# block 1

block_1/class_map.png
Drawn at 4 px/um. Fill, decap, tap and diode cells in grey.
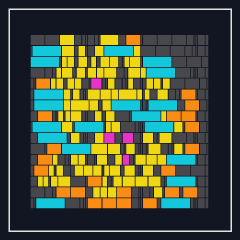
--- config.mk ---
export PLATFORM = sky130hd
export DESIGN_NAME = noc_input_rr_scheduler
export DESIGN_NICKNAME = d
export VERILOG_FILES = /design/src/rtl/noc_pkg.sv /design/src/rtl/noc_input_rr_scheduler_rr_pick4.sv /design/src/rtl/noc_input_rr_scheduler.sv
export SDC_FILE = /design/constraint.sdc
export NUM_CORES = 1
export LEC_CHECK = 0
export CAP_MARGIN = 10
export CORE_MARGIN = 5
export CORE_UTILIZATION = 48
export DETAILED_ROUTE_END_ITERATION = 16
export PLACE_DENSITY = 0.78
export SLEW_MARGIN = 10
export SYNTH_ARGS = -nofsm -noshare
export SYNTH_HDL_FRONTEND = slang
export SYNTH_SLANG_ARGS = --single-unit
--- constraint.sdc ---
create_clock -name clk -period 3.56 [get_ports clk]
set_input_delay 0.712 -clock clk [delete_from_list [all_inputs] [get_ports clk]]
set_output_delay 0.712 -clock clk [all_outputs]
set_load 0.005 [all_outputs]
--- src/rtl/noc_pkg.sv ---
// noc_pkg: shared constants for the mesh router node.
//   - port count and flit field widths used by the router node blocks
//   - scheduler FSM state encoding
//   - debug view of the scheduler FSM (state + round-robin pointer)
//   - onehot4 helper: 2-bit index to 4-bit one-hot vector
package noc_pkg;

  localparam int NUM_IN_PORTS = 4;
  localparam int ADDR_W       = 5;
  localparam int DATA_W       = 32;

  // Scheduler FSM encoding. The value 2'd3 is unused and falls back to IDLE.
  localparam logic [1:0] SCH_IDLE = 2'd0;
  localparam logic [1:0] SCH_LOAD = 2'd1;
  localparam logic [1:0] SCH_BUSY = 2'd2;

  // Debug view of the scheduler, so checkers can bind to internal state
  // without reaching into the hierarchy.
  typedef struct packed {
    logic [1:0] state;
    logic [1:0] rr_ptr;
  } sch_dbg_t;

  function automatic logic [NUM_IN_PORTS-1:0] onehot4(input logic [1:0] idx);
    logic [NUM_IN_PORTS-1:0] v;
    v = '0;
    v[idx] = 1'b1;
    return v;
  endfunction

endpackage

--- src/rtl/noc_input_rr_scheduler_rr_pick4.sv ---
// rr_pick4: combinational 4-way round-robin picker.
//   req  in  4  request vector, bit i = port i+1
//   ptr  in  2  highest-priority index for this pick
//   any  out 1  at least one request present
//   idx  out 2  first requesting index found searching ptr, ptr+1, ... mod 4
//               (0 when nothing is requesting)
module rr_pick4
  import noc_pkg::*;
(
  input  logic [NUM_IN_PORTS-1:0] req,
  input  logic [1:0]              ptr,
  output logic                    any,
  output logic [1:0]              idx
);

  logic [1:0] cand;

  // Walk the offsets from farthest to nearest so that the nearest
  // requester (smallest offset from ptr) is the last one written and wins.
  always_comb begin
    any  = |req;
    idx  = 2'd0;
    cand = 2'd0;
    for (int i = NUM_IN_PORTS - 1; i >= 0; i--) begin
      cand = ptr + 2'(i);
      if (req[cand]) begin
        idx = cand;
      end
    end
  end

endmodule

--- src/rtl/noc_input_rr_scheduler.sv ---
// noc_input_rr_scheduler: round-robin scheduler for the 4 input ports of a
// mesh router node. It grants one requesting input, strobes the node's
// single flit buffer to capture that input, then holds the buffer until
// the output stage reports delivery before arbitrating again.
//
// Ports:
//   clk        in   1  clock, all state updates on rising edge
//   rst        in   1  synchronous active-high reset
//   in_valid   in   4  request per input port (bit0 = port1 .. bit3 = port4)
//   out_done   in   1  1-cycle pulse: buffered flit accepted downstream
//   grant      out  4  registered one-hot grant, 0 when no grant
//   in_sel     out  2  buffer mux select of granted port, 0 when idle
//   load_en    out  1  buffer capture strobe (only in LOAD)
//   to_in_ack  out  4  one-hot ack to the granted input, coincident with load_en
//   busy       out  1  buffer holds an undelivered flit
//   stall_err  out  1  sticky: BUSY lasted TIMEOUT_CYCLES without out_done
//   dbg        out  4  debug view: FSM state and round-robin pointer
//
// Handshake: a requester raises in_valid and holds it (with its addr/data)
// stable until it sees its to_in_ack bit; the ack is the single-cycle LOAD
// strobe, so the transfer completes exactly in the cycle load_en is high.
// Downstream delivery is signalled back by a one-cycle out_done pulse,
// which is only honoured while the buffer is BUSY.
module noc_input_rr_scheduler
  import noc_pkg::*;
#(
  parameter int TIMEOUT_CYCLES = 255,
  parameter int CNT_W          = 8
) (
  input  logic                    clk,
  input  logic                    rst,
  input  logic [NUM_IN_PORTS-1:0] in_valid,
  input  logic                    out_done,
  output logic [NUM_IN_PORTS-1:0] grant,
  output logic [1:0]              in_sel,
  output logic                    load_en,
  output logic [NUM_IN_PORTS-1:0] to_in_ack,
  output logic                    busy,
  output logic                    stall_err,
  output sch_dbg_t                dbg
);

  // busy_cnt holds the number of completed BUSY cycles without delivery,
  // so it reads TIMEOUT_CYCLES-1 during the last permitted BUSY cycle.
  localparam logic [CNT_W-1:0] CNT_LAST = CNT_W'(TIMEOUT_CYCLES - 1);
  localparam logic [CNT_W-1:0] CNT_MAX  = '1;

  logic [1:0]       state;
  logic [1:0]       rr_ptr;
  logic [CNT_W-1:0] busy_cnt;

  logic             pick_any;
  logic [1:0]       pick_idx;

  rr_pick4 u_pick (
    .req (in_valid),
    .ptr (rr_ptr),
    .any (pick_any),
    .idx (pick_idx)
  );

  always_ff @(posedge clk) begin
    if (rst) begin
      state     <= SCH_IDLE;
      rr_ptr    <= 2'd0;
      grant     <= '0;
      in_sel    <= 2'd0;
      busy_cnt  <= '0;
      stall_err <= 1'b0;
    end else begin
      case (state)
        SCH_IDLE: begin
          if (pick_any) begin
            grant  <= onehot4(pick_idx);
            in_sel <= pick_idx;
            state  <= SCH_LOAD;
          end
        end

        SCH_LOAD: begin
          busy_cnt <= '0;
          state    <= SCH_BUSY;
        end

        SCH_BUSY: begin
          if (out_done) begin
            // Pointer moves only on a completed transfer, just past the
            // port that was served, which bounds any waiter to 3 transfers.
            rr_ptr <= in_sel + 2'd1;
            grant  <= '0;
            in_sel <= 2'd0;
            state  <= SCH_IDLE;
          end else begin
            if (busy_cnt != CNT_MAX) begin
              busy_cnt <= busy_cnt + 1'b1;
            end
            // Flag only; the flit is kept and the FSM keeps waiting.
            if (busy_cnt == CNT_LAST) begin
              stall_err <= 1'b1;
            end
          end
        end

        default: begin
          state <= SCH_IDLE;
        end
      endcase
    end
  end

  // Strobes are pure decodes of the LOAD state so they can never appear
  // outside the single LOAD cycle.
  assign load_en   = (state == SCH_LOAD);
  assign to_in_ack = load_en ? grant : '0;
  assign busy      = (state == SCH_BUSY);

  assign dbg.state  = state;
  assign dbg.rr_ptr = rr_ptr;

endmodule
==> flow_metrics.env <==
# implementation run metrics
export IMPL_mi_logic_area_um2=561.8
export IMPL_yosys_most_used_dff="dfxtp_1"
export IMPL_clock_latency_ns=0.30
export IMPL_grt_start_max_net_pins=16
export IMPL_synthCells=117
export IMPL_area_growth_pct=27.79
export IMPL_grt_pass1_wl_um=4160
export IMPL_path_cells="nor2b_1 -> and2_1 -> clkdlybuf4s50_1"
export IMPL_mostFrequentLayoutCell="clkdlybuf4s50_1"
export IMPL_top_area_cell="dfxtp_1"
export IMPL_status="completed"
export IMPL_track_usage=0.1892
export IMPL_ys_sh_mux=0.01024
export IMPL_grt_busiest_layer="met2"
export IMPL_nNonClkInverters=4
export IMPL_buf_share=0.1844
export IMPL_whs_path_depth=2
export IMPL_die_x_um=55.12
## Picture notes: block_1/class_map.png
Key: magenta = clock drivers and dummy loads [cells 4]; yellow = remaining logic cells [cells 93]; cyan = registers [cells 19]; orange = remaining buffers and delay cells [cells 23]
core region area: 1942 um^2
Core Util, Final: 0.6430
fraction of area in registers: 0.3046
Site Rows: 16
cell area after layout: 1249 um^2


# block 2

**src/rtl/bit_serializer_if.sv**
```systemverilog
// rtl/bit_serializer_if.sv - parallel-load / serial-out handshake bundle for bit_serializer
interface bit_serializer_if #(
    parameter int WIDTH = 8
);
    logic             load;
    logic [WIDTH-1:0] data;
    logic             ready;
    logic             sout;
    logic             valid;
    logic             done;

    // word producer side
    modport master (
        output load,
        output data,
        input  ready,
        input  sout,
        input  valid,
        input  done
    );

    // serializer side
    modport slave (
        input  load,
        input  data,
        output ready,
        output sout,
        output valid,
        output done
    );
endinterface

```
**src/rtl/bit_serializer.sv**
```systemverilog
// rtl/bit_serializer.sv - MSB-first parallel-to-serial converter; macro PARITY_EN appends an even-parity bit
module bit_serializer #(
    parameter int WIDTH = 8
) (
    input  logic            clk,
    input  logic            reset,
    bit_serializer_if.slave bus
);
    localparam int              CW   = $clog2(WIDTH + 1);
    localparam logic [CW-1:0]   LAST = CW'(WIDTH - 1);

    // Reject out-of-range widths at elaboration time
    generate
        if (WIDTH < 2 || WIDTH > 16) begin : g_width_check
            $error("bit_serializer: WIDTH must be in 2..16");
        end
    endgenerate

`ifdef PARITY_EN
    typedef enum logic [1:0] {
        IDLE  = 2'd0,
        SHIFT = 2'd1,
        PAR   = 2'd2
    } state_t;
`else
    typedef enum logic {
        IDLE  = 1'b0,
        SHIFT = 1'b1
    } state_t;
`endif

    state_t           state;
    state_t           next_state;
    logic [WIDTH-1:0] sreg;
    logic [CW-1:0]    cnt;
    logic             last_bit;
    logic             ready_int;
    logic             done_int;
    logic             sout_int;
    logic             valid_int;
    logic             accept;
`ifdef PARITY_EN
    logic             par_acc;
`endif

    // Output decode: everything here depends only on registered state,
    // so load/data never reach an output combinationally.
    always_comb begin
        last_bit  = 1'b0;
        done_int  = 1'b0;
        ready_int = 1'b0;
        sout_int  = 1'b0;
        valid_int = 1'b0;
        case (state)
            IDLE: begin
                ready_int = 1'b1;
            end
            SHIFT: begin
                last_bit  = (cnt == LAST);
                sout_int  = sreg[WIDTH-1];
                valid_int = 1'b1;
`ifdef PARITY_EN
                // the parity bit, not the last data bit, closes the word
                done_int  = 1'b0;
                ready_int = 1'b0;
`else
                done_int  = last_bit;
                ready_int = last_bit;
`endif
            end
`ifdef PARITY_EN
            PAR: begin
                sout_int  = par_acc;
                valid_int = 1'b1;
                done_int  = 1'b1;
                ready_int = 1'b1;
            end
`endif
            default: begin
                ready_int = 1'b1;
            end
        endcase
    end

    assign accept    = bus.load & ready_int;
    assign bus.ready = ready_int;
    assign bus.sout  = sout_int;
    assign bus.valid = valid_int;
    assign bus.done  = done_int;

    // State register
    always_ff @(posedge clk or posedge reset) begin
        if (reset) begin
            state <= IDLE;
        end else begin
            state <= next_state;
        end
    end

    // Next-state logic; an accept on the closing cycle of a word restarts SHIFT with no gap
    always_comb begin
        next_state = state;
        case (state)
            IDLE: begin
                if (accept) begin
                    next_state = SHIFT;
                end
            end
            SHIFT: begin
                if (last_bit) begin
`ifdef PARITY_EN
                    next_state = PAR;
`else
                    next_state = accept ? SHIFT : IDLE;
`endif
                end
            end
`ifdef PARITY_EN
            PAR: begin
                next_state = accept ? SHIFT : IDLE;
            end
`endif
            default: begin
                next_state = IDLE;
            end
        endcase
    end

    // Shift register and bit counter; counter holds at LAST so it never wraps inside a word
    always_ff @(posedge clk or posedge reset) begin
        if (reset) begin
            sreg <= '0;
            cnt  <= '0;
        end else if (accept) begin
            sreg <= bus.data;
            cnt  <= '0;
        end else if (state == SHIFT) begin
            sreg <= {sreg[WIDTH-2:0], 1'b0};
            if (cnt != LAST) begin
                cnt <= cnt + CW'(1);
            end
        end
    end

`ifdef PARITY_EN
    // Even-parity accumulator: folds in each data bit as it leaves on sout
    always_ff @(posedge clk or posedge reset) begin
        if (reset) begin
            par_acc <= 1'b0;
        end else if (accept) begin
            par_acc <= 1'b0;
        end else if (state == SHIFT) begin
            par_acc <= par_acc ^ sreg[WIDTH-1];
        end
    end
`endif

endmodule

```
**src/flat_wrapper.sv**
```systemverilog
// flat-port wrapper written by rule: the top's interface ports become plain ports
module bit_serializer_flat 
#(
    parameter int WIDTH = 8
)
  (clk, reset, bus_load, bus_data, bus_ready, bus_sout, bus_valid, bus_done);
  bit_serializer_if #(.WIDTH(WIDTH)) bus_i ();
  input  logic clk;
  input  logic reset;
  input wire logic [$bits(bus_i.load)-1:0] bus_load;
  input wire logic [$bits(bus_i.data)-1:0] bus_data;
  output wire logic [$bits(bus_i.ready)-1:0] bus_ready;
  output wire logic [$bits(bus_i.sout)-1:0] bus_sout;
  output wire logic [$bits(bus_i.valid)-1:0] bus_valid;
  output wire logic [$bits(bus_i.done)-1:0] bus_done;
  assign bus_i.load = bus_load;
  assign bus_i.data = bus_data;
  assign bus_ready = bus_i.ready;
  assign bus_sout = bus_i.sout;
  assign bus_valid = bus_i.valid;
  assign bus_done = bus_i.done;
  bit_serializer #(.WIDTH(WIDTH)) u_core (.clk(clk), .reset(reset), .bus(bus_i));
endmodule
```
**config.mk**
```make
export PLATFORM = sky130hd
export DESIGN_NAME = bit_serializer_flat
export DESIGN_NICKNAME = d
export VERILOG_FILES = /design/src/rtl/bit_serializer_if.sv /design/src/rtl/bit_serializer.sv /design/src/flat_wrapper.sv
export SDC_FILE = /design/constraint.sdc
export NUM_CORES = 1
export LEC_CHECK = 0
export CORE_ASPECT_RATIO = 0.75
export CORE_MARGIN = 3
export CORE_UTILIZATION = 30
export DETAILED_ROUTE_END_ITERATION = 16
export GPL_ROUTABILITY_DRIVEN = 0
export PLACE_DENSITY = 0.59
export SYNTH_ARGS = -nofsm -noshare
export SYNTH_HDL_FRONTEND = slang
export SYNTH_SLANG_ARGS = --single-unit
```
**constraint.sdc**
```tcl
create_clock -name clk -period 1.4 [get_ports clk]
set_input_delay 0.14 -clock clk [delete_from_list [all_inputs] [get_ports clk]]
set_output_delay 0.14 -clock clk [all_outputs]
set_load 0.01 [all_outputs]
```
block_2/floorplan.png
Drawn at 6 px/um. Pins as bars on the die edge.
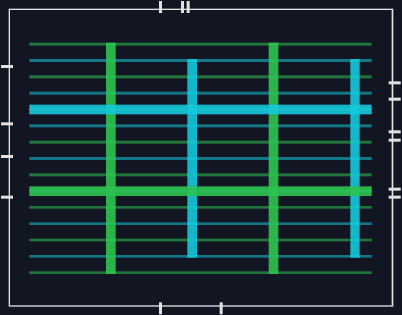
Key: green = VSS; cyan = VDD
The core has 14 rows. 2 straps on met5. 15 signal pins sit on the boundary. 15 met1 rails follow the rows.
core region area: 2172 um^2
Die Ht: 49.22 um
worst vdd ir: 0.8005 mV

==> flow_metrics.env <==
# implementation run metrics
export IMPL_status="finished, violations left"
export IMPL_violations="setup timing"
export IMPL_top_logic_kind="AND-OR/OR-AND gates"
export IMPL_dpl_hpwl_um=1152
export IMPL_timing_fmax_mhz=711.6
export IMPL_path_cells="ha_2 -> nand3b_1 -> nor2_1 -> buf_2"
export IMPL_setup_slack_ns=-0.005214
export IMPL_cts_root_buffer="clkbuf_4"
export IMPL_top_area_cell="dfrtp_1"
export IMPL_place_inst=122
export IMPL_most_common_cell="dfrtp_1"
export IMPL_met2_wirelength_um=619
export IMPL_dr_max_layer_used="met3"
export IMPL_io_buffers=14
export IMPL_fin_crit_sh=1.004
export IMPL_met1_length_um=847
export IMPL_synth_simple_area_share=0.1122
export IMPL_flops=13
export IMPL_power_switching_uw=676.3
export IMPL_synthCells=70
export IMPL_endpoint="bus_done"
export IMPL_grt_pass1_wl_um=2608
export IMPL_ys_flops=13
export IMPL_die_area_um2=3131
export IMPL_place_area_um2=987.2
export IMPL_synth_cell_types=26
export IMPL_setup_violations=1
export IMPL_ys_cells=70
export IMPL_cts_sinks=13
export IMPL_cts_buffer_depth=2
export IMPL_reg_top3="u_core.sreg x8, u_core.cnt x4, u_core.state x1"
export IMPL_drtIter0Drc=12
block_2/class_map.png
Drawn at 4 px/um. Fill, decap, tap and diode cells in grey.
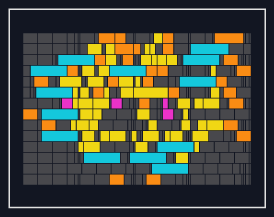
Key: orange = remaining buffers and delay cells [cells 29]; yellow = remaining logic cells [cells 53]; magenta = clock drivers and dummy loads [cells 4]; cyan = registers [cells 13]
cell area after layout: 1060 um^2
fraction of area in registers: 0.3081
Site Rows: 14
Core Util, Final: 0.4879


# block 3

### config.mk
export PLATFORM = sky130hd
export DESIGN_NAME = key_overlay
export DESIGN_NICKNAME = d
export VERILOG_FILES = /design/src/rtl/key_overlay.sv
export SDC_FILE = /design/constraint.sdc
export NUM_CORES = 1
export LEC_CHECK = 0
export ABC_CLOCK_PERIOD_IN_PS = 1900
export CAP_MARGIN = 0
export CORE_MARGIN = 2
export CORE_UTILIZATION = 60
export CTS_BUF_LIST = sky130_fd_sc_hd__clkbuf_8
export DETAILED_ROUTE_END_ITERATION = 10
export DONT_BUFFER_PORTS = 1
export PLACE_DENSITY = 0.86
export SYNTH_ARGS = -nofsm -noshare
export SYNTH_HDL_FRONTEND = slang
export SYNTH_SLANG_ARGS = --single-unit
### constraint.sdc
create_clock -name clk -period 1.9 [get_ports clk]
set_input_delay 0.57 -clock clk [delete_from_list [all_inputs] [get_ports clk]]
set_output_delay 0.57 -clock clk [all_outputs]
set_load 0.05 [all_outputs]
### src/rtl/key_overlay.sv
// rtl/key_overlay.sv - piano keyboard overlay: key fills, separators, divider, press highlight and fade
module key_overlay #(
    parameter int NUM_KEYS    = 40,
    parameter int KEY_W_LOG2  = 4,
    parameter int KEY_TOP     = 320,
    parameter int LINE_W      = 2,
    parameter int HOLD_FRAMES = 8,
    parameter int CW          = 16
) (
    input  logic                clk,
    input  logic                rst_n,
    input  logic                frame_start,
    input  logic [NUM_KEYS-1:0] key_down,
    input  logic                in_valid,
    input  logic [CW-1:0]       in_x,
    input  logic [CW-1:0]       in_y,
    input  logic [8:0]          in_color,
    input  logic                in_finger,
    output logic                out_valid,
    output logic [8:0]          out_color
);
    localparam int CNT_W = $clog2(HOLD_FRAMES + 1);
    localparam int KID_W = CW - KEY_W_LOG2;

    logic [NUM_KEYS-1:0] pressed;
    logic [CNT_W-1:0]    cnt [NUM_KEYS];

    always_ff @(posedge clk or negedge rst_n) begin
        if (!rst_n) begin
            pressed <= '0;
            for (int k = 0; k < NUM_KEYS; k++) cnt[k] <= '0;
        end else if (frame_start) begin
            pressed <= key_down;
            for (int k = 0; k < NUM_KEYS; k++) begin
                if (key_down[k])
                    cnt[k] <= CNT_W'(HOLD_FRAMES);
                else if (cnt[k] != '0)
                    cnt[k] <= cnt[k] - 1'b1;
            end
        end
    end

    logic [KID_W-1:0] key_id;
    logic             sel_pressed;
    logic             sel_fading;
    logic             is_key;
    logic             is_div;
    logic             is_vline;
    logic [8:0]       base;
    logic [8:0]       filter;

    assign key_id = in_x[CW-1:KEY_W_LOG2];

    // Ids past the last key match nothing, so they fall through as idle.
    always_comb begin
        sel_pressed = 1'b0;
        sel_fading  = 1'b0;
        for (int k = 0; k < NUM_KEYS; k++) begin
            if (key_id == KID_W'(k)) begin
                sel_pressed = pressed[k];
                sel_fading  = !pressed[k] && (cnt[k] != '0);
            end
        end
    end

    assign is_key   = in_y > CW'(KEY_TOP);
    assign is_div   = (in_y == CW'(KEY_TOP - 2)) || (in_y == CW'(KEY_TOP - 1));
    assign is_vline = is_key && (in_x[KEY_W_LOG2-1:0] < KEY_W_LOG2'(LINE_W));

    always_comb begin
        base = in_color;
        if (in_finger)
            base = 9'b111000000;
        else if (is_key && sel_pressed)
            base = 9'b111111100;

        filter = 9'b000000000;
        if (is_div)
            filter = 9'b000100000;
        else if (is_key && sel_pressed)
            filter = 9'b100100000;
        else if (is_key && sel_fading)
            filter = 9'b010010000;
        else if (is_key)
            filter = 9'b110110110;
    end

    function automatic logic [2:0] sat3(input logic [2:0] a, input logic [2:0] b);
        logic [3:0] s;
        s = {1'b0, a} + {1'b0, b};
        return s[3] ? 3'd7 : s[2:0];
    endfunction

    logic       s1_valid;
    logic [8:0] s1_base;
    logic [8:0] s1_filter;
    logic       s1_vline;

    always_ff @(posedge clk or negedge rst_n) begin
        if (!rst_n) begin
            s1_valid  <= 1'b0;
            s1_base   <= '0;
            s1_filter <= '0;
            s1_vline  <= 1'b0;
            out_valid <= 1'b0;
            out_color <= '0;
        end else begin
            s1_valid  <= in_valid;
            s1_base   <= base;
            s1_filter <= filter;
            s1_vline  <= is_vline;
            out_valid <= s1_valid;
            out_color <= s1_vline ? 9'b000000000 :
                         {sat3(s1_base[8:6], s1_filter[8:6]),
                          sat3(s1_base[5:3], s1_filter[5:3]),
                          sat3(s1_base[2:0], s1_filter[2:0])};
        end
    end
endmodule

==> flow_metrics.env <==
# implementation run metrics
export IMPL_fin_crit_sh=1.369
export IMPL_place_area_um2=14200
export IMPL_met3_usage=0.07454
export IMPL_synth_edff_count=0
export IMPL_setup_violations=13
export IMPL_first_global_vias=11463
export IMPL_crit_start="in_x[13]"
export IMPL_xor_area_frac=0
export IMPL_violations="hold timing, setup timing"
export IMPL_ys_cells=1429
export IMPL_holdWs_ns=-0.2553
export IMPL_io_pin_count=96
export IMPL_die_area_um2=22040
export IMPL_path_clk_slew_ns=0.06
export IMPL_p_seq_frac=0.384
export IMPL_met3_length_um=2647
export IMPL_top_logic_kind="simple AND/OR/NAND/NOR gates"
export IMPL_grtUsageMet2=0.5053
export IMPL_drtIter0Drc=1114
export IMPL_top_cells_by_area="dfrtp_1, o21ai_0, ha_1"
export IMPL_finalSetupTns_ns=-8.086
export IMPL_async_flop_share=1.000
export IMPL_rsz0062_at_grt="true"
export IMPL_drt_wl_total_um=32280
export IMPL_finalPower_uw=20300
export IMPL_top_cells_by_count="o21ai_0, dfrtp_1, nand2_1, nor2_1, inv_1"
export IMPL_flops=225
export IMPL_dominant_cells="logic gates"
export IMPL_most_common_layout_cells="o21ai_0, dfrtp_1, nand2_1"
export IMPL_setup_slack_ns=-0.7016
export IMPL_buf_share=0.09758
export IMPL_synth_area_um2=12520
export IMPL_use_met1=0.3684
export IMPL_antenna_found_initial=0
export IMPL_status="finished, violations left"
export IMPL_hold_viol=225
export IMPL_timing_fmax_mhz=384.4
block_3/floorplan.png
Drawn at 2 px/um. Pins as bars on the die edge.
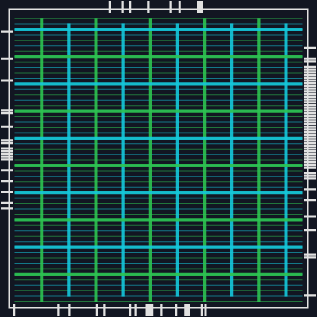
Key: green = VSS; cyan = VDD
53 met1 rails follow the rows. The core has 52 rows.
worst vdd ir: 0.8907 mV
Die W: 148.5 um
core region area: 20360 um^2
Die Ht: 148.5 um

block_3/class_map.png
Drawn at 2 px/um. Fill, decap, tap and diode cells in grey.
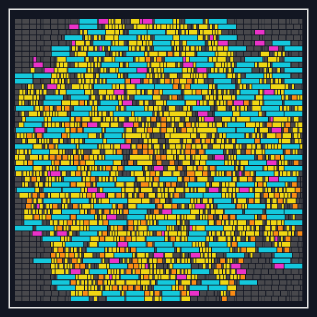
Key: orange = remaining buffers and delay cells [cells 196]; magenta = clock drivers and dummy loads [cells 65]; yellow = remaining logic cells [cells 1160]; cyan = registers [cells 225]
fraction of area in registers: 0.3715
cell area after layout: 15160 um^2
Site Rows: 52
Core Util, Final: 0.7442


# block 4

block_4/floorplan.png
Drawn at 3 px/um. Pins as bars on the die edge.
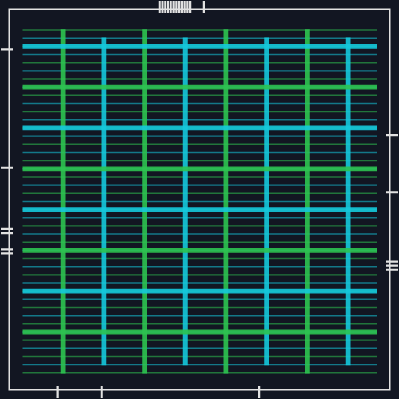
block_4/class_map.png
Drawn at 2 px/um. Fill, decap, tap and diode cells in grey.
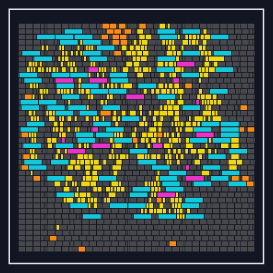
block_4/clock_wires.png
Drawn at 4 px/um.
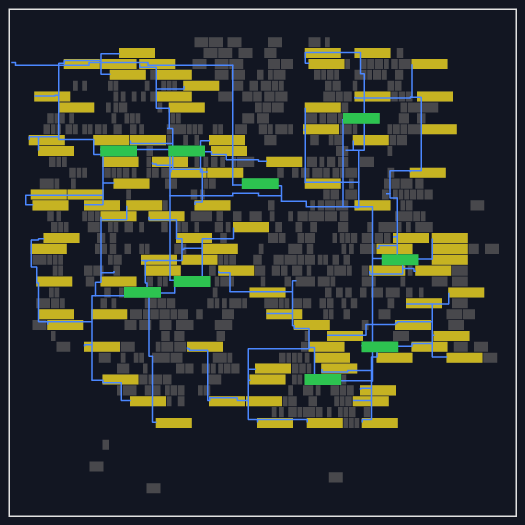
## src/rtl/rx_frame_controller_pkg.sv

```systemverilog
// Shared types, constants and the RATE to N_DBPS mapping for the receive frame controller.
package rx_frame_controller_pkg;

  localparam logic [11:0] HEADER_DEFAULT = 12'hFFF;

  localparam int unsigned SIG_LEN   = 18;
  localparam int unsigned TAIL_LEN  = 6;
  localparam int unsigned SVC_LEN   = 16;
  localparam int unsigned SEED_LEN  = 7;

  localparam int unsigned HDR_W     = 12;
  localparam int unsigned RATE_W    = 4;
  localparam int unsigned LEN_W     = 12;
  localparam int unsigned BIT_CNT_W = 16;
  localparam int unsigned SYM_CNT_W = 8;
  localparam int unsigned LFSR_W    = 7;

  typedef enum logic [2:0] {
    ST_HUNT,
    ST_SIG,
    ST_SIG_TAIL,
    ST_SERVICE,
    ST_DATA,
    ST_TAIL,
    ST_PAD
  } state_t;

  // SIGNAL field without the parity bit, which only feeds the running XOR
  typedef struct packed {
    logic [RATE_W-1:0] rate;
    logic              rsvd;
    logic [LEN_W-1:0]  length;
  } sig_hdr_t;

  function automatic logic [SYM_CNT_W-1:0] ndbps(input logic [RATE_W-1:0] rate);
    case (rate)
      4'b1101: ndbps = 8'd24;
      4'b1111: ndbps = 8'd36;
      4'b0101: ndbps = 8'd48;
      4'b0111: ndbps = 8'd72;
      4'b1001: ndbps = 8'd96;
      4'b1011: ndbps = 8'd144;
      4'b0001: ndbps = 8'd192;
      4'b0011: ndbps = 8'd216;
      default: ndbps = 8'd24;
    endcase
  endfunction

endpackage

```

## src/rtl/rx_frame_controller_if.sv

```systemverilog
// Serial bit input and frame/PSDU output bundle of the receive frame controller.
interface rx_frame_controller_if;
  import rx_frame_controller_pkg::*;

  logic              iData;
  logic              iValid;
  logic              oData;
  logic              oValid;
  logic [RATE_W-1:0] oRate;
  logic [LEN_W-1:0]  oLength;
  logic              oHdrValid;
  logic              oHdrErr;
  logic              oSvcErr;
  logic              oDone;
  logic              oBusy;

  modport master (
    output iData, iValid,
    input  oData, oValid, oRate, oLength, oHdrValid, oHdrErr, oSvcErr, oDone, oBusy
  );

  modport slave (
    input  iData, iValid,
    output oData, oValid, oRate, oLength, oHdrValid, oHdrErr, oSvcErr, oDone, oBusy
  );
endinterface

```

## src/rtl/rx_frame_controller_descrambler.sv

```systemverilog
// 7-bit x^7+x^4+1 descrambler: seed load from the received bits, then free-running descramble.
module rx_frame_controller_descrambler
  import rx_frame_controller_pkg::*;
(
  input  logic iClk,
  input  logic iRst,
  input  logic en,
  input  logic load,
  input  logic din,
  output logic dout_c
);

  logic [LFSR_W-1:0] s_q;
  logic              fb_c;

  assign fb_c   = s_q[6] ^ s_q[3];
  assign dout_c = din ^ fb_c;

  always_ff @(posedge iClk or posedge iRst) begin
    if (iRst) begin
      s_q <= '0;
    end else if (en) begin
      s_q <= load ? {s_q[5:0], din} : {s_q[5:0], fb_c};
    end
  end

endmodule

```

## src/rtl/rx_frame_controller.sv

```systemverilog
// Receive frame controller: preamble hunt, SIGNAL check, SERVICE seed recovery, PSDU descramble,
// TAIL/PAD discard up to the symbol boundary.
module rx_frame_controller
  import rx_frame_controller_pkg::*;
#(
  parameter logic [HDR_W-1:0] HEADER = HEADER_DEFAULT
) (
  input  logic                 iClk,
  input  logic                 iRst,
  rx_frame_controller_if.slave bus
);

  state_t                state_q, state_d;
  logic [HDR_W-2:0]      hunt_q, hunt_d;
  logic [HDR_W-1:0]      window_c;
  sig_hdr_t              sig_q, sig_d;
  logic                  par_q, par_d;
  logic [BIT_CNT_W-1:0]  bit_cnt_q, bit_cnt_d;
  logic [SYM_CNT_W-1:0]  sym_cnt_q, sym_cnt_d;
  logic [SYM_CNT_W-1:0]  ndbps_q, ndbps_d;
  logic                  sticky_q, sticky_d;
  logic [RATE_W-1:0]     rate_q, rate_d;
  logic [LEN_W-1:0]      length_q, length_d;
  logic                  data_q, data_d;
  logic                  valid_q, valid_d;
  logic                  hdr_valid_q, hdr_valid_d;
  logic                  hdr_err_q, hdr_err_d;
  logic                  svc_err_q, svc_err_d;
  logic                  done_q, done_d;
  logic                  busy_q, busy_d;

  logic                  sym_wrap_c;
  logic                  hdr_ok_c;
  logic                  last_bit_c;
  logic                  ds_en_c, ds_load_c, ds_dout_c;

  // 11 bits of history plus the current bit form the 12-bit preamble window
  assign window_c   = {hunt_q, bus.iData};
  assign sym_wrap_c = (sym_cnt_q == ndbps_q - 8'd1);
  assign last_bit_c = (bit_cnt_q == '0);
  assign hdr_ok_c   = !par_q && !sig_q.rsvd && sig_q.rate[0] && (sig_q.length != '0);

  rx_frame_controller_descrambler u_descrambler (
    .iClk   (iClk),
    .iRst   (iRst),
    .en     (ds_en_c),
    .load   (ds_load_c),
    .din    (bus.iData),
    .dout_c (ds_dout_c)
  );

  always_ff @(posedge iClk or posedge iRst) begin
    if (iRst) begin
      state_q     <= ST_HUNT;
      hunt_q      <= '0;
      sig_q       <= '0;
      par_q       <= 1'b0;
      bit_cnt_q   <= '0;
      sym_cnt_q   <= '0;
      ndbps_q     <= '0;
      sticky_q    <= 1'b0;
      rate_q      <= '0;
      length_q    <= '0;
      data_q      <= 1'b0;
      valid_q     <= 1'b0;
      hdr_valid_q <= 1'b0;
      hdr_err_q   <= 1'b0;
      svc_err_q   <= 1'b0;
      done_q      <= 1'b0;
      busy_q      <= 1'b0;
    end else begin
      state_q     <= state_d;
      hunt_q      <= hunt_d;
      sig_q       <= sig_d;
      par_q       <= par_d;
      bit_cnt_q   <= bit_cnt_d;
      sym_cnt_q   <= sym_cnt_d;
      ndbps_q     <= ndbps_d;
      sticky_q    <= sticky_d;
      rate_q      <= rate_d;
      length_q    <= length_d;
      data_q      <= data_d;
      valid_q     <= valid_d;
      hdr_valid_q <= hdr_valid_d;
      hdr_err_q   <= hdr_err_d;
      svc_err_q   <= svc_err_d;
      done_q      <= done_d;
      busy_q      <= busy_d;
    end
  end

  always_comb begin
    state_d     = state_q;
    hunt_d      = hunt_q;
    sig_d       = sig_q;
    par_d       = par_q;
    bit_cnt_d   = bit_cnt_q;
    sym_cnt_d   = sym_cnt_q;
    ndbps_d     = ndbps_q;
    sticky_d    = sticky_q;
    rate_d      = rate_q;
    length_d    = length_q;
    data_d      = data_q;
    valid_d     = 1'b0;
    hdr_valid_d = 1'b0;
    hdr_err_d   = 1'b0;
    svc_err_d   = 1'b0;
    done_d      = 1'b0;
    ds_en_c     = 1'b0;
    ds_load_c   = 1'b0;

    if (bus.iValid) begin
      // symbol counter runs from the first SERVICE bit to the end of the frame
      if (state_q inside {ST_SERVICE, ST_DATA, ST_TAIL, ST_PAD}) begin
        sym_cnt_d = sym_wrap_c ? '0 : sym_cnt_q + 8'd1;
      end

      case (state_q)
        ST_HUNT: begin
          hunt_d = window_c[HDR_W-2:0];
          if (window_c == HEADER) begin
            state_d   = ST_SIG;
            hunt_d    = '0;
            par_d     = 1'b0;
            bit_cnt_d = BIT_CNT_W'(SIG_LEN - 1);
          end
        end

        ST_SIG: begin
          par_d = par_q ^ bus.iData;
          if (last_bit_c) begin
            state_d   = ST_SIG_TAIL;
            bit_cnt_d = BIT_CNT_W'(TAIL_LEN - 1);
          end else begin
            sig_d     = sig_hdr_t'({sig_q[LEN_W+RATE_W-1:0], bus.iData});
            bit_cnt_d = bit_cnt_q - BIT_CNT_W'(1);
          end
        end

        ST_SIG_TAIL: begin
          bit_cnt_d = bit_cnt_q - BIT_CNT_W'(1);
          if (last_bit_c) begin
            if (hdr_ok_c) begin
              state_d     = ST_SERVICE;
              rate_d      = sig_q.rate;
              length_d    = sig_q.length;
              ndbps_d     = ndbps(sig_q.rate);
              sym_cnt_d   = '0;
              sticky_d    = 1'b0;
              bit_cnt_d   = BIT_CNT_W'(SVC_LEN - 1);
              hdr_valid_d = 1'b1;
            end else begin
              state_d   = ST_HUNT;
              bit_cnt_d = '0;
              hdr_err_d = 1'b1;
            end
            sig_d = '0;
          end
        end

        ST_SERVICE: begin
          ds_en_c   = 1'b1;
          ds_load_c = (bit_cnt_q >= BIT_CNT_W'(SVC_LEN - SEED_LEN));
          bit_cnt_d = bit_cnt_q - BIT_CNT_W'(1);
          if (!ds_load_c) begin
            sticky_d = sticky_q | ds_dout_c;
          end
          if (last_bit_c) begin
            state_d   = ST_DATA;
            svc_err_d = sticky_q | ds_dout_c;
            bit_cnt_d = BIT_CNT_W'({length_q, 3'b000}) - BIT_CNT_W'(1);
          end
        end

        ST_DATA: begin
          ds_en_c   = 1'b1;
          data_d    = ds_dout_c;
          valid_d   = 1'b1;
          bit_cnt_d = bit_cnt_q - BIT_CNT_W'(1);
          if (last_bit_c) begin
            state_d   = ST_TAIL;
            bit_cnt_d = BIT_CNT_W'(TAIL_LEN - 1);
          end
        end

        ST_TAIL: begin
          bit_cnt_d = bit_cnt_q - BIT_CNT_W'(1);
          if (last_bit_c) begin
            bit_cnt_d = '0;
            if (sym_wrap_c) begin
              state_d = ST_HUNT;
              done_d  = 1'b1;
            end else begin
              state_d = ST_PAD;
            end
          end
        end

        ST_PAD: begin
          if (sym_wrap_c) begin
            state_d = ST_HUNT;
            done_d  = 1'b1;
          end
        end

        default: state_d = ST_HUNT;
      endcase
    end

    busy_d = (state_d != ST_HUNT);
  end

  assign bus.oData     = data_q;
  assign bus.oValid    = valid_q;
  assign bus.oRate     = rate_q;
  assign bus.oLength   = length_q;
  assign bus.oHdrValid = hdr_valid_q;
  assign bus.oHdrErr   = hdr_err_q;
  assign bus.oSvcErr   = svc_err_q;
  assign bus.oDone     = done_q;
  assign bus.oBusy     = busy_q;

endmodule

```

## src/flat_wrapper.sv

```systemverilog
// flat-port wrapper written by rule: the top's interface ports become plain ports
module rx_frame_controller_flat import rx_frame_controller_pkg::*;
#(
  parameter logic [HDR_W-1:0] HEADER = HEADER_DEFAULT
)
  (iClk, iRst, bus_iData, bus_iValid, bus_oData, bus_oValid, bus_oRate, bus_oLength, bus_oHdrValid, bus_oHdrErr, bus_oSvcErr, bus_oDone, bus_oBusy);
  rx_frame_controller_if bus_i ();
  input  logic iClk;
  input  logic iRst;
  input wire logic [$bits(bus_i.iData)-1:0] bus_iData;
  input wire logic [$bits(bus_i.iValid)-1:0] bus_iValid;
  output wire logic [$bits(bus_i.oData)-1:0] bus_oData;
  output wire logic [$bits(bus_i.oValid)-1:0] bus_oValid;
  output wire logic [$bits(bus_i.oRate)-1:0] bus_oRate;
  output wire logic [$bits(bus_i.oLength)-1:0] bus_oLength;
  output wire logic [$bits(bus_i.oHdrValid)-1:0] bus_oHdrValid;
  output wire logic [$bits(bus_i.oHdrErr)-1:0] bus_oHdrErr;
  output wire logic [$bits(bus_i.oSvcErr)-1:0] bus_oSvcErr;
  output wire logic [$bits(bus_i.oDone)-1:0] bus_oDone;
  output wire logic [$bits(bus_i.oBusy)-1:0] bus_oBusy;
  assign bus_i.iData = bus_iData;
  assign bus_i.iValid = bus_iValid;
  assign bus_oData = bus_i.oData;
  assign bus_oValid = bus_i.oValid;
  assign bus_oRate = bus_i.oRate;
  assign bus_oLength = bus_i.oLength;
  assign bus_oHdrValid = bus_i.oHdrValid;
  assign bus_oHdrErr = bus_i.oHdrErr;
  assign bus_oSvcErr = bus_i.oSvcErr;
  assign bus_oDone = bus_i.oDone;
  assign bus_oBusy = bus_i.oBusy;
  rx_frame_controller #(.HEADER(HEADER)) u_core (.iClk(iClk), .iRst(iRst), .bus(bus_i));
endmodule
```

## config.mk

```make
export PLATFORM = sky130hd
export DESIGN_NAME = rx_frame_controller_flat
export DESIGN_NICKNAME = d
export VERILOG_FILES = /design/src/rtl/rx_frame_controller_pkg.sv /design/src/rtl/rx_frame_controller_if.sv /design/src/rtl/rx_frame_controller_descrambler.sv /design/src/rtl/rx_frame_controller.sv /design/src/flat_wrapper.sv
export SDC_FILE = /design/constraint.sdc
export NUM_CORES = 1
export LEC_CHECK = 0
export CAP_MARGIN = 20
export CORE_MARGIN = 4
export CORE_UTILIZATION = 35
export CTS_CLUSTER_SIZE = 25
export DETAILED_ROUTE_END_ITERATION = 10
export GPL_TIMING_DRIVEN = 1
export HOLD_SLACK_MARGIN = 0.02
export PLACE_DENSITY = 0.57
export SYNTH_ARGS = -nofsm -noshare
export SYNTH_HDL_FRONTEND = slang
export SYNTH_SLANG_ARGS = --single-unit
export TNS_END_PERCENT = 100
```

## constraint.sdc

```tcl
create_clock -name iClk -period 7.76 [get_ports iClk]
set_input_delay 1.164 -clock iClk [delete_from_list [all_inputs] [get_ports iClk]]
set_output_delay 1.164 -clock iClk [all_outputs]
set_load 0.03 [all_outputs]
```

==> flow_metrics.env <==
# implementation run metrics
export IMPL_status="completed"
export IMPL_fin_nets=584
export IMPL_cts_root_buffer="clkbuf_16"
export IMPL_endpoint="u_core.ndbps_q[3]"
export IMPL_path_clk_slew_ns=0.07
export IMPL_finalSetupTns_ns=0
export IMPL_most_common_cell="nand2_1"
export IMPL_ys_flops=93
export IMPL_p_seq_frac=0.485
export IMPL_fin_area_um2=5573
export IMPL_syn_nets=569
export IMPL_post_cts_buffers=0
export IMPL_syn_avg_cell_area_um2=8.772
export IMPL_slowest_delay_ns=0.85
export IMPL_most_common_layout_cells="nand2_1, dfrtp_1, o21ai_0"
Notes on block_4/floorplan.png above:
Key: green = VSS; cyan = VDD
8 straps on met5. 8 straps on met4.
core region area: 13510 um^2
Die W: 126.4 um
worst vdd ir: 0.1201 mV
Die Ht: 126.4 um

Notes on block_4/class_map.png above:
Key: orange = remaining buffers and delay cells [cells 32]; cyan = registers [cells 93]; magenta = clock drivers and dummy loads [cells 16]; yellow = remaining logic cells [cells 438]
Site Rows: 42
fraction of area in registers: 0.4176
Core Util, Final: 0.4126

Notes on block_4/clock_wires.png above:
Key: green = clock-net drivers [count 9]; blue = clock wires [length 1240 um]; yellow = flip-flops [count 93]
There are 10 routed clock nets.
clk ins delay skew pair: 0.34 ns
Worst Skew: 0.006512 ns
clock-net power: 425 uW
clock share of power: 0.343


# block 5

<file path="config.mk">
export PLATFORM = sky130hd
export DESIGN_NAME = id_stage_pipe
export DESIGN_NICKNAME = d
export VERILOG_FILES = /design/src/rtl/id_pkg.sv /design/src/rtl/id_stage_pipe_decode.sv /design/src/rtl/id_stage_pipe.sv
export SDC_FILE = /design/constraint.sdc
export NUM_CORES = 1
export LEC_CHECK = 0
export CORE_MARGIN = 3
export CORE_UTILIZATION = 34
export CTS_BUF_LIST = sky130_fd_sc_hd__clkbuf_16
export CTS_CLUSTER_DIAMETER = 30
export DETAILED_ROUTE_END_ITERATION = 10
export PLACE_DENSITY = 0.64
export SYNTH_ARGS = -nofsm -noshare
export SYNTH_HDL_FRONTEND = slang
export SYNTH_SLANG_ARGS = --single-unit
</file>
<file path="constraint.sdc">
create_clock -name clk -period 3.7 [get_ports clk]
set_clock_uncertainty 0.1 [all_clocks]
set_input_delay 0.74 -clock clk [delete_from_list [all_inputs] [get_ports clk]]
set_output_delay 0.74 -clock clk [all_outputs]
set_load 0.005 [all_outputs]
</file>
<file path="src/rtl/id_pkg.sv">
// Shared class codes, one-hot bit positions and decoded-entry metadata
// for the instruction-decode pipeline stage.
package id_pkg;

    localparam logic [7:0] CLS_LOAD  = 8'd0;
    localparam logic [7:0] CLS_STORE = 8'd1;
    localparam logic [7:0] CLS_ARITH = 8'd2;
    localparam logic [7:0] CLS_IMM   = 8'd3;
    localparam logic [7:0] CLS_JUMP  = 8'd4;
    localparam logic [7:0] CLS_JCOND = 8'd5;

    localparam int CB_LOAD  = 0;
    localparam int CB_STORE = 1;
    localparam int CB_ARITH = 2;
    localparam int CB_IMM   = 3;
    localparam int CB_JUMP  = 4;
    localparam int CB_JCOND = 5;

    typedef logic [5:0] id_cls_t;

    typedef struct packed {
        id_cls_t cls;
        logic    illegal;
    } id_meta_t;

    function automatic id_cls_t cls_onehot(input logic [7:0] code);
        id_cls_t oh;
        oh = '0;
        case (code)
            CLS_LOAD:  oh[CB_LOAD]  = 1'b1;
            CLS_STORE: oh[CB_STORE] = 1'b1;
            CLS_ARITH: oh[CB_ARITH] = 1'b1;
            CLS_IMM:   oh[CB_IMM]   = 1'b1;
            CLS_JUMP:  oh[CB_JUMP]  = 1'b1;
            CLS_JCOND: oh[CB_JCOND] = 1'b1;
            default:   oh = '0;
        endcase
        return oh;
    endfunction

endpackage

</file>
<file path="src/rtl/id_stage_pipe_decode.sv">
// Pure combinational field extractor for one instruction word.
// ID_ILLEGAL_TRAP_EN enables the illegal-class flag.
module id_field_decode
    import id_pkg::*;
#(
    parameter int INSTR_W = 16,
    parameter int OPC_W   = 5,
    parameter int CLASS_W = 3,
    parameter int REG_AW  = 3,
    parameter int ADDR_W  = 5
) (
    input  logic [INSTR_W-1:0] i_instr,
    output logic [OPC_W-1:0]   o_opcode,
    output logic [REG_AW-1:0]  o_rd,
    output logic [REG_AW-1:0]  o_rs2,
    output logic [REG_AW-1:0]  o_rs1,
    output logic [ADDR_W-1:0]  o_addr,
    output id_meta_t           o_meta
);

    localparam int RD_HI = INSTR_W - OPC_W - 1;

    logic [7:0] w_code;

    assign w_code   = 8'(i_instr[INSTR_W-1 -: CLASS_W]);
    assign o_opcode = i_instr[INSTR_W-1 -: OPC_W];
    assign o_rd     = i_instr[RD_HI -: REG_AW];
    assign o_rs2    = i_instr[RD_HI-REG_AW -: REG_AW];
    assign o_rs1    = i_instr[REG_AW+1:2];
    assign o_addr   = i_instr[ADDR_W-1:0];

    assign o_meta.cls = cls_onehot(w_code);
`ifdef ID_ILLEGAL_TRAP_EN
    assign o_meta.illegal = (w_code > CLS_JCOND);
`else
    assign o_meta.illegal = 1'b0;
`endif

endmodule

</file>
<file path="src/rtl/id_stage_pipe.sv">
// Registered decode stage with a 2-entry skid buffer and accept counter.
// ID_ILLEGAL_TRAP_EN adds the illegal flag and err_sticky output.
module id_stage_pipe
    import id_pkg::*;
#(
    parameter int INSTR_W = 16,
    parameter int OPC_W   = 5,
    parameter int CLASS_W = 3,
    parameter int REG_AW  = 3,
    parameter int ADDR_W  = 5,
    parameter int CNT_W   = 16
) (
    input  logic               clk,
    input  logic               rst,
    input  logic               flush,
    input  logic               in_valid,
    output logic               in_ready,
    input  logic [INSTR_W-1:0] in_instr,
    output logic               out_valid,
    input  logic               out_ready,
    output logic [OPC_W-1:0]   out_opcode,
    output logic [REG_AW-1:0]  out_rd,
    output logic [REG_AW-1:0]  out_rs2,
    output logic [REG_AW-1:0]  out_rs1,
    output logic [ADDR_W-1:0]  out_address,
    output logic [5:0]         out_class,
    output logic               out_illegal,
    output logic [CNT_W-1:0]   accept_cnt
`ifdef ID_ILLEGAL_TRAP_EN
    ,
    output logic               err_sticky
`endif
);

    if ((OPC_W + 2*REG_AW + 2 > INSTR_W) || (ADDR_W > INSTR_W - OPC_W)
        || (CLASS_W > OPC_W)) begin : g_bad_params
        $error("id_stage_pipe: illegal parameter combination");
    end

    typedef struct packed {
        logic [OPC_W-1:0]  opcode;
        logic [REG_AW-1:0] rd;
        logic [REG_AW-1:0] rs2;
        logic [REG_AW-1:0] rs1;
        logic [ADDR_W-1:0] addr;
        id_meta_t          meta;
    } dec_t;

    dec_t             w_dec;
    dec_t             r_main;
    dec_t             r_skid;
    logic             r_main_valid;
    logic             r_skid_valid;
    logic [CNT_W-1:0] r_cnt;
    logic             w_in_fire;
    logic             w_out_fire;

    id_field_decode #(
        .INSTR_W (INSTR_W),
        .OPC_W   (OPC_W),
        .CLASS_W (CLASS_W),
        .REG_AW  (REG_AW),
        .ADDR_W  (ADDR_W)
    ) u_dec (
        .i_instr  (in_instr),
        .o_opcode (w_dec.opcode),
        .o_rd     (w_dec.rd),
        .o_rs2    (w_dec.rs2),
        .o_rs1    (w_dec.rs1),
        .o_addr   (w_dec.addr),
        .o_meta   (w_dec.meta)
    );

    // in_ready comes straight from the skid flag, never from out_ready
    assign in_ready   = !r_skid_valid;
    assign w_in_fire  = in_valid && !r_skid_valid;
    assign w_out_fire = r_main_valid && out_ready;

    always_ff @(posedge clk) begin
        if (rst) begin
            r_main       <= '0;
            r_skid       <= '0;
            r_main_valid <= 1'b0;
            r_skid_valid <= 1'b0;
            r_cnt        <= '0;
        end else if (flush) begin
            r_main_valid <= 1'b0;
            r_skid_valid <= 1'b0;
        end else begin
            if (w_in_fire) begin
                r_cnt <= r_cnt + CNT_W'(1);
            end
            if (w_out_fire) begin
                if (r_skid_valid) begin
                    r_main       <= r_skid;
                    r_skid_valid <= 1'b0;
                end else if (w_in_fire) begin
                    r_main <= w_dec;
                end else begin
                    r_main_valid <= 1'b0;
                end
            end else if (w_in_fire) begin
                if (!r_main_valid) begin
                    r_main       <= w_dec;
                    r_main_valid <= 1'b1;
                end else begin
                    r_skid       <= w_dec;
                    r_skid_valid <= 1'b1;
                end
            end
        end
    end

`ifdef ID_ILLEGAL_TRAP_EN
    logic r_err;

    always_ff @(posedge clk) begin
        if (rst) begin
            r_err <= 1'b0;
        end else if (!flush && w_out_fire && r_main.meta.illegal) begin
            r_err <= 1'b1;
        end
    end

    assign err_sticky = r_err;
`endif

    assign out_valid   = r_main_valid;
    assign out_opcode  = r_main.opcode;
    assign out_rd      = r_main.rd;
    assign out_rs2     = r_main.rs2;
    assign out_rs1     = r_main.rs1;
    assign out_address = r_main.addr;
    assign out_class   = r_main.meta.cls;
    assign out_illegal = r_main.meta.illegal;
    assign accept_cnt  = r_cnt;

endmodule

</file>
block_5/layers.png
Drawn at 4 px/um. Two of the layers only.
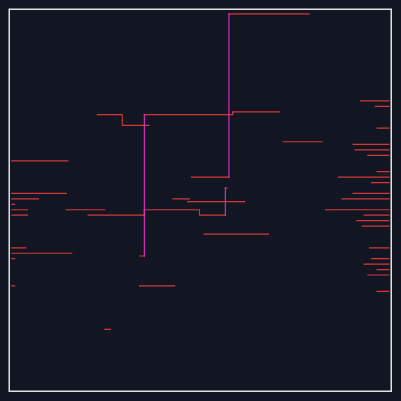
Key: red = M3 [wire length 385 um]; magenta = M4 [wire length 83.0 um]
routed len/inst: 13.08 um
DR vias: 2281
drt total wl: 6032 um
global-route usage over all layers: 0.1391

block_5/floorplan.png
Drawn at 4 px/um. Pins as bars on the die edge.
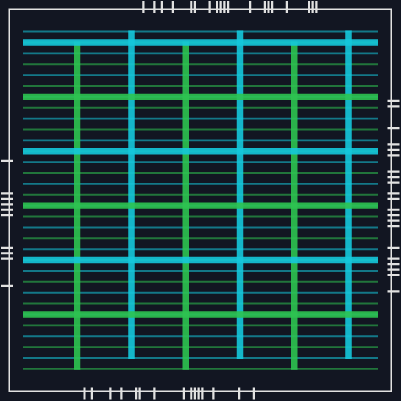
Key: cyan = VDD; green = VSS
6 straps on met5. 6 straps on met4.
Die W: 95.16 um
core region area: 7486 um^2
worst vdd ir: 0.2530 mV

block_5/class_map.png
Drawn at 3 px/um. Fill, decap, tap and diode cells in grey.
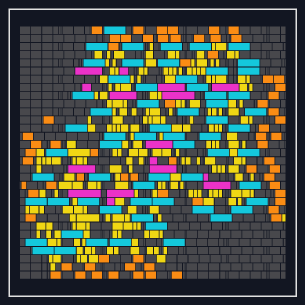
Key: yellow = remaining logic cells [cells 216]; cyan = registers [cells 62]; magenta = clock drivers and dummy loads [cells 16]; orange = remaining buffers and delay cells [cells 68]
Site Rows: 31
cell area after layout: 3666 um^2
fraction of area in registers: 0.3386
Core Util, Final: 0.4897

==> flow_metrics.env <==
# implementation run metrics
export IMPL_status="completed"
export IMPL_path_clk_slew_ns=0.06
export IMPL_r2r_start="r_skid_valid"
export IMPL_flop_area_um2=1241
export IMPL_cp_top_family="simple AND/OR/NAND/NOR gates"
export IMPL_rsz0062_at_grt="false"
export IMPL_worst_path_stages=5
export IMPL_pwr_share_comb=0.080
export IMPL_regMostFlops="r_skid"
export IMPL_hold_start="r_skid[4]"
export IMPL_cts_sinks=62
export IMPL_synth_edff_count=0
export IMPL_top_logic_kind="simple AND/OR/NAND/NOR gates"
export IMPL_fp_util=0.3610
export IMPL_arrival_ns=2.68
export IMPL_synth_cell_types=44
export IMPL_comb_power_uw=139
export IMPL_fin_crit_sh=0.7007
export IMPL_cts_root_buffer="clkbuf_16"
export IMPL_whs_endpoint="r_skid[4]"
export IMPL_setup_slack_ns=1.107
export IMPL_pre_cts_slack_ns=0.7865

# block 6

`src/rtl/psimd_sqrt_seq.sv`:
```
// Sequential packed-SIMD square root: feeds four DLfloat16 lanes one at a time through a shared sqrt unit.
// Define PSIMD_SQRT_SEQ_SKIP_EN to visit only enabled lanes instead of all four.
module psimd_sqrt_seq #(
  parameter logic [3:0] SQRT_ENA_CODE = 4'b0100
) (
  input  logic        clk,
  input  logic        rst_n,
  input  logic        in_valid,
  output logic        in_ready,
  input  logic [63:0] in_op,
  input  logic [3:0]  in_mask,
  output logic [3:0]  sqrt_ena,
  output logic [15:0] sqrt_in,
  input  logic [19:0] sqrt_out,
  input  logic [4:0]  sqrt_exc,
  output logic        out_valid,
  input  logic        out_ready,
  output logic [63:0] out_res,
  output logic [4:0]  out_exc
);

  typedef enum logic [1:0] {IDLE, RUN, DONE} state_t;

  state_t      state, state_next;
  logic [63:0] op_q, res_q;
  logic [3:0]  mask_q;
  logic [4:0]  exc_q;
  logic [1:0]  lane, lane_next, first_lane;
  logic        last_lane, lane_en;

  assign lane_en = mask_q[lane];

`ifdef PSIMD_SQRT_SEQ_SKIP_EN
  // Descending scans leave the lowest qualifying lane selected.
  always_comb begin
    first_lane = 2'd0;
    for (int i = 3; i >= 0; i--)
      if (in_mask[i]) first_lane = 2'(i);
    last_lane = 1'b1;
    lane_next = lane;
    for (int i = 3; i >= 0; i--)
      if (i > int'(lane) && mask_q[i]) begin
        last_lane = 1'b0;
        lane_next = 2'(i);
      end
  end
`else
  always_comb begin
    first_lane = 2'd0;
    last_lane  = (lane == 2'd3);
    lane_next  = lane + 2'd1;
  end
`endif

  always_ff @(posedge clk or negedge rst_n) begin
    if (!rst_n) state <= IDLE;
    else        state <= state_next;
  end

  always_comb begin
    state_next = state;
    in_ready   = 1'b0;
    out_valid  = 1'b0;
    sqrt_ena   = 4'b0000;
    sqrt_in    = 16'h0000;
    case (state)
      IDLE: begin
        in_ready = 1'b1;
        if (in_valid) state_next = (in_mask == 4'b0000) ? DONE : RUN;
      end
      RUN: begin
        if (lane_en) begin
          sqrt_ena = SQRT_ENA_CODE;
          sqrt_in  = op_q[{lane, 4'b0000} +: 16];
        end
        if (last_lane) state_next = DONE;
      end
      DONE: begin
        out_valid = 1'b1;
        if (out_ready) state_next = IDLE;
      end
      default: state_next = IDLE;
    endcase
  end

  // The result register starts as the operand so disabled lanes pass through untouched.
  always_ff @(posedge clk or negedge rst_n) begin
    if (!rst_n) begin
      op_q   <= 64'h0;
      mask_q <= 4'h0;
      res_q  <= 64'h0;
      exc_q  <= 5'h0;
      lane   <= 2'd0;
    end else begin
      case (state)
        IDLE: if (in_valid) begin
          op_q   <= in_op;
          mask_q <= in_mask;
          res_q  <= in_op;
          exc_q  <= 5'h0;
          lane   <= first_lane;
        end
        RUN: begin
          if (lane_en) begin
            res_q[{lane, 4'b0000} +: 16] <= sqrt_out[15:0];
            exc_q <= exc_q | sqrt_exc;
          end
          if (!last_lane) lane <= lane_next;
        end
        default: ;
      endcase
    end
  end

  assign out_res = res_q;
  assign out_exc = exc_q;

endmodule

```
`config.mk`:
```
export PLATFORM = sky130hd
export DESIGN_NAME = psimd_sqrt_seq
export DESIGN_NICKNAME = d
export VERILOG_FILES = /design/src/rtl/psimd_sqrt_seq.sv
export SDC_FILE = /design/constraint.sdc
export NUM_CORES = 1
export LEC_CHECK = 0
export ABC_CLOCK_PERIOD_IN_PS = 5700
export CORE_AREA = 2 2 121 152
export CTS_BUF_LIST = sky130_fd_sc_hd__clkbuf_4
export CTS_CLUSTER_DIAMETER = 60
export DETAILED_ROUTE_END_ITERATION = 10
export DIE_AREA = 0 0 123 154
export PLACE_DENSITY = 0.69
export SLEW_MARGIN = 20
export SYNTH_ARGS = -nofsm -noshare
export SYNTH_HDL_FRONTEND = slang
export SYNTH_SLANG_ARGS = --single-unit
```
`constraint.sdc`:
```
create_clock -name clk -period 5.7 [get_ports clk]
set_input_delay 1.425 -clock clk [delete_from_list [all_inputs] [get_ports clk]]
set_output_delay 1.425 -clock clk [all_outputs]
set_load 0.005 [all_outputs]
```
block_6/floorplan.png
Drawn at 2 px/um. Pins as bars on the die edge.
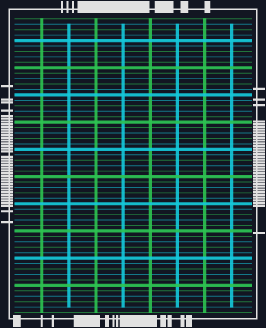
Key: green = VSS; cyan = VDD
10 straps on met5. 8 straps on met4. The core has 54 rows. 55 met1 rails follow the rows.
Die Ht: 154 um
worst vdd ir: 0.3116 mV
Die W: 123 um
core region area: 17430 um^2

block_6/class_map.png
Drawn at 2 px/um. Fill, decap, tap and diode cells in grey.
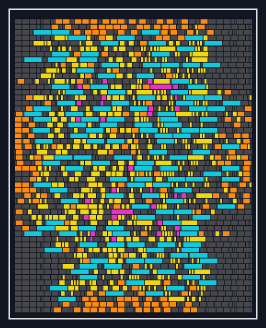
Key: magenta = clock drivers and dummy loads [cells 31]; cyan = registers [cells 141]; yellow = remaining logic cells [cells 506]; orange = remaining buffers and delay cells [cells 191]
Site Rows: 54
fraction of area in registers: 0.3815

==> flow_metrics.env <==
# implementation run metrics
export IMPL_hold_start="mask_q[3]"
export IMPL_power_leader="combinational cells"
export IMPL_ys_seq_share=0.4981
export IMPL_critPathKind="reg2out"
export IMPL_synth_edff_count=0
export IMPL_status="completed"
export IMPL_synth_cell_types=41
export IMPL_fin_util=0.5305
export IMPL_pg_clk_uw=632
export IMPL_r2r_setup_slack_ns=2.48
export IMPL_cpMaxStageDelayCell="dfrtp_1"
export IMPL_powerDensity_nw_per_um2=593.8
export IMPL_worst_path_stages=3
export IMPL_fp_util=0.4064
export IMPL_cts_buffer_depth=2
export IMPL_synthCells=710
export IMPL_fin_area_um2=9248
export IMPL_worst_pin_slew_ns=1.115
export IMPL_ctsHoldBuffers=0

# block 7

--- config.mk ---
export PLATFORM = sky130hd
export DESIGN_NAME = io_switch_led_responder
export DESIGN_NICKNAME = d
export VERILOG_FILES = /design/src/rtl/io_switch_led_responder.sv
export SDC_FILE = /design/constraint.sdc
export NUM_CORES = 1
export LEC_CHECK = 0
export CAP_MARGIN = 20
export CORE_AREA = 2 2 120 133
export CTS_BUF_LIST = sky130_fd_sc_hd__clkbuf_16
export CTS_CLUSTER_SIZE = 10
export DETAILED_ROUTE_END_ITERATION = 10
export DIE_AREA = 0 0 122 135
export HOLD_SLACK_MARGIN = 0.03
export PLACE_DENSITY = 0.68
export SLEW_MARGIN = 20
export SYNTH_ARGS = -nofsm -noshare
export SYNTH_HDL_FRONTEND = slang
export SYNTH_SLANG_ARGS = --single-unit
--- constraint.sdc ---
create_clock -name clock -period 4.19 [get_ports clock]
set_clock_uncertainty 0.2 [all_clocks]
set_input_delay 0.419 -clock clock [delete_from_list [all_inputs] [get_ports clock]]
set_output_delay 0.419 -clock clock [all_outputs]
set_load 0.1 [all_outputs]
--- src/rtl/io_switch_led_responder.sv ---
// Memory-mapped IO responder: LED output register, debounced switch inputs and a
// read-to-clear "switch changed" status flag, all decoded from the CPU IO region.
module io_switch_led_responder #(
    parameter int DEBOUNCE_CYCLES = 50000,
    parameter int CNT_W           = 16
) (
    input  logic        clock,
    input  logic        reset,
    input  logic        ioRead,
    input  logic        ioWrite,
    input  logic [31:0] addr,
    input  logic [15:0] wdata,
    output logic [15:0] io_rdata,
    input  logic [23:0] switch_raw,
    output logic [23:0] LED,
    output logic        sw_changed
);

    localparam logic [CNT_W-1:0] TICK_LAST  = CNT_W'(DEBOUNCE_CYCLES - 1);
    localparam logic [21:0]      IO_REGION  = 22'h3FFFFF;
    localparam logic [9:0]       OFF_LED_LO = 10'h060;
    localparam logic [9:0]       OFF_LED_HI = 10'h062;
    localparam logic [9:0]       OFF_SW_LO  = 10'h070;
    localparam logic [9:0]       OFF_SW_HI  = 10'h072;
    localparam logic [9:0]       OFF_STATUS = 10'h074;

    logic [23:0]      sync_1;
    logic [23:0]      sync_2;
    logic [23:0]      hist_0;
    logic [23:0]      hist_1;
    logic [23:0]      hist_2;
    logic [23:0]      sw;
    logic [CNT_W-1:0] tick_cnt;
    logic             pending;

    logic        in_io;
    logic        sel_led_lo;
    logic        sel_led_hi;
    logic        sel_sw_lo;
    logic        sel_sw_hi;
    logic        sel_status;
    logic        tick;
    logic [23:0] all_one;
    logic [23:0] all_zero;
    logic [23:0] sw_next;
    logic        sw_change;
    logic        status_clr;

    always_comb begin
        in_io      = (addr[31:10] == IO_REGION);
        sel_led_lo = in_io && (addr[9:0] == OFF_LED_LO);
        sel_led_hi = in_io && (addr[9:0] == OFF_LED_HI);
        sel_sw_lo  = in_io && (addr[9:0] == OFF_SW_LO);
        sel_sw_hi  = in_io && (addr[9:0] == OFF_SW_HI);
        sel_status = in_io && (addr[9:0] == OFF_STATUS);
    end

    // History is judged after this tick's shift: the incoming sample plus the two newest.
    always_comb begin
        tick       = (tick_cnt == TICK_LAST);
        all_one    = sync_2 & hist_0 & hist_1;
        all_zero   = ~(sync_2 | hist_0 | hist_1);
        sw_next    = tick ? ((sw & ~all_zero) | all_one) : sw;
        sw_change  = (sw_next != sw);
        status_clr = ioRead && sel_status;
    end

    always_ff @(posedge clock) begin
        if (reset) begin
            sync_1   <= '0;
            sync_2   <= '0;
            hist_0   <= '0;
            hist_1   <= '0;
            hist_2   <= '0;
            sw       <= '0;
            tick_cnt <= '0;
            pending  <= 1'b0;
            LED      <= '0;
        end else begin
            sync_1   <= switch_raw;
            sync_2   <= sync_1;
            tick_cnt <= tick ? '0 : tick_cnt + CNT_W'(1);
            if (tick) begin
                hist_0 <= sync_2;
                hist_1 <= hist_0;
                hist_2 <= hist_1;
            end
            sw <= sw_next;
            // A change landing on the clearing edge keeps the flag set.
            pending <= sw_change | (pending & ~status_clr);
            if (ioWrite && sel_led_lo) begin
                LED[15:0] <= wdata;
            end
            if (ioWrite && sel_led_hi) begin
                LED[23:16] <= wdata[7:0];
            end
        end
    end

    always_comb begin
        io_rdata = 16'h0000;
        if (sel_led_lo) begin
            io_rdata = LED[15:0];
        end else if (sel_led_hi) begin
            io_rdata = {8'h00, LED[23:16]};
        end else if (sel_sw_lo) begin
            io_rdata = sw[15:0];
        end else if (sel_sw_hi) begin
            io_rdata = {8'h00, sw[23:16]};
        end else if (sel_status) begin
            io_rdata = {15'h0000, pending};
        end
    end

    assign sw_changed = pending;

endmodule

==> flow_metrics.env <==
# implementation run metrics
export IMPL_status="completed"
export IMPL_antenna_found_initial=0
export IMPL_top_area_frac=0.4816
export IMPL_pwr_share_clk=0.468
export IMPL_xor_area_frac=0.01832
export IMPL_drt_pass1_iter_count=5
export IMPL_grt_busiest_layer="met2"
export IMPL_p_seq_frac=0.488
export IMPL_path_buffers=2
export IMPL_die_x_um=122
export IMPL_via_per_inst=5.490
export IMPL_drv_cap=0
export IMPL_cp_top_family="simple AND/OR/NAND/NOR gates"
export IMPL_area_growth_pct=27.86
export IMPL_dpl_hpwl_um=11610
export IMPL_path_clk_slew_ns=0.06
export IMPL_worst_path_stages=7
export IMPL_top_cells_by_area="dfxtp_1, nand2_1, a21oi_1"
export IMPL_ys_sh_mux=0.07291
export IMPL_critPathKind="in2out"
export IMPL_final_cells=1037
export IMPL_ir_drop_mv=0.2651
export IMPL_syn_avg_cell_area_um2=9.168
export IMPL_pwr_share_comb=0.044
export IMPL_io_buffers=116
export IMPL_leakage_uw=0.003172
export IMPL_timing_fmax_mhz=293.0
block_7/class_map.png
Drawn at 2 px/um. Fill, decap, tap and diode cells in grey.
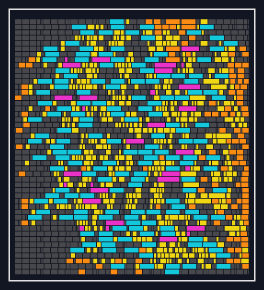
Key: yellow = remaining logic cells [cells 528]; orange = remaining buffers and delay cells [cells 122]; cyan = registers [cells 161]; magenta = clock drivers and dummy loads [cells 30]
fraction of area in registers: 0.3767
cell area after layout: 8557 um^2
Site Rows: 47
core region area: 15000 um^2

block_7/layers.png
Drawn at 3 px/um. Two of the layers only.
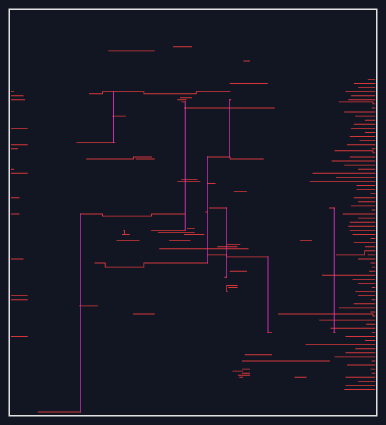
Key: red = M3 [wire length 1140 um]; magenta = M4 [wire length 270 um]
global-route usage over all layers: 0.2010
routed len/inst: 15.96 um
DR vias: 5693
drt total wl: 16550 um


# block 8

$ cat src/rtl/axi4lite_req_arbiter_if.sv
// Bundle for the two requester channels, the shared AXI4-Lite master user port and busy.
// "slave" is the arbiter's view; "master" is the view of the clients plus the master core.
interface axi4lite_req_arbiter_if #(
  parameter int ADDR_WIDTH = 2,
  parameter int DATA_WIDTH = 8
);
  logic                  req0_valid;
  logic                  req0_write;
  logic [ADDR_WIDTH-1:0] req0_addr;
  logic [DATA_WIDTH-1:0] req0_wdata;
  logic                  req0_ready;
  logic                  req0_done;
  logic [DATA_WIDTH-1:0] req0_rdata;
  logic                  req0_err;

  logic                  req1_valid;
  logic                  req1_write;
  logic [ADDR_WIDTH-1:0] req1_addr;
  logic [DATA_WIDTH-1:0] req1_wdata;
  logic                  req1_ready;
  logic                  req1_done;
  logic [DATA_WIDTH-1:0] req1_rdata;
  logic                  req1_err;

  logic                  m_start_write;
  logic                  m_start_read;
  logic [ADDR_WIDTH-1:0] m_write_addr;
  logic [ADDR_WIDTH-1:0] m_read_addr;
  logic [DATA_WIDTH-1:0] m_wdata;
  logic                  m_done;
  logic [DATA_WIDTH-1:0] m_read_data;

  logic                  busy;

  modport slave (
    input  req0_valid, req0_write, req0_addr, req0_wdata,
    output req0_ready, req0_done, req0_rdata, req0_err,
    input  req1_valid, req1_write, req1_addr, req1_wdata,
    output req1_ready, req1_done, req1_rdata, req1_err,
    output m_start_write, m_start_read, m_write_addr, m_read_addr, m_wdata,
    input  m_done, m_read_data,
    output busy
  );

  modport master (
    output req0_valid, req0_write, req0_addr, req0_wdata,
    input  req0_ready, req0_done, req0_rdata, req0_err,
    output req1_valid, req1_write, req1_addr, req1_wdata,
    input  req1_ready, req1_done, req1_rdata, req1_err,
    input  m_start_write, m_start_read, m_write_addr, m_read_addr, m_wdata,
    output m_done, m_read_data,
    input  busy
  );
endinterface

$ cat src/rtl/axi4lite_req_arbiter.sv
// Two-requester round-robin arbiter in front of a single AXI4-Lite master user port.
// Optional WAIT timeout abort is enabled by defining ARB_TIMEOUT_EN.
module axi4lite_req_arbiter #(
  parameter int ADDR_WIDTH     = 2,
  parameter int DATA_WIDTH     = 8,
  parameter int TIMEOUT_CYCLES = 64
) (
  input logic                  clk,
  input logic                  rst_n,
  axi4lite_req_arbiter_if.slave bus
);

  typedef enum logic [1:0] {IDLE, ISSUE, WAIT, RESP} state_e;

  state_e                state_q;
  logic                  gnt_q;
  logic                  last_grant_q;
  logic                  cmd_write_q;
  logic [ADDR_WIDTH-1:0] cmd_addr_q;
  logic [DATA_WIDTH-1:0] cmd_wdata_q;
  logic [DATA_WIDTH-1:0] rdata0_q;
  logic [DATA_WIDTH-1:0] rdata1_q;
  logic                  m_done_q;
  logic                  ready0_q;
  logic                  ready1_q;
  logic                  done0_q;
  logic                  done1_q;
  logic                  start_write_q;
  logic                  start_read_q;

  logic                  done_evt;
  logic                  pick1;
  logic                  pick_write;
  logic [ADDR_WIDTH-1:0] pick_addr;
  logic [DATA_WIDTH-1:0] pick_wdata;

`ifdef ARB_TIMEOUT_EN
  localparam int CNT_W = (TIMEOUT_CYCLES > 1) ? $clog2(TIMEOUT_CYCLES) : 1;
  localparam logic [CNT_W-1:0] CNT_LAST = CNT_W'(TIMEOUT_CYCLES - 1);
  logic [CNT_W-1:0] cnt_q;
  logic             err0_q;
  logic             err1_q;
`else
  localparam int unused_timeout = TIMEOUT_CYCLES;
`endif

  // Rising-edge detect keeps a level left high by the previous transaction from completing this one.
  assign done_evt = bus.m_done & ~m_done_q;

  // On a tie the requester that was not served last wins.
  assign pick1      = bus.req1_valid & (~bus.req0_valid | ~last_grant_q);
  assign pick_write = pick1 ? bus.req1_write : bus.req0_write;
  assign pick_addr  = pick1 ? bus.req1_addr  : bus.req0_addr;
  assign pick_wdata = pick1 ? bus.req1_wdata : bus.req0_wdata;

  always_ff @(posedge clk or negedge rst_n) begin
    if (!rst_n) begin
      state_q       <= IDLE;
      gnt_q         <= 1'b0;
      last_grant_q  <= 1'b1;
      cmd_write_q   <= 1'b0;
      cmd_addr_q    <= '0;
      cmd_wdata_q   <= '0;
      rdata0_q      <= '0;
      rdata1_q      <= '0;
      m_done_q      <= 1'b0;
      ready0_q      <= 1'b0;
      ready1_q      <= 1'b0;
      done0_q       <= 1'b0;
      done1_q       <= 1'b0;
      start_write_q <= 1'b0;
      start_read_q  <= 1'b0;
`ifdef ARB_TIMEOUT_EN
      cnt_q         <= '0;
      err0_q        <= 1'b0;
      err1_q        <= 1'b0;
`endif
    end else begin
      m_done_q <= bus.m_done;
      case (state_q)
        IDLE: begin
          if (bus.req0_valid || bus.req1_valid) begin
            gnt_q         <= pick1;
            cmd_write_q   <= pick_write;
            cmd_addr_q    <= pick_addr;
            cmd_wdata_q   <= pick_wdata;
            ready0_q      <= ~pick1;
            ready1_q      <= pick1;
            start_write_q <= pick_write;
            start_read_q  <= ~pick_write;
            state_q       <= ISSUE;
          end
        end
        ISSUE: begin
          ready0_q      <= 1'b0;
          ready1_q      <= 1'b0;
          start_write_q <= 1'b0;
          start_read_q  <= 1'b0;
`ifdef ARB_TIMEOUT_EN
          cnt_q         <= '0;
`endif
          state_q       <= WAIT;
        end
        WAIT: begin
          // A completion on the same cycle as the timeout takes priority.
          if (done_evt) begin
            if (!cmd_write_q) begin
              if (gnt_q) rdata1_q <= bus.m_read_data;
              else       rdata0_q <= bus.m_read_data;
            end
            done0_q <= ~gnt_q;
            done1_q <= gnt_q;
            state_q <= RESP;
          end
`ifdef ARB_TIMEOUT_EN
          else if (cnt_q == CNT_LAST) begin
            if (gnt_q) rdata1_q <= '0;
            else       rdata0_q <= '0;
            done0_q <= ~gnt_q;
            done1_q <= gnt_q;
            err0_q  <= ~gnt_q;
            err1_q  <= gnt_q;
            state_q <= RESP;
          end else begin
            cnt_q <= cnt_q + 1'b1;
          end
`endif
        end
        RESP: begin
          done0_q      <= 1'b0;
          done1_q      <= 1'b0;
`ifdef ARB_TIMEOUT_EN
          err0_q       <= 1'b0;
          err1_q       <= 1'b0;
`endif
          last_grant_q <= gnt_q;
          state_q      <= IDLE;
        end
        default: state_q <= IDLE;
      endcase
    end
  end

  assign bus.req0_ready    = ready0_q;
  assign bus.req1_ready    = ready1_q;
  assign bus.req0_done     = done0_q;
  assign bus.req1_done     = done1_q;
  assign bus.req0_rdata    = rdata0_q;
  assign bus.req1_rdata    = rdata1_q;
  assign bus.m_start_write = start_write_q;
  assign bus.m_start_read  = start_read_q;
  assign bus.m_write_addr  = cmd_addr_q;
  assign bus.m_read_addr   = cmd_addr_q;
  assign bus.m_wdata       = cmd_wdata_q;
  assign bus.busy          = (state_q != IDLE);

`ifdef ARB_TIMEOUT_EN
  assign bus.req0_err = err0_q;
  assign bus.req1_err = err1_q;
`else
  assign bus.req0_err = 1'b0;
  assign bus.req1_err = 1'b0;
`endif

endmodule
$ cat src/flat_wrapper.sv
// flat-port wrapper written by rule: the top's interface ports become plain ports
module axi4lite_req_arbiter_flat 
#(
  parameter int ADDR_WIDTH     = 2,
  parameter int DATA_WIDTH     = 8,
  parameter int TIMEOUT_CYCLES = 64
)
  (clk, rst_n, bus_req0_valid, bus_req0_write, bus_req0_addr, bus_req0_wdata, bus_req0_ready, bus_req0_done, bus_req0_rdata, bus_req0_err, bus_req1_valid, bus_req1_write, bus_req1_addr, bus_req1_wdata, bus_req1_ready, bus_req1_done, bus_req1_rdata, bus_req1_err, bus_m_start_write, bus_m_start_read, bus_m_write_addr, bus_m_read_addr, bus_m_wdata, bus_m_done, bus_m_read_data, bus_busy);
  axi4lite_req_arbiter_if #(.ADDR_WIDTH(ADDR_WIDTH), .DATA_WIDTH(DATA_WIDTH)) bus_i ();
  input logic clk;
  input logic rst_n;
  input wire logic [$bits(bus_i.req0_valid)-1:0] bus_req0_valid;
  input wire logic [$bits(bus_i.req0_write)-1:0] bus_req0_write;
  input wire logic [$bits(bus_i.req0_addr)-1:0] bus_req0_addr;
  input wire logic [$bits(bus_i.req0_wdata)-1:0] bus_req0_wdata;
  output wire logic [$bits(bus_i.req0_ready)-1:0] bus_req0_ready;
  output wire logic [$bits(bus_i.req0_done)-1:0] bus_req0_done;
  output wire logic [$bits(bus_i.req0_rdata)-1:0] bus_req0_rdata;
  output wire logic [$bits(bus_i.req0_err)-1:0] bus_req0_err;
  input wire logic [$bits(bus_i.req1_valid)-1:0] bus_req1_valid;
  input wire logic [$bits(bus_i.req1_write)-1:0] bus_req1_write;
  input wire logic [$bits(bus_i.req1_addr)-1:0] bus_req1_addr;
  input wire logic [$bits(bus_i.req1_wdata)-1:0] bus_req1_wdata;
  output wire logic [$bits(bus_i.req1_ready)-1:0] bus_req1_ready;
  output wire logic [$bits(bus_i.req1_done)-1:0] bus_req1_done;
  output wire logic [$bits(bus_i.req1_rdata)-1:0] bus_req1_rdata;
  output wire logic [$bits(bus_i.req1_err)-1:0] bus_req1_err;
  output wire logic [$bits(bus_i.m_start_write)-1:0] bus_m_start_write;
  output wire logic [$bits(bus_i.m_start_read)-1:0] bus_m_start_read;
  output wire logic [$bits(bus_i.m_write_addr)-1:0] bus_m_write_addr;
  output wire logic [$bits(bus_i.m_read_addr)-1:0] bus_m_read_addr;
  output wire logic [$bits(bus_i.m_wdata)-1:0] bus_m_wdata;
  input wire logic [$bits(bus_i.m_done)-1:0] bus_m_done;
  input wire logic [$bits(bus_i.m_read_data)-1:0] bus_m_read_data;
  output wire logic [$bits(bus_i.busy)-1:0] bus_busy;
  assign bus_i.req0_valid = bus_req0_valid;
  assign bus_i.req0_write = bus_req0_write;
  assign bus_i.req0_addr = bus_req0_addr;
  assign bus_i.req0_wdata = bus_req0_wdata;
  assign bus_req0_ready = bus_i.req0_ready;
  assign bus_req0_done = bus_i.req0_done;
  assign bus_req0_rdata = bus_i.req0_rdata;
  assign bus_req0_err = bus_i.req0_err;
  assign bus_i.req1_valid = bus_req1_valid;
  assign bus_i.req1_write = bus_req1_write;
  assign bus_i.req1_addr = bus_req1_addr;
  assign bus_i.req1_wdata = bus_req1_wdata;
  assign bus_req1_ready = bus_i.req1_ready;
  assign bus_req1_done = bus_i.req1_done;
  assign bus_req1_rdata = bus_i.req1_rdata;
  assign bus_req1_err = bus_i.req1_err;
  assign bus_m_start_write = bus_i.m_start_write;
  assign bus_m_start_read = bus_i.m_start_read;
  assign bus_m_write_addr = bus_i.m_write_addr;
  assign bus_m_read_addr = bus_i.m_read_addr;
  assign bus_m_wdata = bus_i.m_wdata;
  assign bus_i.m_done = bus_m_done;
  assign bus_i.m_read_data = bus_m_read_data;
  assign bus_busy = bus_i.busy;
  axi4lite_req_arbiter #(.ADDR_WIDTH(ADDR_WIDTH), .DATA_WIDTH(DATA_WIDTH), .TIMEOUT_CYCLES(TIMEOUT_CYCLES)) u_core (.clk(clk), .rst_n(rst_n), .bus(bus_i));
endmodule
$ cat config.mk
export PLATFORM = sky130hd
export DESIGN_NAME = axi4lite_req_arbiter_flat
export DESIGN_NICKNAME = d
export VERILOG_FILES = /design/src/rtl/axi4lite_req_arbiter_if.sv /design/src/rtl/axi4lite_req_arbiter.sv /design/src/flat_wrapper.sv
export SDC_FILE = /design/constraint.sdc
export NUM_CORES = 1
export LEC_CHECK = 0
export CAP_MARGIN = 10
export CORE_MARGIN = 2
export CORE_UTILIZATION = 38
export DETAILED_ROUTE_END_ITERATION = 7
export PLACE_DENSITY = 0.76
export SYNTH_ARGS = -nofsm -noshare
export SYNTH_HDL_FRONTEND = slang
export SYNTH_SLANG_ARGS = --single-unit
$ cat constraint.sdc
create_clock -name clk -period 1.5 [get_ports clk]
set_input_delay 0.15 -clock clk [delete_from_list [all_inputs] [get_ports clk]]
set_output_delay 0.15 -clock clk [all_outputs]
set_load 0.01 [all_outputs]
block_8/floorplan.png
Drawn at 6 px/um. Pins as bars on the die edge.
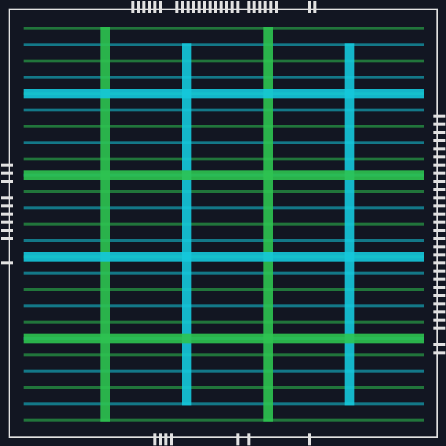
Key: cyan = VDD; green = VSS
72 signal pins sit on the boundary. 4 straps on met4. 25 met1 rails follow the rows. 4 straps on met5.
Die W: 71.07 um
worst vdd ir: 0.7201 mV
Die Ht: 71.07 um

==> flow_metrics.env <==
# implementation run metrics
export IMPL_setup_violations=8
export IMPL_violations="setup timing"
export IMPL_endpoint="u_core.bus.req0_rdata[4]"
export IMPL_syn_avg_cell_area_um2=12.12
export IMPL_clock_area_frac=0.03219
export IMPL_ys_seq_share=0.5571
export IMPL_cpMaxStageDelayCell="dfrtp_1"
export IMPL_num_tap_cells=52
export IMPL_worstSetupEndpointType="register"
export IMPL_setup_slack_ns=-0.02303
export IMPL_antenna_found_initial=0
export IMPL_top_cells_by_count="dfrtp_1, nand2_1, mux2_2, mux2i_1, o21ai_1"
export IMPL_first_global_vias=1304
export IMPL_top_area_frac=0.5417
export IMPL_fin_crit_sh=1.015
export IMPL_fin_crit_ns=1.523
export IMPL_final_cells=283
export IMPL_status="finished, violations left"
export IMPL_most_common_cell="dfrtp_1"
block_8/class_map.png
Drawn at 4 px/um. Fill, decap, tap and diode cells in grey.
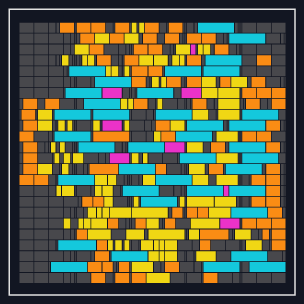
Key: yellow = remaining logic cells [cells 96]; magenta = clock drivers and dummy loads [cells 8]; cyan = registers [cells 38]; orange = remaining buffers and delay cells [cells 89]
cell area after layout: 2799 um^2
Site Rows: 24
fraction of area in registers: 0.3402


# block 9

block_9/floorplan.png
Drawn at 2 px/um. Pins as bars on the die edge.
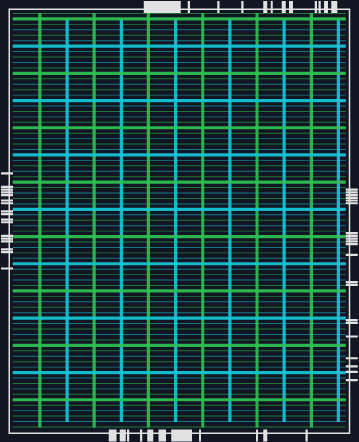
[config.mk]
export PLATFORM = sky130hd
export DESIGN_NAME = seq_alu_flat
export DESIGN_NICKNAME = d
export VERILOG_FILES = /design/src/rtl/seq_alu_if.sv /design/src/rtl/seq_alu.sv /design/src/flat_wrapper.sv
export SDC_FILE = /design/constraint.sdc
export NUM_CORES = 1
export LEC_CHECK = 0
export CAP_MARGIN = 20
export CORE_ASPECT_RATIO = 1.25
export CORE_MARGIN = 1
export CORE_UTILIZATION = 55
export CTS_CLUSTER_SIZE = 14
export DETAILED_ROUTE_END_ITERATION = 7
export DONT_BUFFER_PORTS = 1
export PLACE_DENSITY = 0.67
export SETUP_SLACK_MARGIN = 0.15
export SKIP_CTS_REPAIR_TIMING = 1
export SYNTH_ARGS = -nofsm -noshare
export SYNTH_HDL_FRONTEND = slang
export SYNTH_SLANG_ARGS = --single-unit
[constraint.sdc]
create_clock -name clk -period 7 [get_ports clk]
set_input_delay 1.75 -clock clk [delete_from_list [all_inputs] [get_ports clk]]
set_output_delay 1.75 -clock clk [all_outputs]
set_load 0.01 [all_outputs]
[src/rtl/seq_alu_if.sv]
// Operand, opcode and result bundle with the start/busy/done handshake of seq_alu.
interface seq_alu_if #(
  parameter int WIDTH = 32
);
  logic             start;
  logic [WIDTH-1:0] A;
  logic [WIDTH-1:0] B;
  logic [3:0]       ALUOp;
  logic [WIDTH-1:0] C;
  logic             zero;
  logic             overflow;
  logic             busy;
  logic             done;

  modport master (
    output start, A, B, ALUOp,
    input  C, zero, overflow, busy, done
  );

  modport slave (
    input  start, A, B, ALUOp,
    output C, zero, overflow, busy, done
  );
endinterface

[src/rtl/seq_alu.sv]
// Multi-cycle ALU: single-cycle logic/arith/shift ops plus iterative unsigned
// multiply (shift-add) and divide/remainder (restoring), behind start/busy/done.
module seq_alu #(
  parameter int WIDTH = 32
) (
  input logic      clk,
  input logic      reset,
  seq_alu_if.slave bus
);
  localparam int SHW = $clog2(WIDTH);

  typedef enum logic [1:0] {IDLE, MUL, DIV, FIN} state_t;

  state_t           r_state;
  logic [WIDTH-1:0] r_c;
  logic             r_zero;
  logic             r_ovf;
  logic             r_busy;
  logic             r_done;
  logic [WIDTH-1:0] r_opA;
  logic [WIDTH-1:0] r_opB;
  logic [WIDTH-1:0] r_acc;
  logic             r_isQuo;
  logic [SHW-1:0]   r_cnt;

  logic [SHW-1:0]   w_sh;
  logic [WIDTH-1:0] w_sum;
  logic [WIDTH-1:0] w_dif;
  logic [WIDTH-1:0] w_result;
  logic             w_ovf;
  logic [WIDTH:0]   w_remSh;
  logic [WIDTH:0]   w_trial;
  logic [WIDTH-1:0] w_final;

  assign w_sh  = bus.B[SHW-1:0];
  assign w_sum = bus.A + bus.B;
  assign w_dif = bus.A - bus.B;

  always_comb begin
    w_result = '0;
    w_ovf    = 1'b0;
    case (bus.ALUOp)
      4'd0: begin
        w_result = w_sum;
        w_ovf    = (bus.A[WIDTH-1] == bus.B[WIDTH-1]) && (w_sum[WIDTH-1] != bus.A[WIDTH-1]);
      end
      4'd1: begin
        w_result = w_dif;
        w_ovf    = (bus.A[WIDTH-1] != bus.B[WIDTH-1]) && (w_dif[WIDTH-1] != bus.A[WIDTH-1]);
      end
      4'd2:    w_result = bus.A & bus.B;
      4'd3:    w_result = bus.A | bus.B;
      4'd4:    w_result = bus.A >> w_sh;
      4'd5:    w_result = $signed(bus.A) >>> w_sh;
      4'd6:    w_result = bus.A << w_sh;
      4'd7:    w_result = {{(WIDTH-1){1'b0}}, ($signed(bus.A) < $signed(bus.B))};
      4'd8:    w_result = {{(WIDTH-1){1'b0}}, (bus.A < bus.B)};
      4'd9:    w_result = bus.A ^ bus.B;
      default: w_result = '0;
    endcase
  end

  // Divider: r_acc is the partial remainder, r_opA shifts the dividend out
  // at the top while quotient bits enter at the bottom.
  assign w_remSh = {r_acc, r_opA[WIDTH-1]};
  assign w_trial = w_remSh - {1'b0, r_opB};
  assign w_final = r_isQuo ? r_opA : r_acc;

  always_ff @(posedge clk) begin
    if (reset) begin
      r_state <= IDLE;
      r_c     <= '0;
      r_zero  <= 1'b1;
      r_ovf   <= 1'b0;
      r_busy  <= 1'b0;
      r_done  <= 1'b0;
      r_opA   <= '0;
      r_opB   <= '0;
      r_acc   <= '0;
      r_isQuo <= 1'b0;
      r_cnt   <= '0;
    end else begin
      r_done <= 1'b0;
      case (r_state)
        IDLE: begin
          if (bus.start) begin
            r_opA   <= bus.A;
            r_opB   <= bus.B;
            r_acc   <= '0;
            r_cnt   <= SHW'(WIDTH - 1);
            r_isQuo <= (bus.ALUOp == 4'd11);
            if (bus.ALUOp == 4'd10) begin
              r_state <= MUL;
              r_busy  <= 1'b1;
            end else if ((bus.ALUOp == 4'd11) || (bus.ALUOp == 4'd12)) begin
              r_state <= DIV;
              r_busy  <= 1'b1;
            end else begin
              r_c    <= w_result;
              r_zero <= (w_result == '0);
              r_ovf  <= w_ovf;
              r_done <= 1'b1;
            end
          end
        end
        MUL: begin
          if (r_opB[0]) begin
            r_acc <= r_acc + r_opA;
          end
          r_opA <= r_opA << 1;
          r_opB <= r_opB >> 1;
          r_cnt <= r_cnt - 1'b1;
          if (r_cnt == '0) begin
            r_state <= FIN;
          end
        end
        DIV: begin
          r_opA <= {r_opA[WIDTH-2:0], ~w_trial[WIDTH]};
          r_acc <= w_trial[WIDTH] ? w_remSh[WIDTH-1:0] : w_trial[WIDTH-1:0];
          r_cnt <= r_cnt - 1'b1;
          if (r_cnt == '0) begin
            r_state <= FIN;
          end
        end
        FIN: begin
          r_c     <= w_final;
          r_zero  <= (w_final == '0);
          r_ovf   <= 1'b0;
          r_done  <= 1'b1;
          r_busy  <= 1'b0;
          r_state <= IDLE;
        end
        default: r_state <= IDLE;
      endcase
    end
  end

  assign bus.C        = r_c;
  assign bus.zero     = r_zero;
  assign bus.overflow = r_ovf;
  assign bus.busy     = r_busy;
  assign bus.done     = r_done;
endmodule

[src/flat_wrapper.sv]
// flat-port wrapper written by rule: the top's interface ports become plain ports
module seq_alu_flat 
#(
  parameter int WIDTH = 32
)
  (clk, reset, bus_start, bus_A, bus_B, bus_ALUOp, bus_C, bus_zero, bus_overflow, bus_busy, bus_done);
  seq_alu_if #(.WIDTH(WIDTH)) bus_i ();
  input logic clk;
  input logic reset;
  input wire logic [$bits(bus_i.start)-1:0] bus_start;
  input wire logic [$bits(bus_i.A)-1:0] bus_A;
  input wire logic [$bits(bus_i.B)-1:0] bus_B;
  input wire logic [$bits(bus_i.ALUOp)-1:0] bus_ALUOp;
  output wire logic [$bits(bus_i.C)-1:0] bus_C;
  output wire logic [$bits(bus_i.zero)-1:0] bus_zero;
  output wire logic [$bits(bus_i.overflow)-1:0] bus_overflow;
  output wire logic [$bits(bus_i.busy)-1:0] bus_busy;
  output wire logic [$bits(bus_i.done)-1:0] bus_done;
  assign bus_i.start = bus_start;
  assign bus_i.A = bus_A;
  assign bus_i.B = bus_B;
  assign bus_i.ALUOp = bus_ALUOp;
  assign bus_C = bus_i.C;
  assign bus_zero = bus_i.zero;
  assign bus_overflow = bus_i.overflow;
  assign bus_busy = bus_i.busy;
  assign bus_done = bus_i.done;
  seq_alu #(.WIDTH(WIDTH)) u_core (.clk(clk), .reset(reset), .bus(bus_i));
endmodule
==> flow_metrics.env <==
# implementation run metrics
export IMPL_status="completed"
export IMPL_cpMaxStageDelayCell="mux2i_1"
export IMPL_top_logic_kind="AND-OR/OR-AND gates"
export IMPL_n_clock_buffer=18
export IMPL_pwr_share_comb=0.450
export IMPL_met3_usage=0.1327
export IMPL_switching_share=0.4373
export IMPL_numCtsBuffers=17
export IMPL_dominant_cells="logic gates"
export IMPL_required_ns=7.39
export IMPL_drive_gt1_frac=0.07816
export IMPL_rr_endpoint="u_core.r_acc[5]"
export IMPL_cts_tree="built"
export IMPL_clock_area_frac=0.02913
export IMPL_setup_slack_ns=1.397
export IMPL_warnings=102
export IMPL_buffers=48
export IMPL_drt_pass1_iter_count=6
export IMPL_power_leader="combinational cells"
export IMPL_cts_buffer_depth=2
export IMPL_drv_cap=0
export IMPL_dr_max_layer_used="met5"
export IMPL_synthCells=2588
export IMPL_ys_sh_mux=0.1278
export IMPL_avgRoutedWirePerCell_um=29.21
export IMPL_io_pin_count=107
Notes on block_9/floorplan.png above:
Key: green = VSS; cyan = VDD
107 signal pins sit on the boundary. 15 straps on met5. 77 met1 rails follow the rows. The core has 76 rows. 12 straps on met4.
core region area: 34420 um^2
Die W: 169.4 um
Die Ht: 211.2 um


# block 10

block_10/floorplan.png
Drawn at 3 px/um. Pins as bars on the die edge.
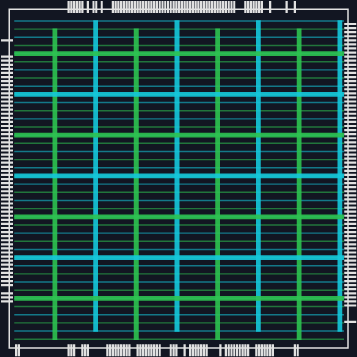
block_10/class_map.png
Drawn at 2 px/um. Fill, decap, tap and diode cells in grey.
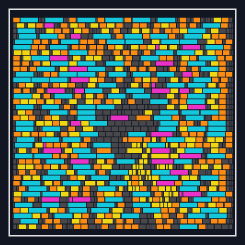
===== config.mk =====
export PLATFORM = sky130hd
export DESIGN_NAME = axi4_sram_bridge
export DESIGN_NICKNAME = d
export VERILOG_FILES = /design/src/rtl/axi4_sram_bridge.sv
export SDC_FILE = /design/constraint.sdc
export NUM_CORES = 1
export LEC_CHECK = 0
export CORE_UTILIZATION = 45
export CTS_CLUSTER_SIZE = 14
export DETAILED_ROUTE_END_ITERATION = 7
export PLACE_DENSITY_LB_ADDON = 0.1
export SLEW_MARGIN = 10
export SYNTH_ARGS = -nofsm -noshare
export SYNTH_HDL_FRONTEND = slang
export SYNTH_SLANG_ARGS = --single-unit

===== constraint.sdc =====
create_clock -name ACLK -period 3.45 [get_ports ACLK]
set_input_delay 0.8625 -clock ACLK [delete_from_list [all_inputs] [get_ports ACLK]]
set_output_delay 0.8625 -clock ACLK [all_outputs]
set_load 0.02 [all_outputs]

===== src/rtl/axi4_sram_bridge.sv =====
// axi4_sram_bridge: single-beat bridge from the core SRAM-style requestor port to an AXI4 master.
// Latency: request sampled at cycle 0, mem_stall falls at cycle 3 with a zero-wait slave.
// Backpressure: mem_stall holds the requestor; every AXI VALID is held until its READY.
// Optional: define AXI4_SRAM_BRIDGE_ALIGN_CHECK_EN to fail misaligned requests without AXI traffic.
module axi4_sram_bridge #(
  parameter int ADDR_W = 32,
  parameter int DATA_W = 32
) (
  input  logic                ACLK,
  input  logic                ARESETn,
  // AXI4 write address channel
  output logic [ADDR_W-1:0]   AWADDR,
  output logic                AWVALID,
  input  logic                AWREADY,
  // AXI4 write data channel
  output logic [DATA_W-1:0]   WDATA,
  output logic [DATA_W/8-1:0] WSTRB,
  output logic                WLAST,
  output logic                WVALID,
  input  logic                WREADY,
  // AXI4 write response channel
  input  logic [1:0]          BRESP,
  input  logic                BVALID,
  output logic                BREADY,
  // AXI4 read address channel
  output logic [ADDR_W-1:0]   ARADDR,
  output logic                ARVALID,
  input  logic                ARREADY,
  // AXI4 read data channel
  input  logic [DATA_W-1:0]   RDATA,
  input  logic [1:0]          RRESP,
  input  logic                RVALID,
  output logic                RREADY,
  // SRAM-style requestor port
  input  logic [ADDR_W-1:0]   mem_addr,
  input  logic [DATA_W-1:0]   mem_wdata,
  input  logic                mem_c_en,
  input  logic                mem_w_en,
  input  logic [DATA_W/8-1:0] mem_b_en,
  output logic [DATA_W-1:0]   mem_rdata,
  output logic                mem_error,
  output logic                mem_stall
);

  localparam int STRB_W = DATA_W / 8;

  typedef enum logic [2:0] {
    ST_IDLE,
    ST_RADDR,
    ST_RDATA,
    ST_WRITE,
    ST_WRESP,
    ST_DONE
  } state_t;

  state_t state;
  logic   err;
  logic   misaligned;

`ifdef AXI4_SRAM_BRIDGE_ALIGN_CHECK_EN
  localparam int OFF_W = $clog2(STRB_W);
  // Any set bit below the bus width makes the request unserviceable as a single beat.
  assign misaligned = |mem_addr[OFF_W-1:0];
`else
  // Low address bits pass straight through to AxADDR.
  assign misaligned = 1'b0;
`endif

  // Only the upper response bit distinguishes OKAY/EXOKAY from SLVERR/DECERR.
  logic unused_resp_bits;
  assign unused_resp_bits = &{1'b0, RRESP[0], BRESP[0]};

  // Handshake FSM; all AXI outputs and captured request fields are registered here.
  always_ff @(posedge ACLK or negedge ARESETn) begin
    if (!ARESETn) begin
      state     <= ST_IDLE;
      err       <= 1'b0;
      AWADDR    <= '0;
      AWVALID   <= 1'b0;
      WDATA     <= '0;
      WSTRB     <= '0;
      WVALID    <= 1'b0;
      BREADY    <= 1'b0;
      ARADDR    <= '0;
      ARVALID   <= 1'b0;
      RREADY    <= 1'b0;
      mem_rdata <= '0;
    end else begin
      case (state)
        ST_IDLE: begin
          if (mem_c_en) begin
            err <= 1'b0;
            if (misaligned) begin
              err   <= 1'b1;
              state <= ST_DONE;
            end else if (mem_w_en) begin
              AWADDR  <= mem_addr;
              WDATA   <= mem_wdata;
              WSTRB   <= mem_b_en;
              AWVALID <= 1'b1;
              WVALID  <= 1'b1;
              state   <= ST_WRITE;
            end else begin
              ARADDR  <= mem_addr;
              ARVALID <= 1'b1;
              state   <= ST_RADDR;
            end
          end
        end
        ST_RADDR: begin
          if (ARREADY) begin
            ARVALID <= 1'b0;
            RREADY  <= 1'b1;
            state   <= ST_RDATA;
          end
        end
        ST_RDATA: begin
          if (RVALID) begin
            RREADY    <= 1'b0;
            mem_rdata <= RDATA;
            err       <= RRESP[1];
            state     <= ST_DONE;
          end
        end
        ST_WRITE: begin
          // AW and W retire independently; a channel already done stays low.
          if (AWREADY) AWVALID <= 1'b0;
          if (WREADY)  WVALID  <= 1'b0;
          if ((!AWVALID || AWREADY) && (!WVALID || WREADY)) begin
            BREADY <= 1'b1;
            state  <= ST_WRESP;
          end
        end
        ST_WRESP: begin
          if (BVALID) begin
            BREADY <= 1'b0;
            err    <= BRESP[1];
            state  <= ST_DONE;
          end
        end
        ST_DONE: begin
          // The request still presented here is the one just completed.
          state <= ST_IDLE;
        end
        default: state <= ST_IDLE;
      endcase
    end
  end

  assign WLAST     = WVALID;
  assign mem_stall = ((state != ST_IDLE) && (state != ST_DONE)) ||
                     ((state == ST_IDLE) && mem_c_en);
  assign mem_error = (state == ST_DONE) ? err : 1'b0;

endmodule


==> flow_metrics.env <==
# implementation run metrics
export IMPL_status="completed"
export IMPL_cp_max_fo=4
export IMPL_use_met1=0.2508
export IMPL_drtIter0Drc=167
export IMPL_diodes=0
export IMPL_final_cells=750
export IMPL_switching_share=0.3375
export IMPL_die_area_um2=12640
export IMPL_startpoint_type="input port"
export IMPL_setup_slack_ns=0.3251
export IMPL_ys_seq_share=0.6428
export IMPL_powerDensity_nw_per_um2=1041
export IMPL_grt_busiest_layer="met2"
export IMPL_ys_cells=339
export IMPL_power_switching_uw=3073
export IMPL_rsz0062_at_grt="false"
export IMPL_drc_errors=0
export IMPL_avgRoutedWirePerCell_um=18.07
export IMPL_synth_cell_types=33
export IMPL_mi_logic_area_um2=1828
export IMPL_syn_nets=452
export IMPL_mostFrequentLayoutCell="clkdlybuf4s50_1"
export IMPL_reg2regPathDepth=4
export IMPL_fa_ha_area_frac=0
export IMPL_drt_pass1_iter_count=4
export IMPL_pwr_share_comb=0.464
export IMPL_arrival_ns=2.26
export IMPL_ant_nets=0
export IMPL_fin_crit_ns=3.125
export IMPL_endpoint="mem_stall"
export IMPL_met2_wirelength_um=6756
export IMPL_fin_nets=708
export IMPL_crit_start="mem_c_en"
export IMPL_overflow=0
export IMPL_rows=39
export IMPL_warnings=28
export IMPL_worst_pin_slew_ns=0.6603
export IMPL_r2r_start="state[2]"
export IMPL_compound_area_frac=0.02211
export IMPL_dominant_cells="sequential cells"
export IMPL_ys_sh_mux=0.2781
export IMPL_buffers=255
export IMPL_async_flop_share=1.000
export IMPL_top_area_cell="dfrtp_1"
export IMPL_area_growth_pct=59.27
Notes on block_10/floorplan.png above:
Key: cyan = VDD; green = VSS
40 met1 rails follow the rows. 7 straps on met5. The core has 39 rows. 8 straps on met4.
core region area: 11660 um^2
Die W: 112.4 um
worst vdd ir: 0.5646 mV
Die Ht: 112.4 um

Notes on block_10/class_map.png above:
Key: magenta = clock drivers and dummy loads [cells 31]; orange = remaining buffers and delay cells [cells 255]; cyan = registers [cells 141]; yellow = remaining logic cells [cells 180]
cell area after layout: 8742 um^2
Core Util, Final: 0.7496
fraction of area in registers: 0.4036


# block 11

block_11/floorplan.png
Drawn at 6 px/um. Pins as bars on the die edge.
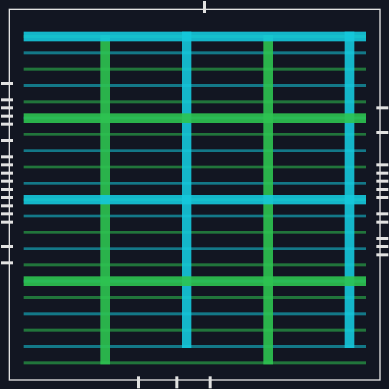
block_11/class_map.png
Drawn at 4 px/um. Fill, decap, tap and diode cells in grey.
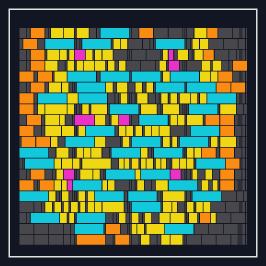
**src/rtl/serial_adder.sv**
```systemverilog
// Bit-serial adder/subtractor: one full-adder cell and a carry flop process a
// WIDTH-bit operand pair LSB-first, with accumulate mode and start/busy/done handshake.
module serial_adder #(
  parameter  int WIDTH = 8,
  localparam int CW    = $clog2(WIDTH + 1)
) (
  input  logic             clk,
  input  logic             rst_n,
  input  logic             start,
  input  logic             sub,
  input  logic             acc,
  input  logic [WIDTH-1:0] a,
  input  logic [WIDTH-1:0] b,
  output logic             busy,
  output logic             done,
  output logic [WIDTH-1:0] sum,
  output logic             cout,
  output logic             ovf
);

  typedef enum logic [1:0] {
    S_IDLE,
    S_RUN,
    S_DONE
  } state_e;

  localparam logic [CW-1:0] LAST_BIT = CW'(WIDTH - 1);

  state_e           state_q, state_d;
  logic [CW-1:0]    cnt_q, cnt_d;
  logic             carry_q, carry_d;
  logic [WIDTH-1:0] opa_q, opa_d;
  logic [WIDTH-1:0] opb_q, opb_d;
  logic [WIDTH-1:0] shr_q, shr_d;
  logic [WIDTH-1:0] sum_q, sum_d;
  logic             cout_q, cout_d;
  logic             ovf_q, ovf_d;

  logic             bit_s;
  logic             maj_s;

  // The single full-adder cell shared by every bit position.
  assign bit_s = opa_q[0] ^ opb_q[0] ^ carry_q;
  assign maj_s = (opa_q[0] & opb_q[0]) | (opa_q[0] & carry_q) | (opb_q[0] & carry_q);

  always_comb begin
    // NOTE: every output of this block gets a default first, so no path can
    // leave a signal unassigned and infer a latch.
    state_d = state_q;
    cnt_d   = cnt_q;
    carry_d = carry_q;
    opa_d   = opa_q;
    opb_d   = opb_q;
    shr_d   = shr_q;
    sum_d   = sum_q;
    cout_d  = cout_q;
    ovf_d   = ovf_q;

    unique case (state_q)
      S_IDLE, S_DONE: begin
        if (start) begin
          // Subtraction is A + ~B + 1: invert B and seed the carry with 1.
          opa_d   = acc ? sum_q : a;
          opb_d   = sub ? ~b : b;
          carry_d = sub;
          cnt_d   = '0;
          state_d = S_RUN;
        end else begin
          state_d = S_IDLE;
        end
      end

      S_RUN: begin
        carry_d = maj_s;
        shr_d   = {bit_s, shr_q[WIDTH-1:1]};
        opa_d   = opa_q >> 1;
        opb_d   = opb_q >> 1;
        cnt_d   = cnt_q + CW'(1);
        if (cnt_q == LAST_BIT) begin
          // carry_q is still the carry into the MSB on this cycle.
          state_d = S_DONE;
          sum_d   = {bit_s, shr_q[WIDTH-1:1]};
          cout_d  = maj_s;
          ovf_d   = carry_q ^ maj_s;
        end
      end

      default: state_d = S_IDLE;
    endcase
  end

  always_ff @(posedge clk) begin
    // NOTE: sequential state uses non-blocking assignments only, so every flop
    // samples the pre-edge value of every other flop.
    if (!rst_n) begin
      // NOTE: the datapath registers are reset too; sum feeds back in accumulate
      // mode and must never start from an unknown value.
      state_q <= S_IDLE;
      cnt_q   <= '0;
      carry_q <= 1'b0;
      opa_q   <= '0;
      opb_q   <= '0;
      shr_q   <= '0;
      sum_q   <= '0;
      cout_q  <= 1'b0;
      ovf_q   <= 1'b0;
    end else begin
      state_q <= state_d;
      cnt_q   <= cnt_d;
      carry_q <= carry_d;
      opa_q   <= opa_d;
      opb_q   <= opb_d;
      shr_q   <= shr_d;
      sum_q   <= sum_d;
      cout_q  <= cout_d;
      ovf_q   <= ovf_d;
    end
  end

  assign busy = (state_q == S_RUN);
  assign done = (state_q == S_DONE);
  assign sum  = sum_q;
  assign cout = cout_q;
  assign ovf  = ovf_q;

endmodule

```
**config.mk**
```make
export PLATFORM = sky130hd
export DESIGN_NAME = serial_adder
export DESIGN_NICKNAME = d
export VERILOG_FILES = /design/src/rtl/serial_adder.sv
export SDC_FILE = /design/constraint.sdc
export NUM_CORES = 1
export LEC_CHECK = 0
export CAP_MARGIN = 20
export CORE_MARGIN = 2
export CORE_UTILIZATION = 55
export DETAILED_ROUTE_END_ITERATION = 7
export PLACE_DENSITY = 0.83
export SLEW_MARGIN = 20
export SYNTH_ARGS = -nofsm -noshare
export SYNTH_HDL_FRONTEND = slang
export SYNTH_SLANG_ARGS = --single-unit
```
**constraint.sdc**
```tcl
create_clock -name clk -period 2.76 [get_ports clk]
set_input_delay 0.414 -clock clk [delete_from_list [all_inputs] [get_ports clk]]
set_output_delay 0.414 -clock clk [all_outputs]
set_load 0.05 [all_outputs]
```
==> flow_metrics.env <==
# implementation run metrics
export IMPL_status="completed"
export IMPL_met2_wirelength_um=1989
export IMPL_dominant_cells="logic gates"
export IMPL_ctsResizeCount=0
export IMPL_setup_violations=0
export IMPL_reg2regPathDepth=4
export IMPL_synth_cell_types=29
export IMPL_hold_start="shr_q[1]"
export IMPL_io_buffers=32
export IMPL_buf_share=0.1630
export IMPL_cp_max_fo=2
export IMPL_antenna_found_initial=0
export IMPL_leakage_uw=0.0007444
export IMPL_whs_path_depth=2
export IMPL_syn_avg_cell_area_um2=8.924
export IMPL_power_leader="registers"
export IMPL_fp_util=0.5867
export IMPL_setup_slack_ns=0.7275
export IMPL_final_max_slew_violation_count=0
export IMPL_grt_busiest_layer="met2"
export IMPL_mostFrequentLayoutCell="dfxtp_1"
export IMPL_crit_start="state_q[1]"
export IMPL_place_inst=263
export IMPL_cts_buffer_depth=2
export IMPL_drive_gt1_frac=0.09692
export IMPL_rsz0062_at_grt="false"
export IMPL_io_pin_count=33
export IMPL_sh_comb_area=0.4087
export IMPL_top_cells_by_count="dfxtp_1, a21oi_1, nand3_1, nand2_1, a22oi_1"
export IMPL_met3_length_um=278
export IMPL_finalSetupTns_ns=0
export IMPL_grt_start_max_net_pins=42
export IMPL_comb_power_uw=162
export IMPL_post_cts_buffers=0
export IMPL_r2r_setup_slack_ns=1.22
export IMPL_synth_chip_area_um2=1820
export IMPL_fin_util=0.6976
export IMPL_warnings=26
export IMPL_via_per_inst=5.845
export IMPL_ys_warn_count=0
export IMPL_yosys_most_used_dff="dfxtp_1"
export IMPL_top_area_cell="dfxtp_1"
export IMPL_path_buffers=1
export IMPL_ys_seq_share=0.4399
export IMPL_r2r_start="cnt_q[0]"
## Picture notes: block_11/floorplan.png
Key: green = VSS; cyan = VDD
33 signal pins sit on the boundary. 21 met1 rails follow the rows. 4 straps on met4. 4 straps on met5. The core has 20 rows.
Die Ht: 61.53 um
Die W: 61.53 um
worst vdd ir: 0.3503 mV
core region area: 3103 um^2

## Picture notes: block_11/class_map.png
Key: magenta = clock drivers and dummy loads [cells 8]; orange = remaining buffers and delay cells [cells 35]; yellow = remaining logic cells [cells 144]; cyan = registers [cells 40]
fraction of area in registers: 0.3699
Site Rows: 20


# block 12

[src/rtl/rf_port_arbiter.sv]
// Round-robin arbiter sharing one single-port register file among NREQ clients,
// with a post-reset init sweep. Optional address range check: RF_ARB_ADDR_CHECK_EN.
module rf_port_arbiter #(
  parameter int              NREQ     = 4,
  parameter int              ABITS    = 7,
  parameter int              DBITS    = 13,
  parameter int              DEPTH    = 16,
  parameter logic [DBITS-1:0] INIT_VAL = '0
) (
  input  logic                      clk,
  input  logic                      reset,
  input  logic [NREQ-1:0]           req_valid,
  output logic [NREQ-1:0]           req_ready,
  input  logic [NREQ-1:0]           req_we,
  input  logic [NREQ*ABITS-1:0]     req_addr,
  input  logic [NREQ*DBITS-1:0]     req_wdata,
  output logic                      rsp_valid,
  output logic [$clog2(NREQ)-1:0]   rsp_id,
  output logic                      rsp_we,
  output logic [DBITS-1:0]          rsp_data,
  output logic                      rsp_err,
  output logic                      init_done,
  output logic                      rf_we,
  output logic [ABITS-1:0]          rf_waddr,
  output logic [DBITS-1:0]          rf_din,
  output logic [ABITS-1:0]          rf_raddr,
  input  logic [DBITS-1:0]          rf_q
);

  localparam int IDW = $clog2(NREQ);
  localparam logic [ABITS-1:0] LAST_IDX = ABITS'(DEPTH - 1);

  typedef enum logic {ST_INIT, ST_RUN} state_t;

  state_t            state_q, state_d;
  logic [ABITS-1:0]  init_cnt_q, init_cnt_d;
  logic [IDW-1:0]    rr_ptr_q, rr_ptr_d;
  logic [IDW-1:0]    gnt_id, cand;
  logic              gnt_found;
  logic              hs;
  logic              sel_we;
  logic [ABITS-1:0]  sel_addr;
  logic [DBITS-1:0]  sel_wdata;
  logic              sel_oob;
  logic [ABITS-1:0]  addr_hold_q;
  logic [DBITS-1:0]  din_hold_q;
  logic              rsp_vld_q;
  logic [IDW-1:0]    rsp_id_q;
  logic              rsp_we_q;

`ifdef RF_ARB_ADDR_CHECK_EN
  logic rsp_err_q;

  function automatic logic addr_oob(input logic [ABITS-1:0] a);
    return (int'(a) >= DEPTH);
  endfunction
`endif

  // Round-robin search starting one past the last granted requester.
  always_comb begin
    gnt_found = 1'b0;
    gnt_id    = '0;
    cand      = '0;
    for (int k = 1; k <= NREQ; k++) begin
      cand = rr_ptr_q + IDW'(k);
      if (!gnt_found && req_valid[cand]) begin
        gnt_found = 1'b1;
        gnt_id    = cand;
      end
    end
  end

  assign sel_we    = req_we[gnt_id];
  assign sel_addr  = req_addr[gnt_id*ABITS +: ABITS];
  assign sel_wdata = req_wdata[gnt_id*DBITS +: DBITS];

`ifdef RF_ARB_ADDR_CHECK_EN
  assign sel_oob = addr_oob(sel_addr);
`else
  assign sel_oob = 1'b0;
`endif

  assign hs = gnt_found && (state_q == ST_RUN) && !reset;

  always_ff @(posedge clk) begin
    if (reset) begin
      state_q    <= ST_INIT;
      init_cnt_q <= '0;
      rr_ptr_q   <= IDW'(NREQ - 1);
    end else begin
      state_q    <= state_d;
      init_cnt_q <= init_cnt_d;
      rr_ptr_q   <= rr_ptr_d;
    end
  end

  always_comb begin
    state_d    = state_q;
    init_cnt_d = init_cnt_q;
    rr_ptr_d   = rr_ptr_q;
    case (state_q)
      ST_INIT: begin
        init_cnt_d = init_cnt_q + ABITS'(1);
        if (init_cnt_q == LAST_IDX) state_d = ST_RUN;
      end
      ST_RUN: begin
        if (hs) rr_ptr_d = gnt_id;
      end
      default: state_d = ST_INIT;
    endcase
  end

  // Reset gates the RF write and grants so nothing is issued while it is held.
  always_comb begin
    req_ready = '0;
    rf_we     = 1'b0;
    rf_waddr  = addr_hold_q;
    rf_din    = din_hold_q;
    if (!reset) begin
      case (state_q)
        ST_INIT: begin
          rf_we    = 1'b1;
          rf_waddr = init_cnt_q;
          rf_din   = INIT_VAL;
        end
        ST_RUN: begin
          if (gnt_found) begin
            req_ready[gnt_id] = 1'b1;
            rf_we    = sel_we && !sel_oob;
            rf_waddr = sel_addr;
            rf_din   = sel_wdata;
          end
        end
        default: ;
      endcase
    end
  end

  assign rf_raddr  = rf_waddr;
  assign init_done = (state_q == ST_RUN);

  always_ff @(posedge clk) begin
    addr_hold_q <= rf_waddr;
    din_hold_q  <= rf_din;
    rsp_id_q    <= gnt_id;
    rsp_we_q    <= sel_we;
  end

  // Response stage: one cycle behind the grant, aligned with the RF's registered q.
  always_ff @(posedge clk) begin
    if (reset) begin
      rsp_vld_q <= 1'b0;
`ifdef RF_ARB_ADDR_CHECK_EN
      rsp_err_q <= 1'b0;
`endif
    end else begin
      rsp_vld_q <= hs;
`ifdef RF_ARB_ADDR_CHECK_EN
      rsp_err_q <= hs && sel_oob;
`endif
    end
  end

  assign rsp_valid = rsp_vld_q;
  assign rsp_id    = rsp_id_q;
  assign rsp_we    = rsp_we_q;

`ifdef RF_ARB_ADDR_CHECK_EN
  assign rsp_err  = rsp_err_q;
  assign rsp_data = rsp_err_q ? '0 : rf_q;
`else
  assign rsp_err  = 1'b0;
  assign rsp_data = rf_q;
`endif

endmodule

[config.mk]
export PLATFORM = sky130hd
export DESIGN_NAME = rf_port_arbiter
export DESIGN_NICKNAME = d
export VERILOG_FILES = /design/src/rtl/rf_port_arbiter.sv
export SDC_FILE = /design/constraint.sdc
export NUM_CORES = 1
export LEC_CHECK = 0
export CAP_MARGIN = 10
export CORE_UTILIZATION = 30
export CTS_CLUSTER_DIAMETER = 100
export DETAILED_ROUTE_END_ITERATION = 6
export GPL_TIMING_DRIVEN = 0
export PLACE_DENSITY = 0.76
export SLEW_MARGIN = 20
export SYNTH_ARGS = -nofsm -noshare
export SYNTH_HDL_FRONTEND = slang
export SYNTH_SLANG_ARGS = --single-unit
[constraint.sdc]
create_clock -name clk -period 2.15 [get_ports clk]
set_clock_uncertainty 0.2 [all_clocks]
set_input_delay 0.43 -clock clk [delete_from_list [all_inputs] [get_ports clk]]
set_output_delay 0.43 -clock clk [all_outputs]
set_load 0.03 [all_outputs]
block_12/floorplan.png
Drawn at 4 px/um. Pins as bars on the die edge.
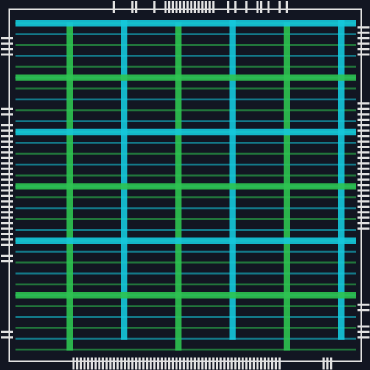
Key: green = VSS; cyan = VDD
The core has 30 rows. 154 signal pins sit on the boundary. 6 straps on met5. 31 met1 rails follow the rows.
core region area: 6944 um^2
worst vdd ir: 0.2066 mV
Die Ht: 87.63 um
Die W: 87.63 um

==> flow_metrics.env <==
# implementation run metrics
export IMPL_timing_fmax_mhz=369.2
export IMPL_ys_seq_share=0.3094
export IMPL_synth_area_um2=2200
export IMPL_drt_wl_total_um=9208
export IMPL_status="finished, violations left"
export IMPL_rsz0062_at_grt="true"
export IMPL_setup_violations=32
export IMPL_die_area_um2=7678
export IMPL_violations="setup timing"
export IMPL_fa_ha_area_frac=0.005688
export IMPL_mostFrequentLayoutCell="clkdlybuf4s50_1"
export IMPL_top_logic_kind="AND-OR/OR-AND gates"
export IMPL_reg2regPathDepth=8
export IMPL_most_common_layout_cells="clkdlybuf4s50_1, buf_6, dfxtp_1"
export IMPL_warnings=29
export IMPL_path_clk_slew_ns=0.08
export IMPL_setup_slack_ns=-0.5583

# block 13

--- src/rtl/round_key_issuer.sv ---
// Round-key issuer: captures the 9x64 key bank on a keys_ready rising edge and streams it forward
// (encrypt) or reverse (decrypt) over a valid/ready handshake. Optional macro: KEY_ISSUE_ABORT_EN.
module round_key_issuer #(
  parameter int unsigned NUM_KEYS = 9,
  parameter int unsigned KEY_W    = 64
) (
  input  logic                      clk,
  input  logic                      rst,
  input  logic [NUM_KEYS*KEY_W-1:0] round_keys,
  input  logic                      keys_ready,
  input  logic                      start,
  input  logic                      decrypt,
  output logic [KEY_W-1:0]          key_out,
  output logic [3:0]                key_idx,
  output logic                      key_valid,
  input  logic                      key_ready,
  output logic                      key_last,
  output logic                      busy,
  output logic                      done,
`ifdef KEY_ISSUE_ABORT_EN
  output logic                      abort,
`endif
  output logic                      bank_valid
);

  localparam logic [3:0] LastIdx = 4'(NUM_KEYS - 1);

  typedef enum logic [1:0] {StIdle, StWaitKeys, StIssue, StDone} state_e;

  state_e                    state_q;
  logic                      kr_q;
  logic                      dir_q;
  logic [NUM_KEYS*KEY_W-1:0] bank_q;

  logic                      rise, fall, hs;
  logic                      dir_sel;
  logic [NUM_KEYS*KEY_W-1:0] src_bank;
  logic [3:0]                first_idx, next_idx;
  logic [KEY_W-1:0]          first_key, next_key;
  logic                      first_last, next_last;

  function automatic logic [KEY_W-1:0] pick(input logic [NUM_KEYS*KEY_W-1:0] b,
                                            input logic [3:0]                idx);
    logic [KEY_W-1:0] k;
    k = '0;
    for (int unsigned i = 0; i < NUM_KEYS; i++) begin
      if (idx == 4'(i)) k = b[i*KEY_W +: KEY_W];
    end
    return k;
  endfunction

  assign rise = keys_ready & ~kr_q;
  assign fall = ~keys_ready & kr_q;
  assign hs   = key_valid & key_ready;

  // A capture in this cycle must already feed the key being loaded this cycle.
  assign src_bank = rise ? round_keys : bank_q;

  // In IDLE the direction comes straight from the request; afterwards from the latched copy.
  assign dir_sel    = (state_q == StIdle) ? decrypt : dir_q;
  assign first_idx  = dir_sel ? LastIdx : 4'd0;
  assign first_last = dir_sel ? (first_idx == 4'd0) : (first_idx == LastIdx);
  assign first_key  = pick(src_bank, first_idx);

  assign next_idx  = dir_q ? (key_idx - 4'd1) : (key_idx + 4'd1);
  assign next_last = dir_q ? (next_idx == 4'd0) : (next_idx == LastIdx);
  assign next_key  = pick(src_bank, next_idx);

  always_ff @(posedge clk) begin
    if (!rst) begin
      state_q    <= StIdle;
      kr_q       <= 1'b0;
      dir_q      <= 1'b0;
      bank_q     <= '0;
      bank_valid <= 1'b0;
      key_out    <= '0;
      key_idx    <= '0;
      key_valid  <= 1'b0;
      key_last   <= 1'b0;
      busy       <= 1'b0;
      done       <= 1'b0;
`ifdef KEY_ISSUE_ABORT_EN
      abort      <= 1'b0;
`endif
    end else begin
      kr_q <= keys_ready;
      done <= 1'b0;
`ifdef KEY_ISSUE_ABORT_EN
      abort <= 1'b0;
`endif
      if (rise) begin
        bank_q     <= round_keys;
        bank_valid <= 1'b1;
      end else if (fall) begin
        bank_valid <= 1'b0;
      end

      case (state_q)
        StIdle: begin
          if (start) begin
            dir_q <= decrypt;
            busy  <= 1'b1;
            if (bank_valid || rise) begin
              state_q   <= StIssue;
              key_valid <= 1'b1;
              key_idx   <= first_idx;
              key_out   <= first_key;
              key_last  <= first_last;
            end else begin
              state_q <= StWaitKeys;
            end
          end
        end
        StWaitKeys: begin
`ifdef KEY_ISSUE_ABORT_EN
          if (fall) begin
            state_q <= StIdle;
            busy    <= 1'b0;
            abort   <= 1'b1;
          end else
`endif
          if (bank_valid) begin
            state_q   <= StIssue;
            key_valid <= 1'b1;
            key_idx   <= first_idx;
            key_out   <= first_key;
            key_last  <= first_last;
          end
        end
        StIssue: begin
`ifdef KEY_ISSUE_ABORT_EN
          if (fall || rise) begin
            state_q   <= StIdle;
            busy      <= 1'b0;
            key_valid <= 1'b0;
            key_last  <= 1'b0;
            abort     <= 1'b1;
          end else
`endif
          if (hs) begin
            if (key_last) begin
              state_q   <= StDone;
              key_valid <= 1'b0;
              key_last  <= 1'b0;
              done      <= 1'b1;
            end else begin
              key_idx  <= next_idx;
              key_out  <= next_key;
              key_last <= next_last;
            end
          end
        end
        StDone: begin
          state_q <= StIdle;
          busy    <= 1'b0;
        end
        default: state_q <= StIdle;
      endcase
    end
  end

endmodule

--- config.mk ---
export PLATFORM = sky130hd
export DESIGN_NAME = round_key_issuer
export DESIGN_NICKNAME = d
export VERILOG_FILES = /design/src/rtl/round_key_issuer.sv
export SDC_FILE = /design/constraint.sdc
export NUM_CORES = 1
export LEC_CHECK = 0
export ABC_AREA = 1
export CELL_PAD_IN_SITES_DETAIL_PLACEMENT = 0
export CELL_PAD_IN_SITES_GLOBAL_PLACEMENT = 2
export CORE_MARGIN = 4
export CORE_UTILIZATION = 32
export CTS_BUF_LIST = sky130_fd_sc_hd__clkbuf_8
export DETAILED_ROUTE_END_ITERATION = 16
export PLACE_DENSITY = 0.95
export SETUP_SLACK_MARGIN = 0.2
export SLEW_MARGIN = 20
export SYNTH_ARGS = -nofsm -noshare
export SYNTH_HDL_FRONTEND = slang
export SYNTH_SLANG_ARGS = --single-unit
--- constraint.sdc ---
create_clock -name clk -period 4.7 [get_ports clk]
set_input_delay 0.94 -clock clk [delete_from_list [all_inputs] [get_ports clk]]
set_output_delay 0.94 -clock clk [all_outputs]
set_load 0.03 [all_outputs]
block_13/floorplan.png
Drawn at 1 px/um. Pins as bars on the die edge.
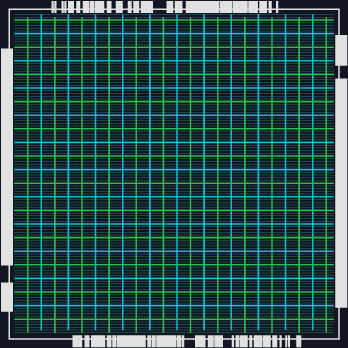
Key: green = VSS; cyan = VDD
118 met1 rails follow the rows. 655 signal pins sit on the boundary.
worst vdd ir: 0.3275 mV
core region area: 101700 um^2

==> flow_metrics.env <==
# implementation run metrics
export IMPL_rr_endpoint="key_out[33]"
export IMPL_startpoint_type="register"
export IMPL_via_per_inst=4.842
export IMPL_place_area_um2=40610
export IMPL_clock_skew_ns=0.04945
export IMPL_slowest_delay_ns=0.59
export IMPL_met3_usage=0.07605
export IMPL_flop_area_um2=13070
export IMPL_grt_start_max_net_pins=122
export IMPL_status="completed"
export IMPL_xor_area_frac=0
export IMPL_dr_max_layer_used="met5"
export IMPL_synth_area_um2=32820
export IMPL_p_seq_frac=0.290
export IMPL_power_leader="combinational cells"
block_13/class_map.png
Drawn at 1 px/um. Fill, decap, tap and diode cells in grey.
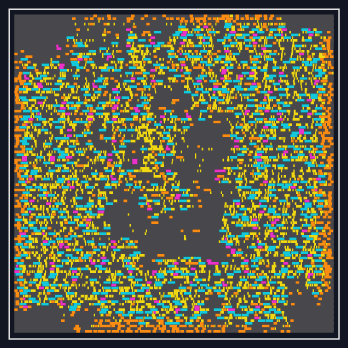
Key: yellow = remaining logic cells [cells 3574]; cyan = registers [cells 653]; magenta = clock drivers and dummy loads [cells 213]; orange = remaining buffers and delay cells [cells 749]
Site Rows: 117
cell area after layout: 43110 um^2
Core Util, Final: 0.4237
fraction of area in registers: 0.3033



==> screenshots <==
Signal wires by layer.
panel A
Drawn at 6 px/um. Two of the layers only.
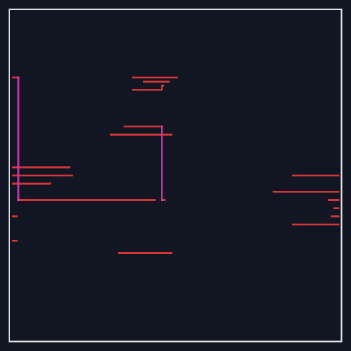
panel B
Drawn at 4 px/um. Two of the layers only.
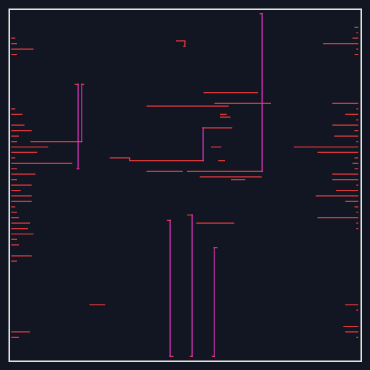
panel C
Drawn at 6 px/um. Two of the layers only.
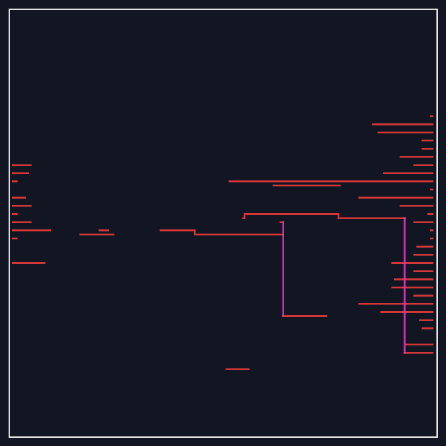
panel D
Drawn at 2 px/um. Two of the layers only.
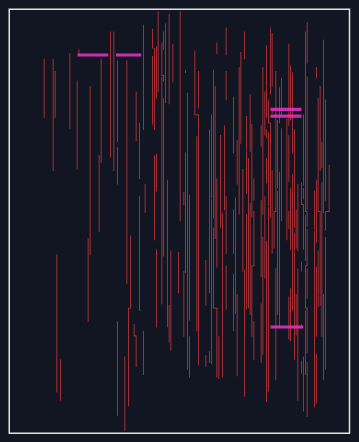
panel E
Drawn at 3 px/um. Two of the layers only.
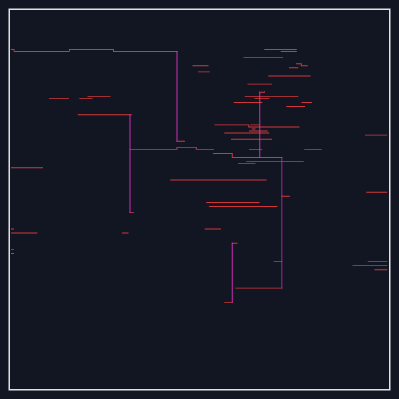
panel F
Drawn at 2 px/um. Two of the layers only.
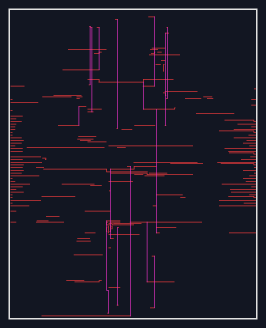
panel A: block 1
panel E: block 4
panel B: block 12
panel D: block 9
panel C: block 8
panel F: block 6

Key to panel A:
Key: red = M3 [wire length 123 um]; magenta = M4 [wire length 32.6 um]


==> gallery <==
Clock distribution.
picture 1
Drawn at 6 px/um.
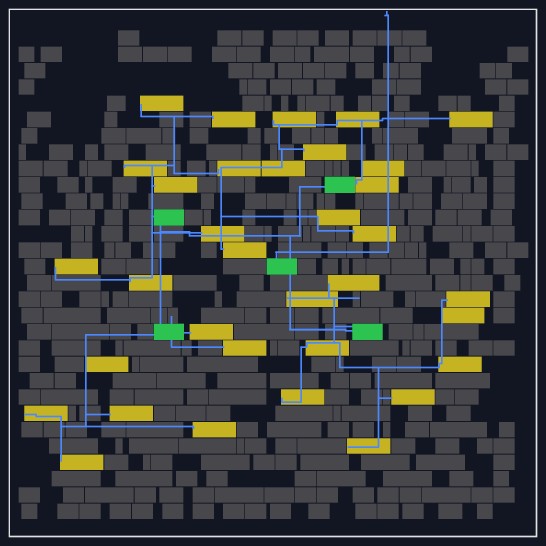
picture 2
Drawn at 1.5 px/um.
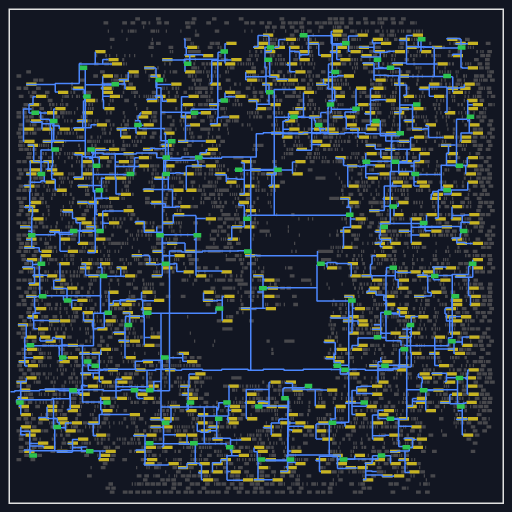
picture 3
Drawn at 3 px/um.
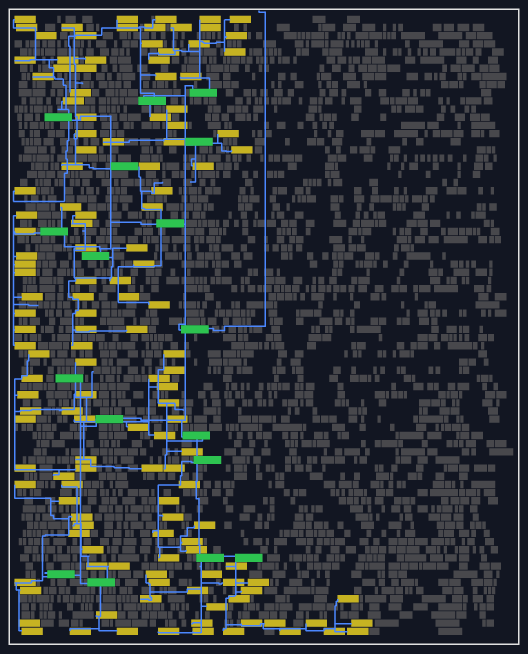
picture 4
Drawn at 10 px/um.
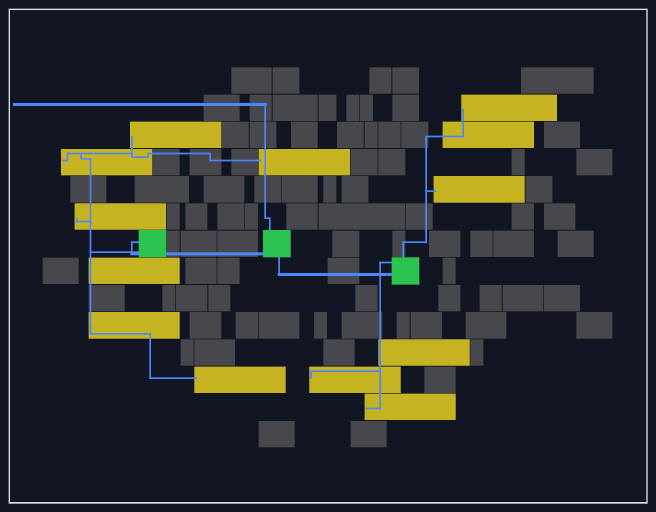
picture 5
Drawn at 10 px/um.
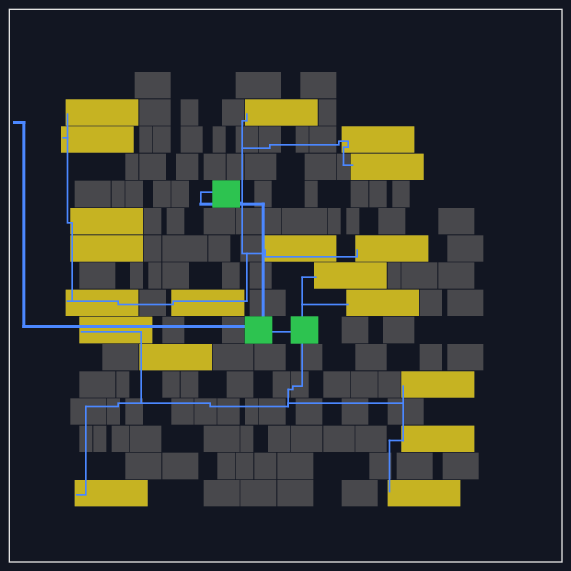
picture 6
Drawn at 4 px/um.
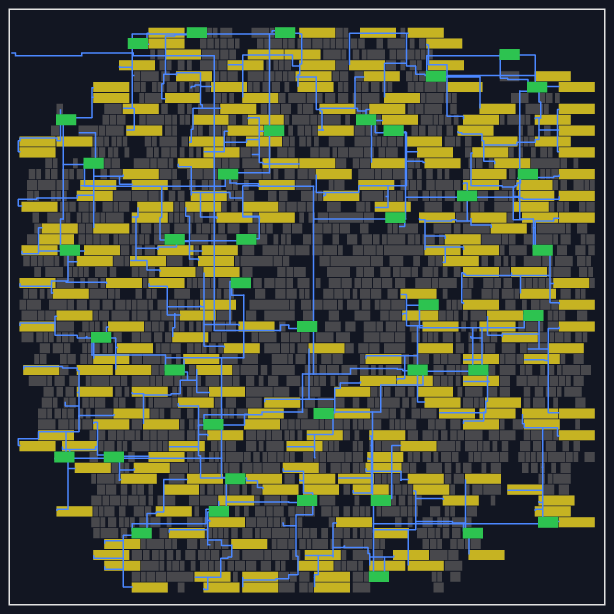
Picture 1 comes from block 12.
Picture 5 comes from block 1.
Picture 6 comes from block 3.
Picture 4 comes from block 2.
Picture 3 comes from block 9.
Picture 2 comes from block 13.
Of these, fewest sequential cells: picture 4

Power figures rest on the tool's default switching activity, not on a simulated workload.
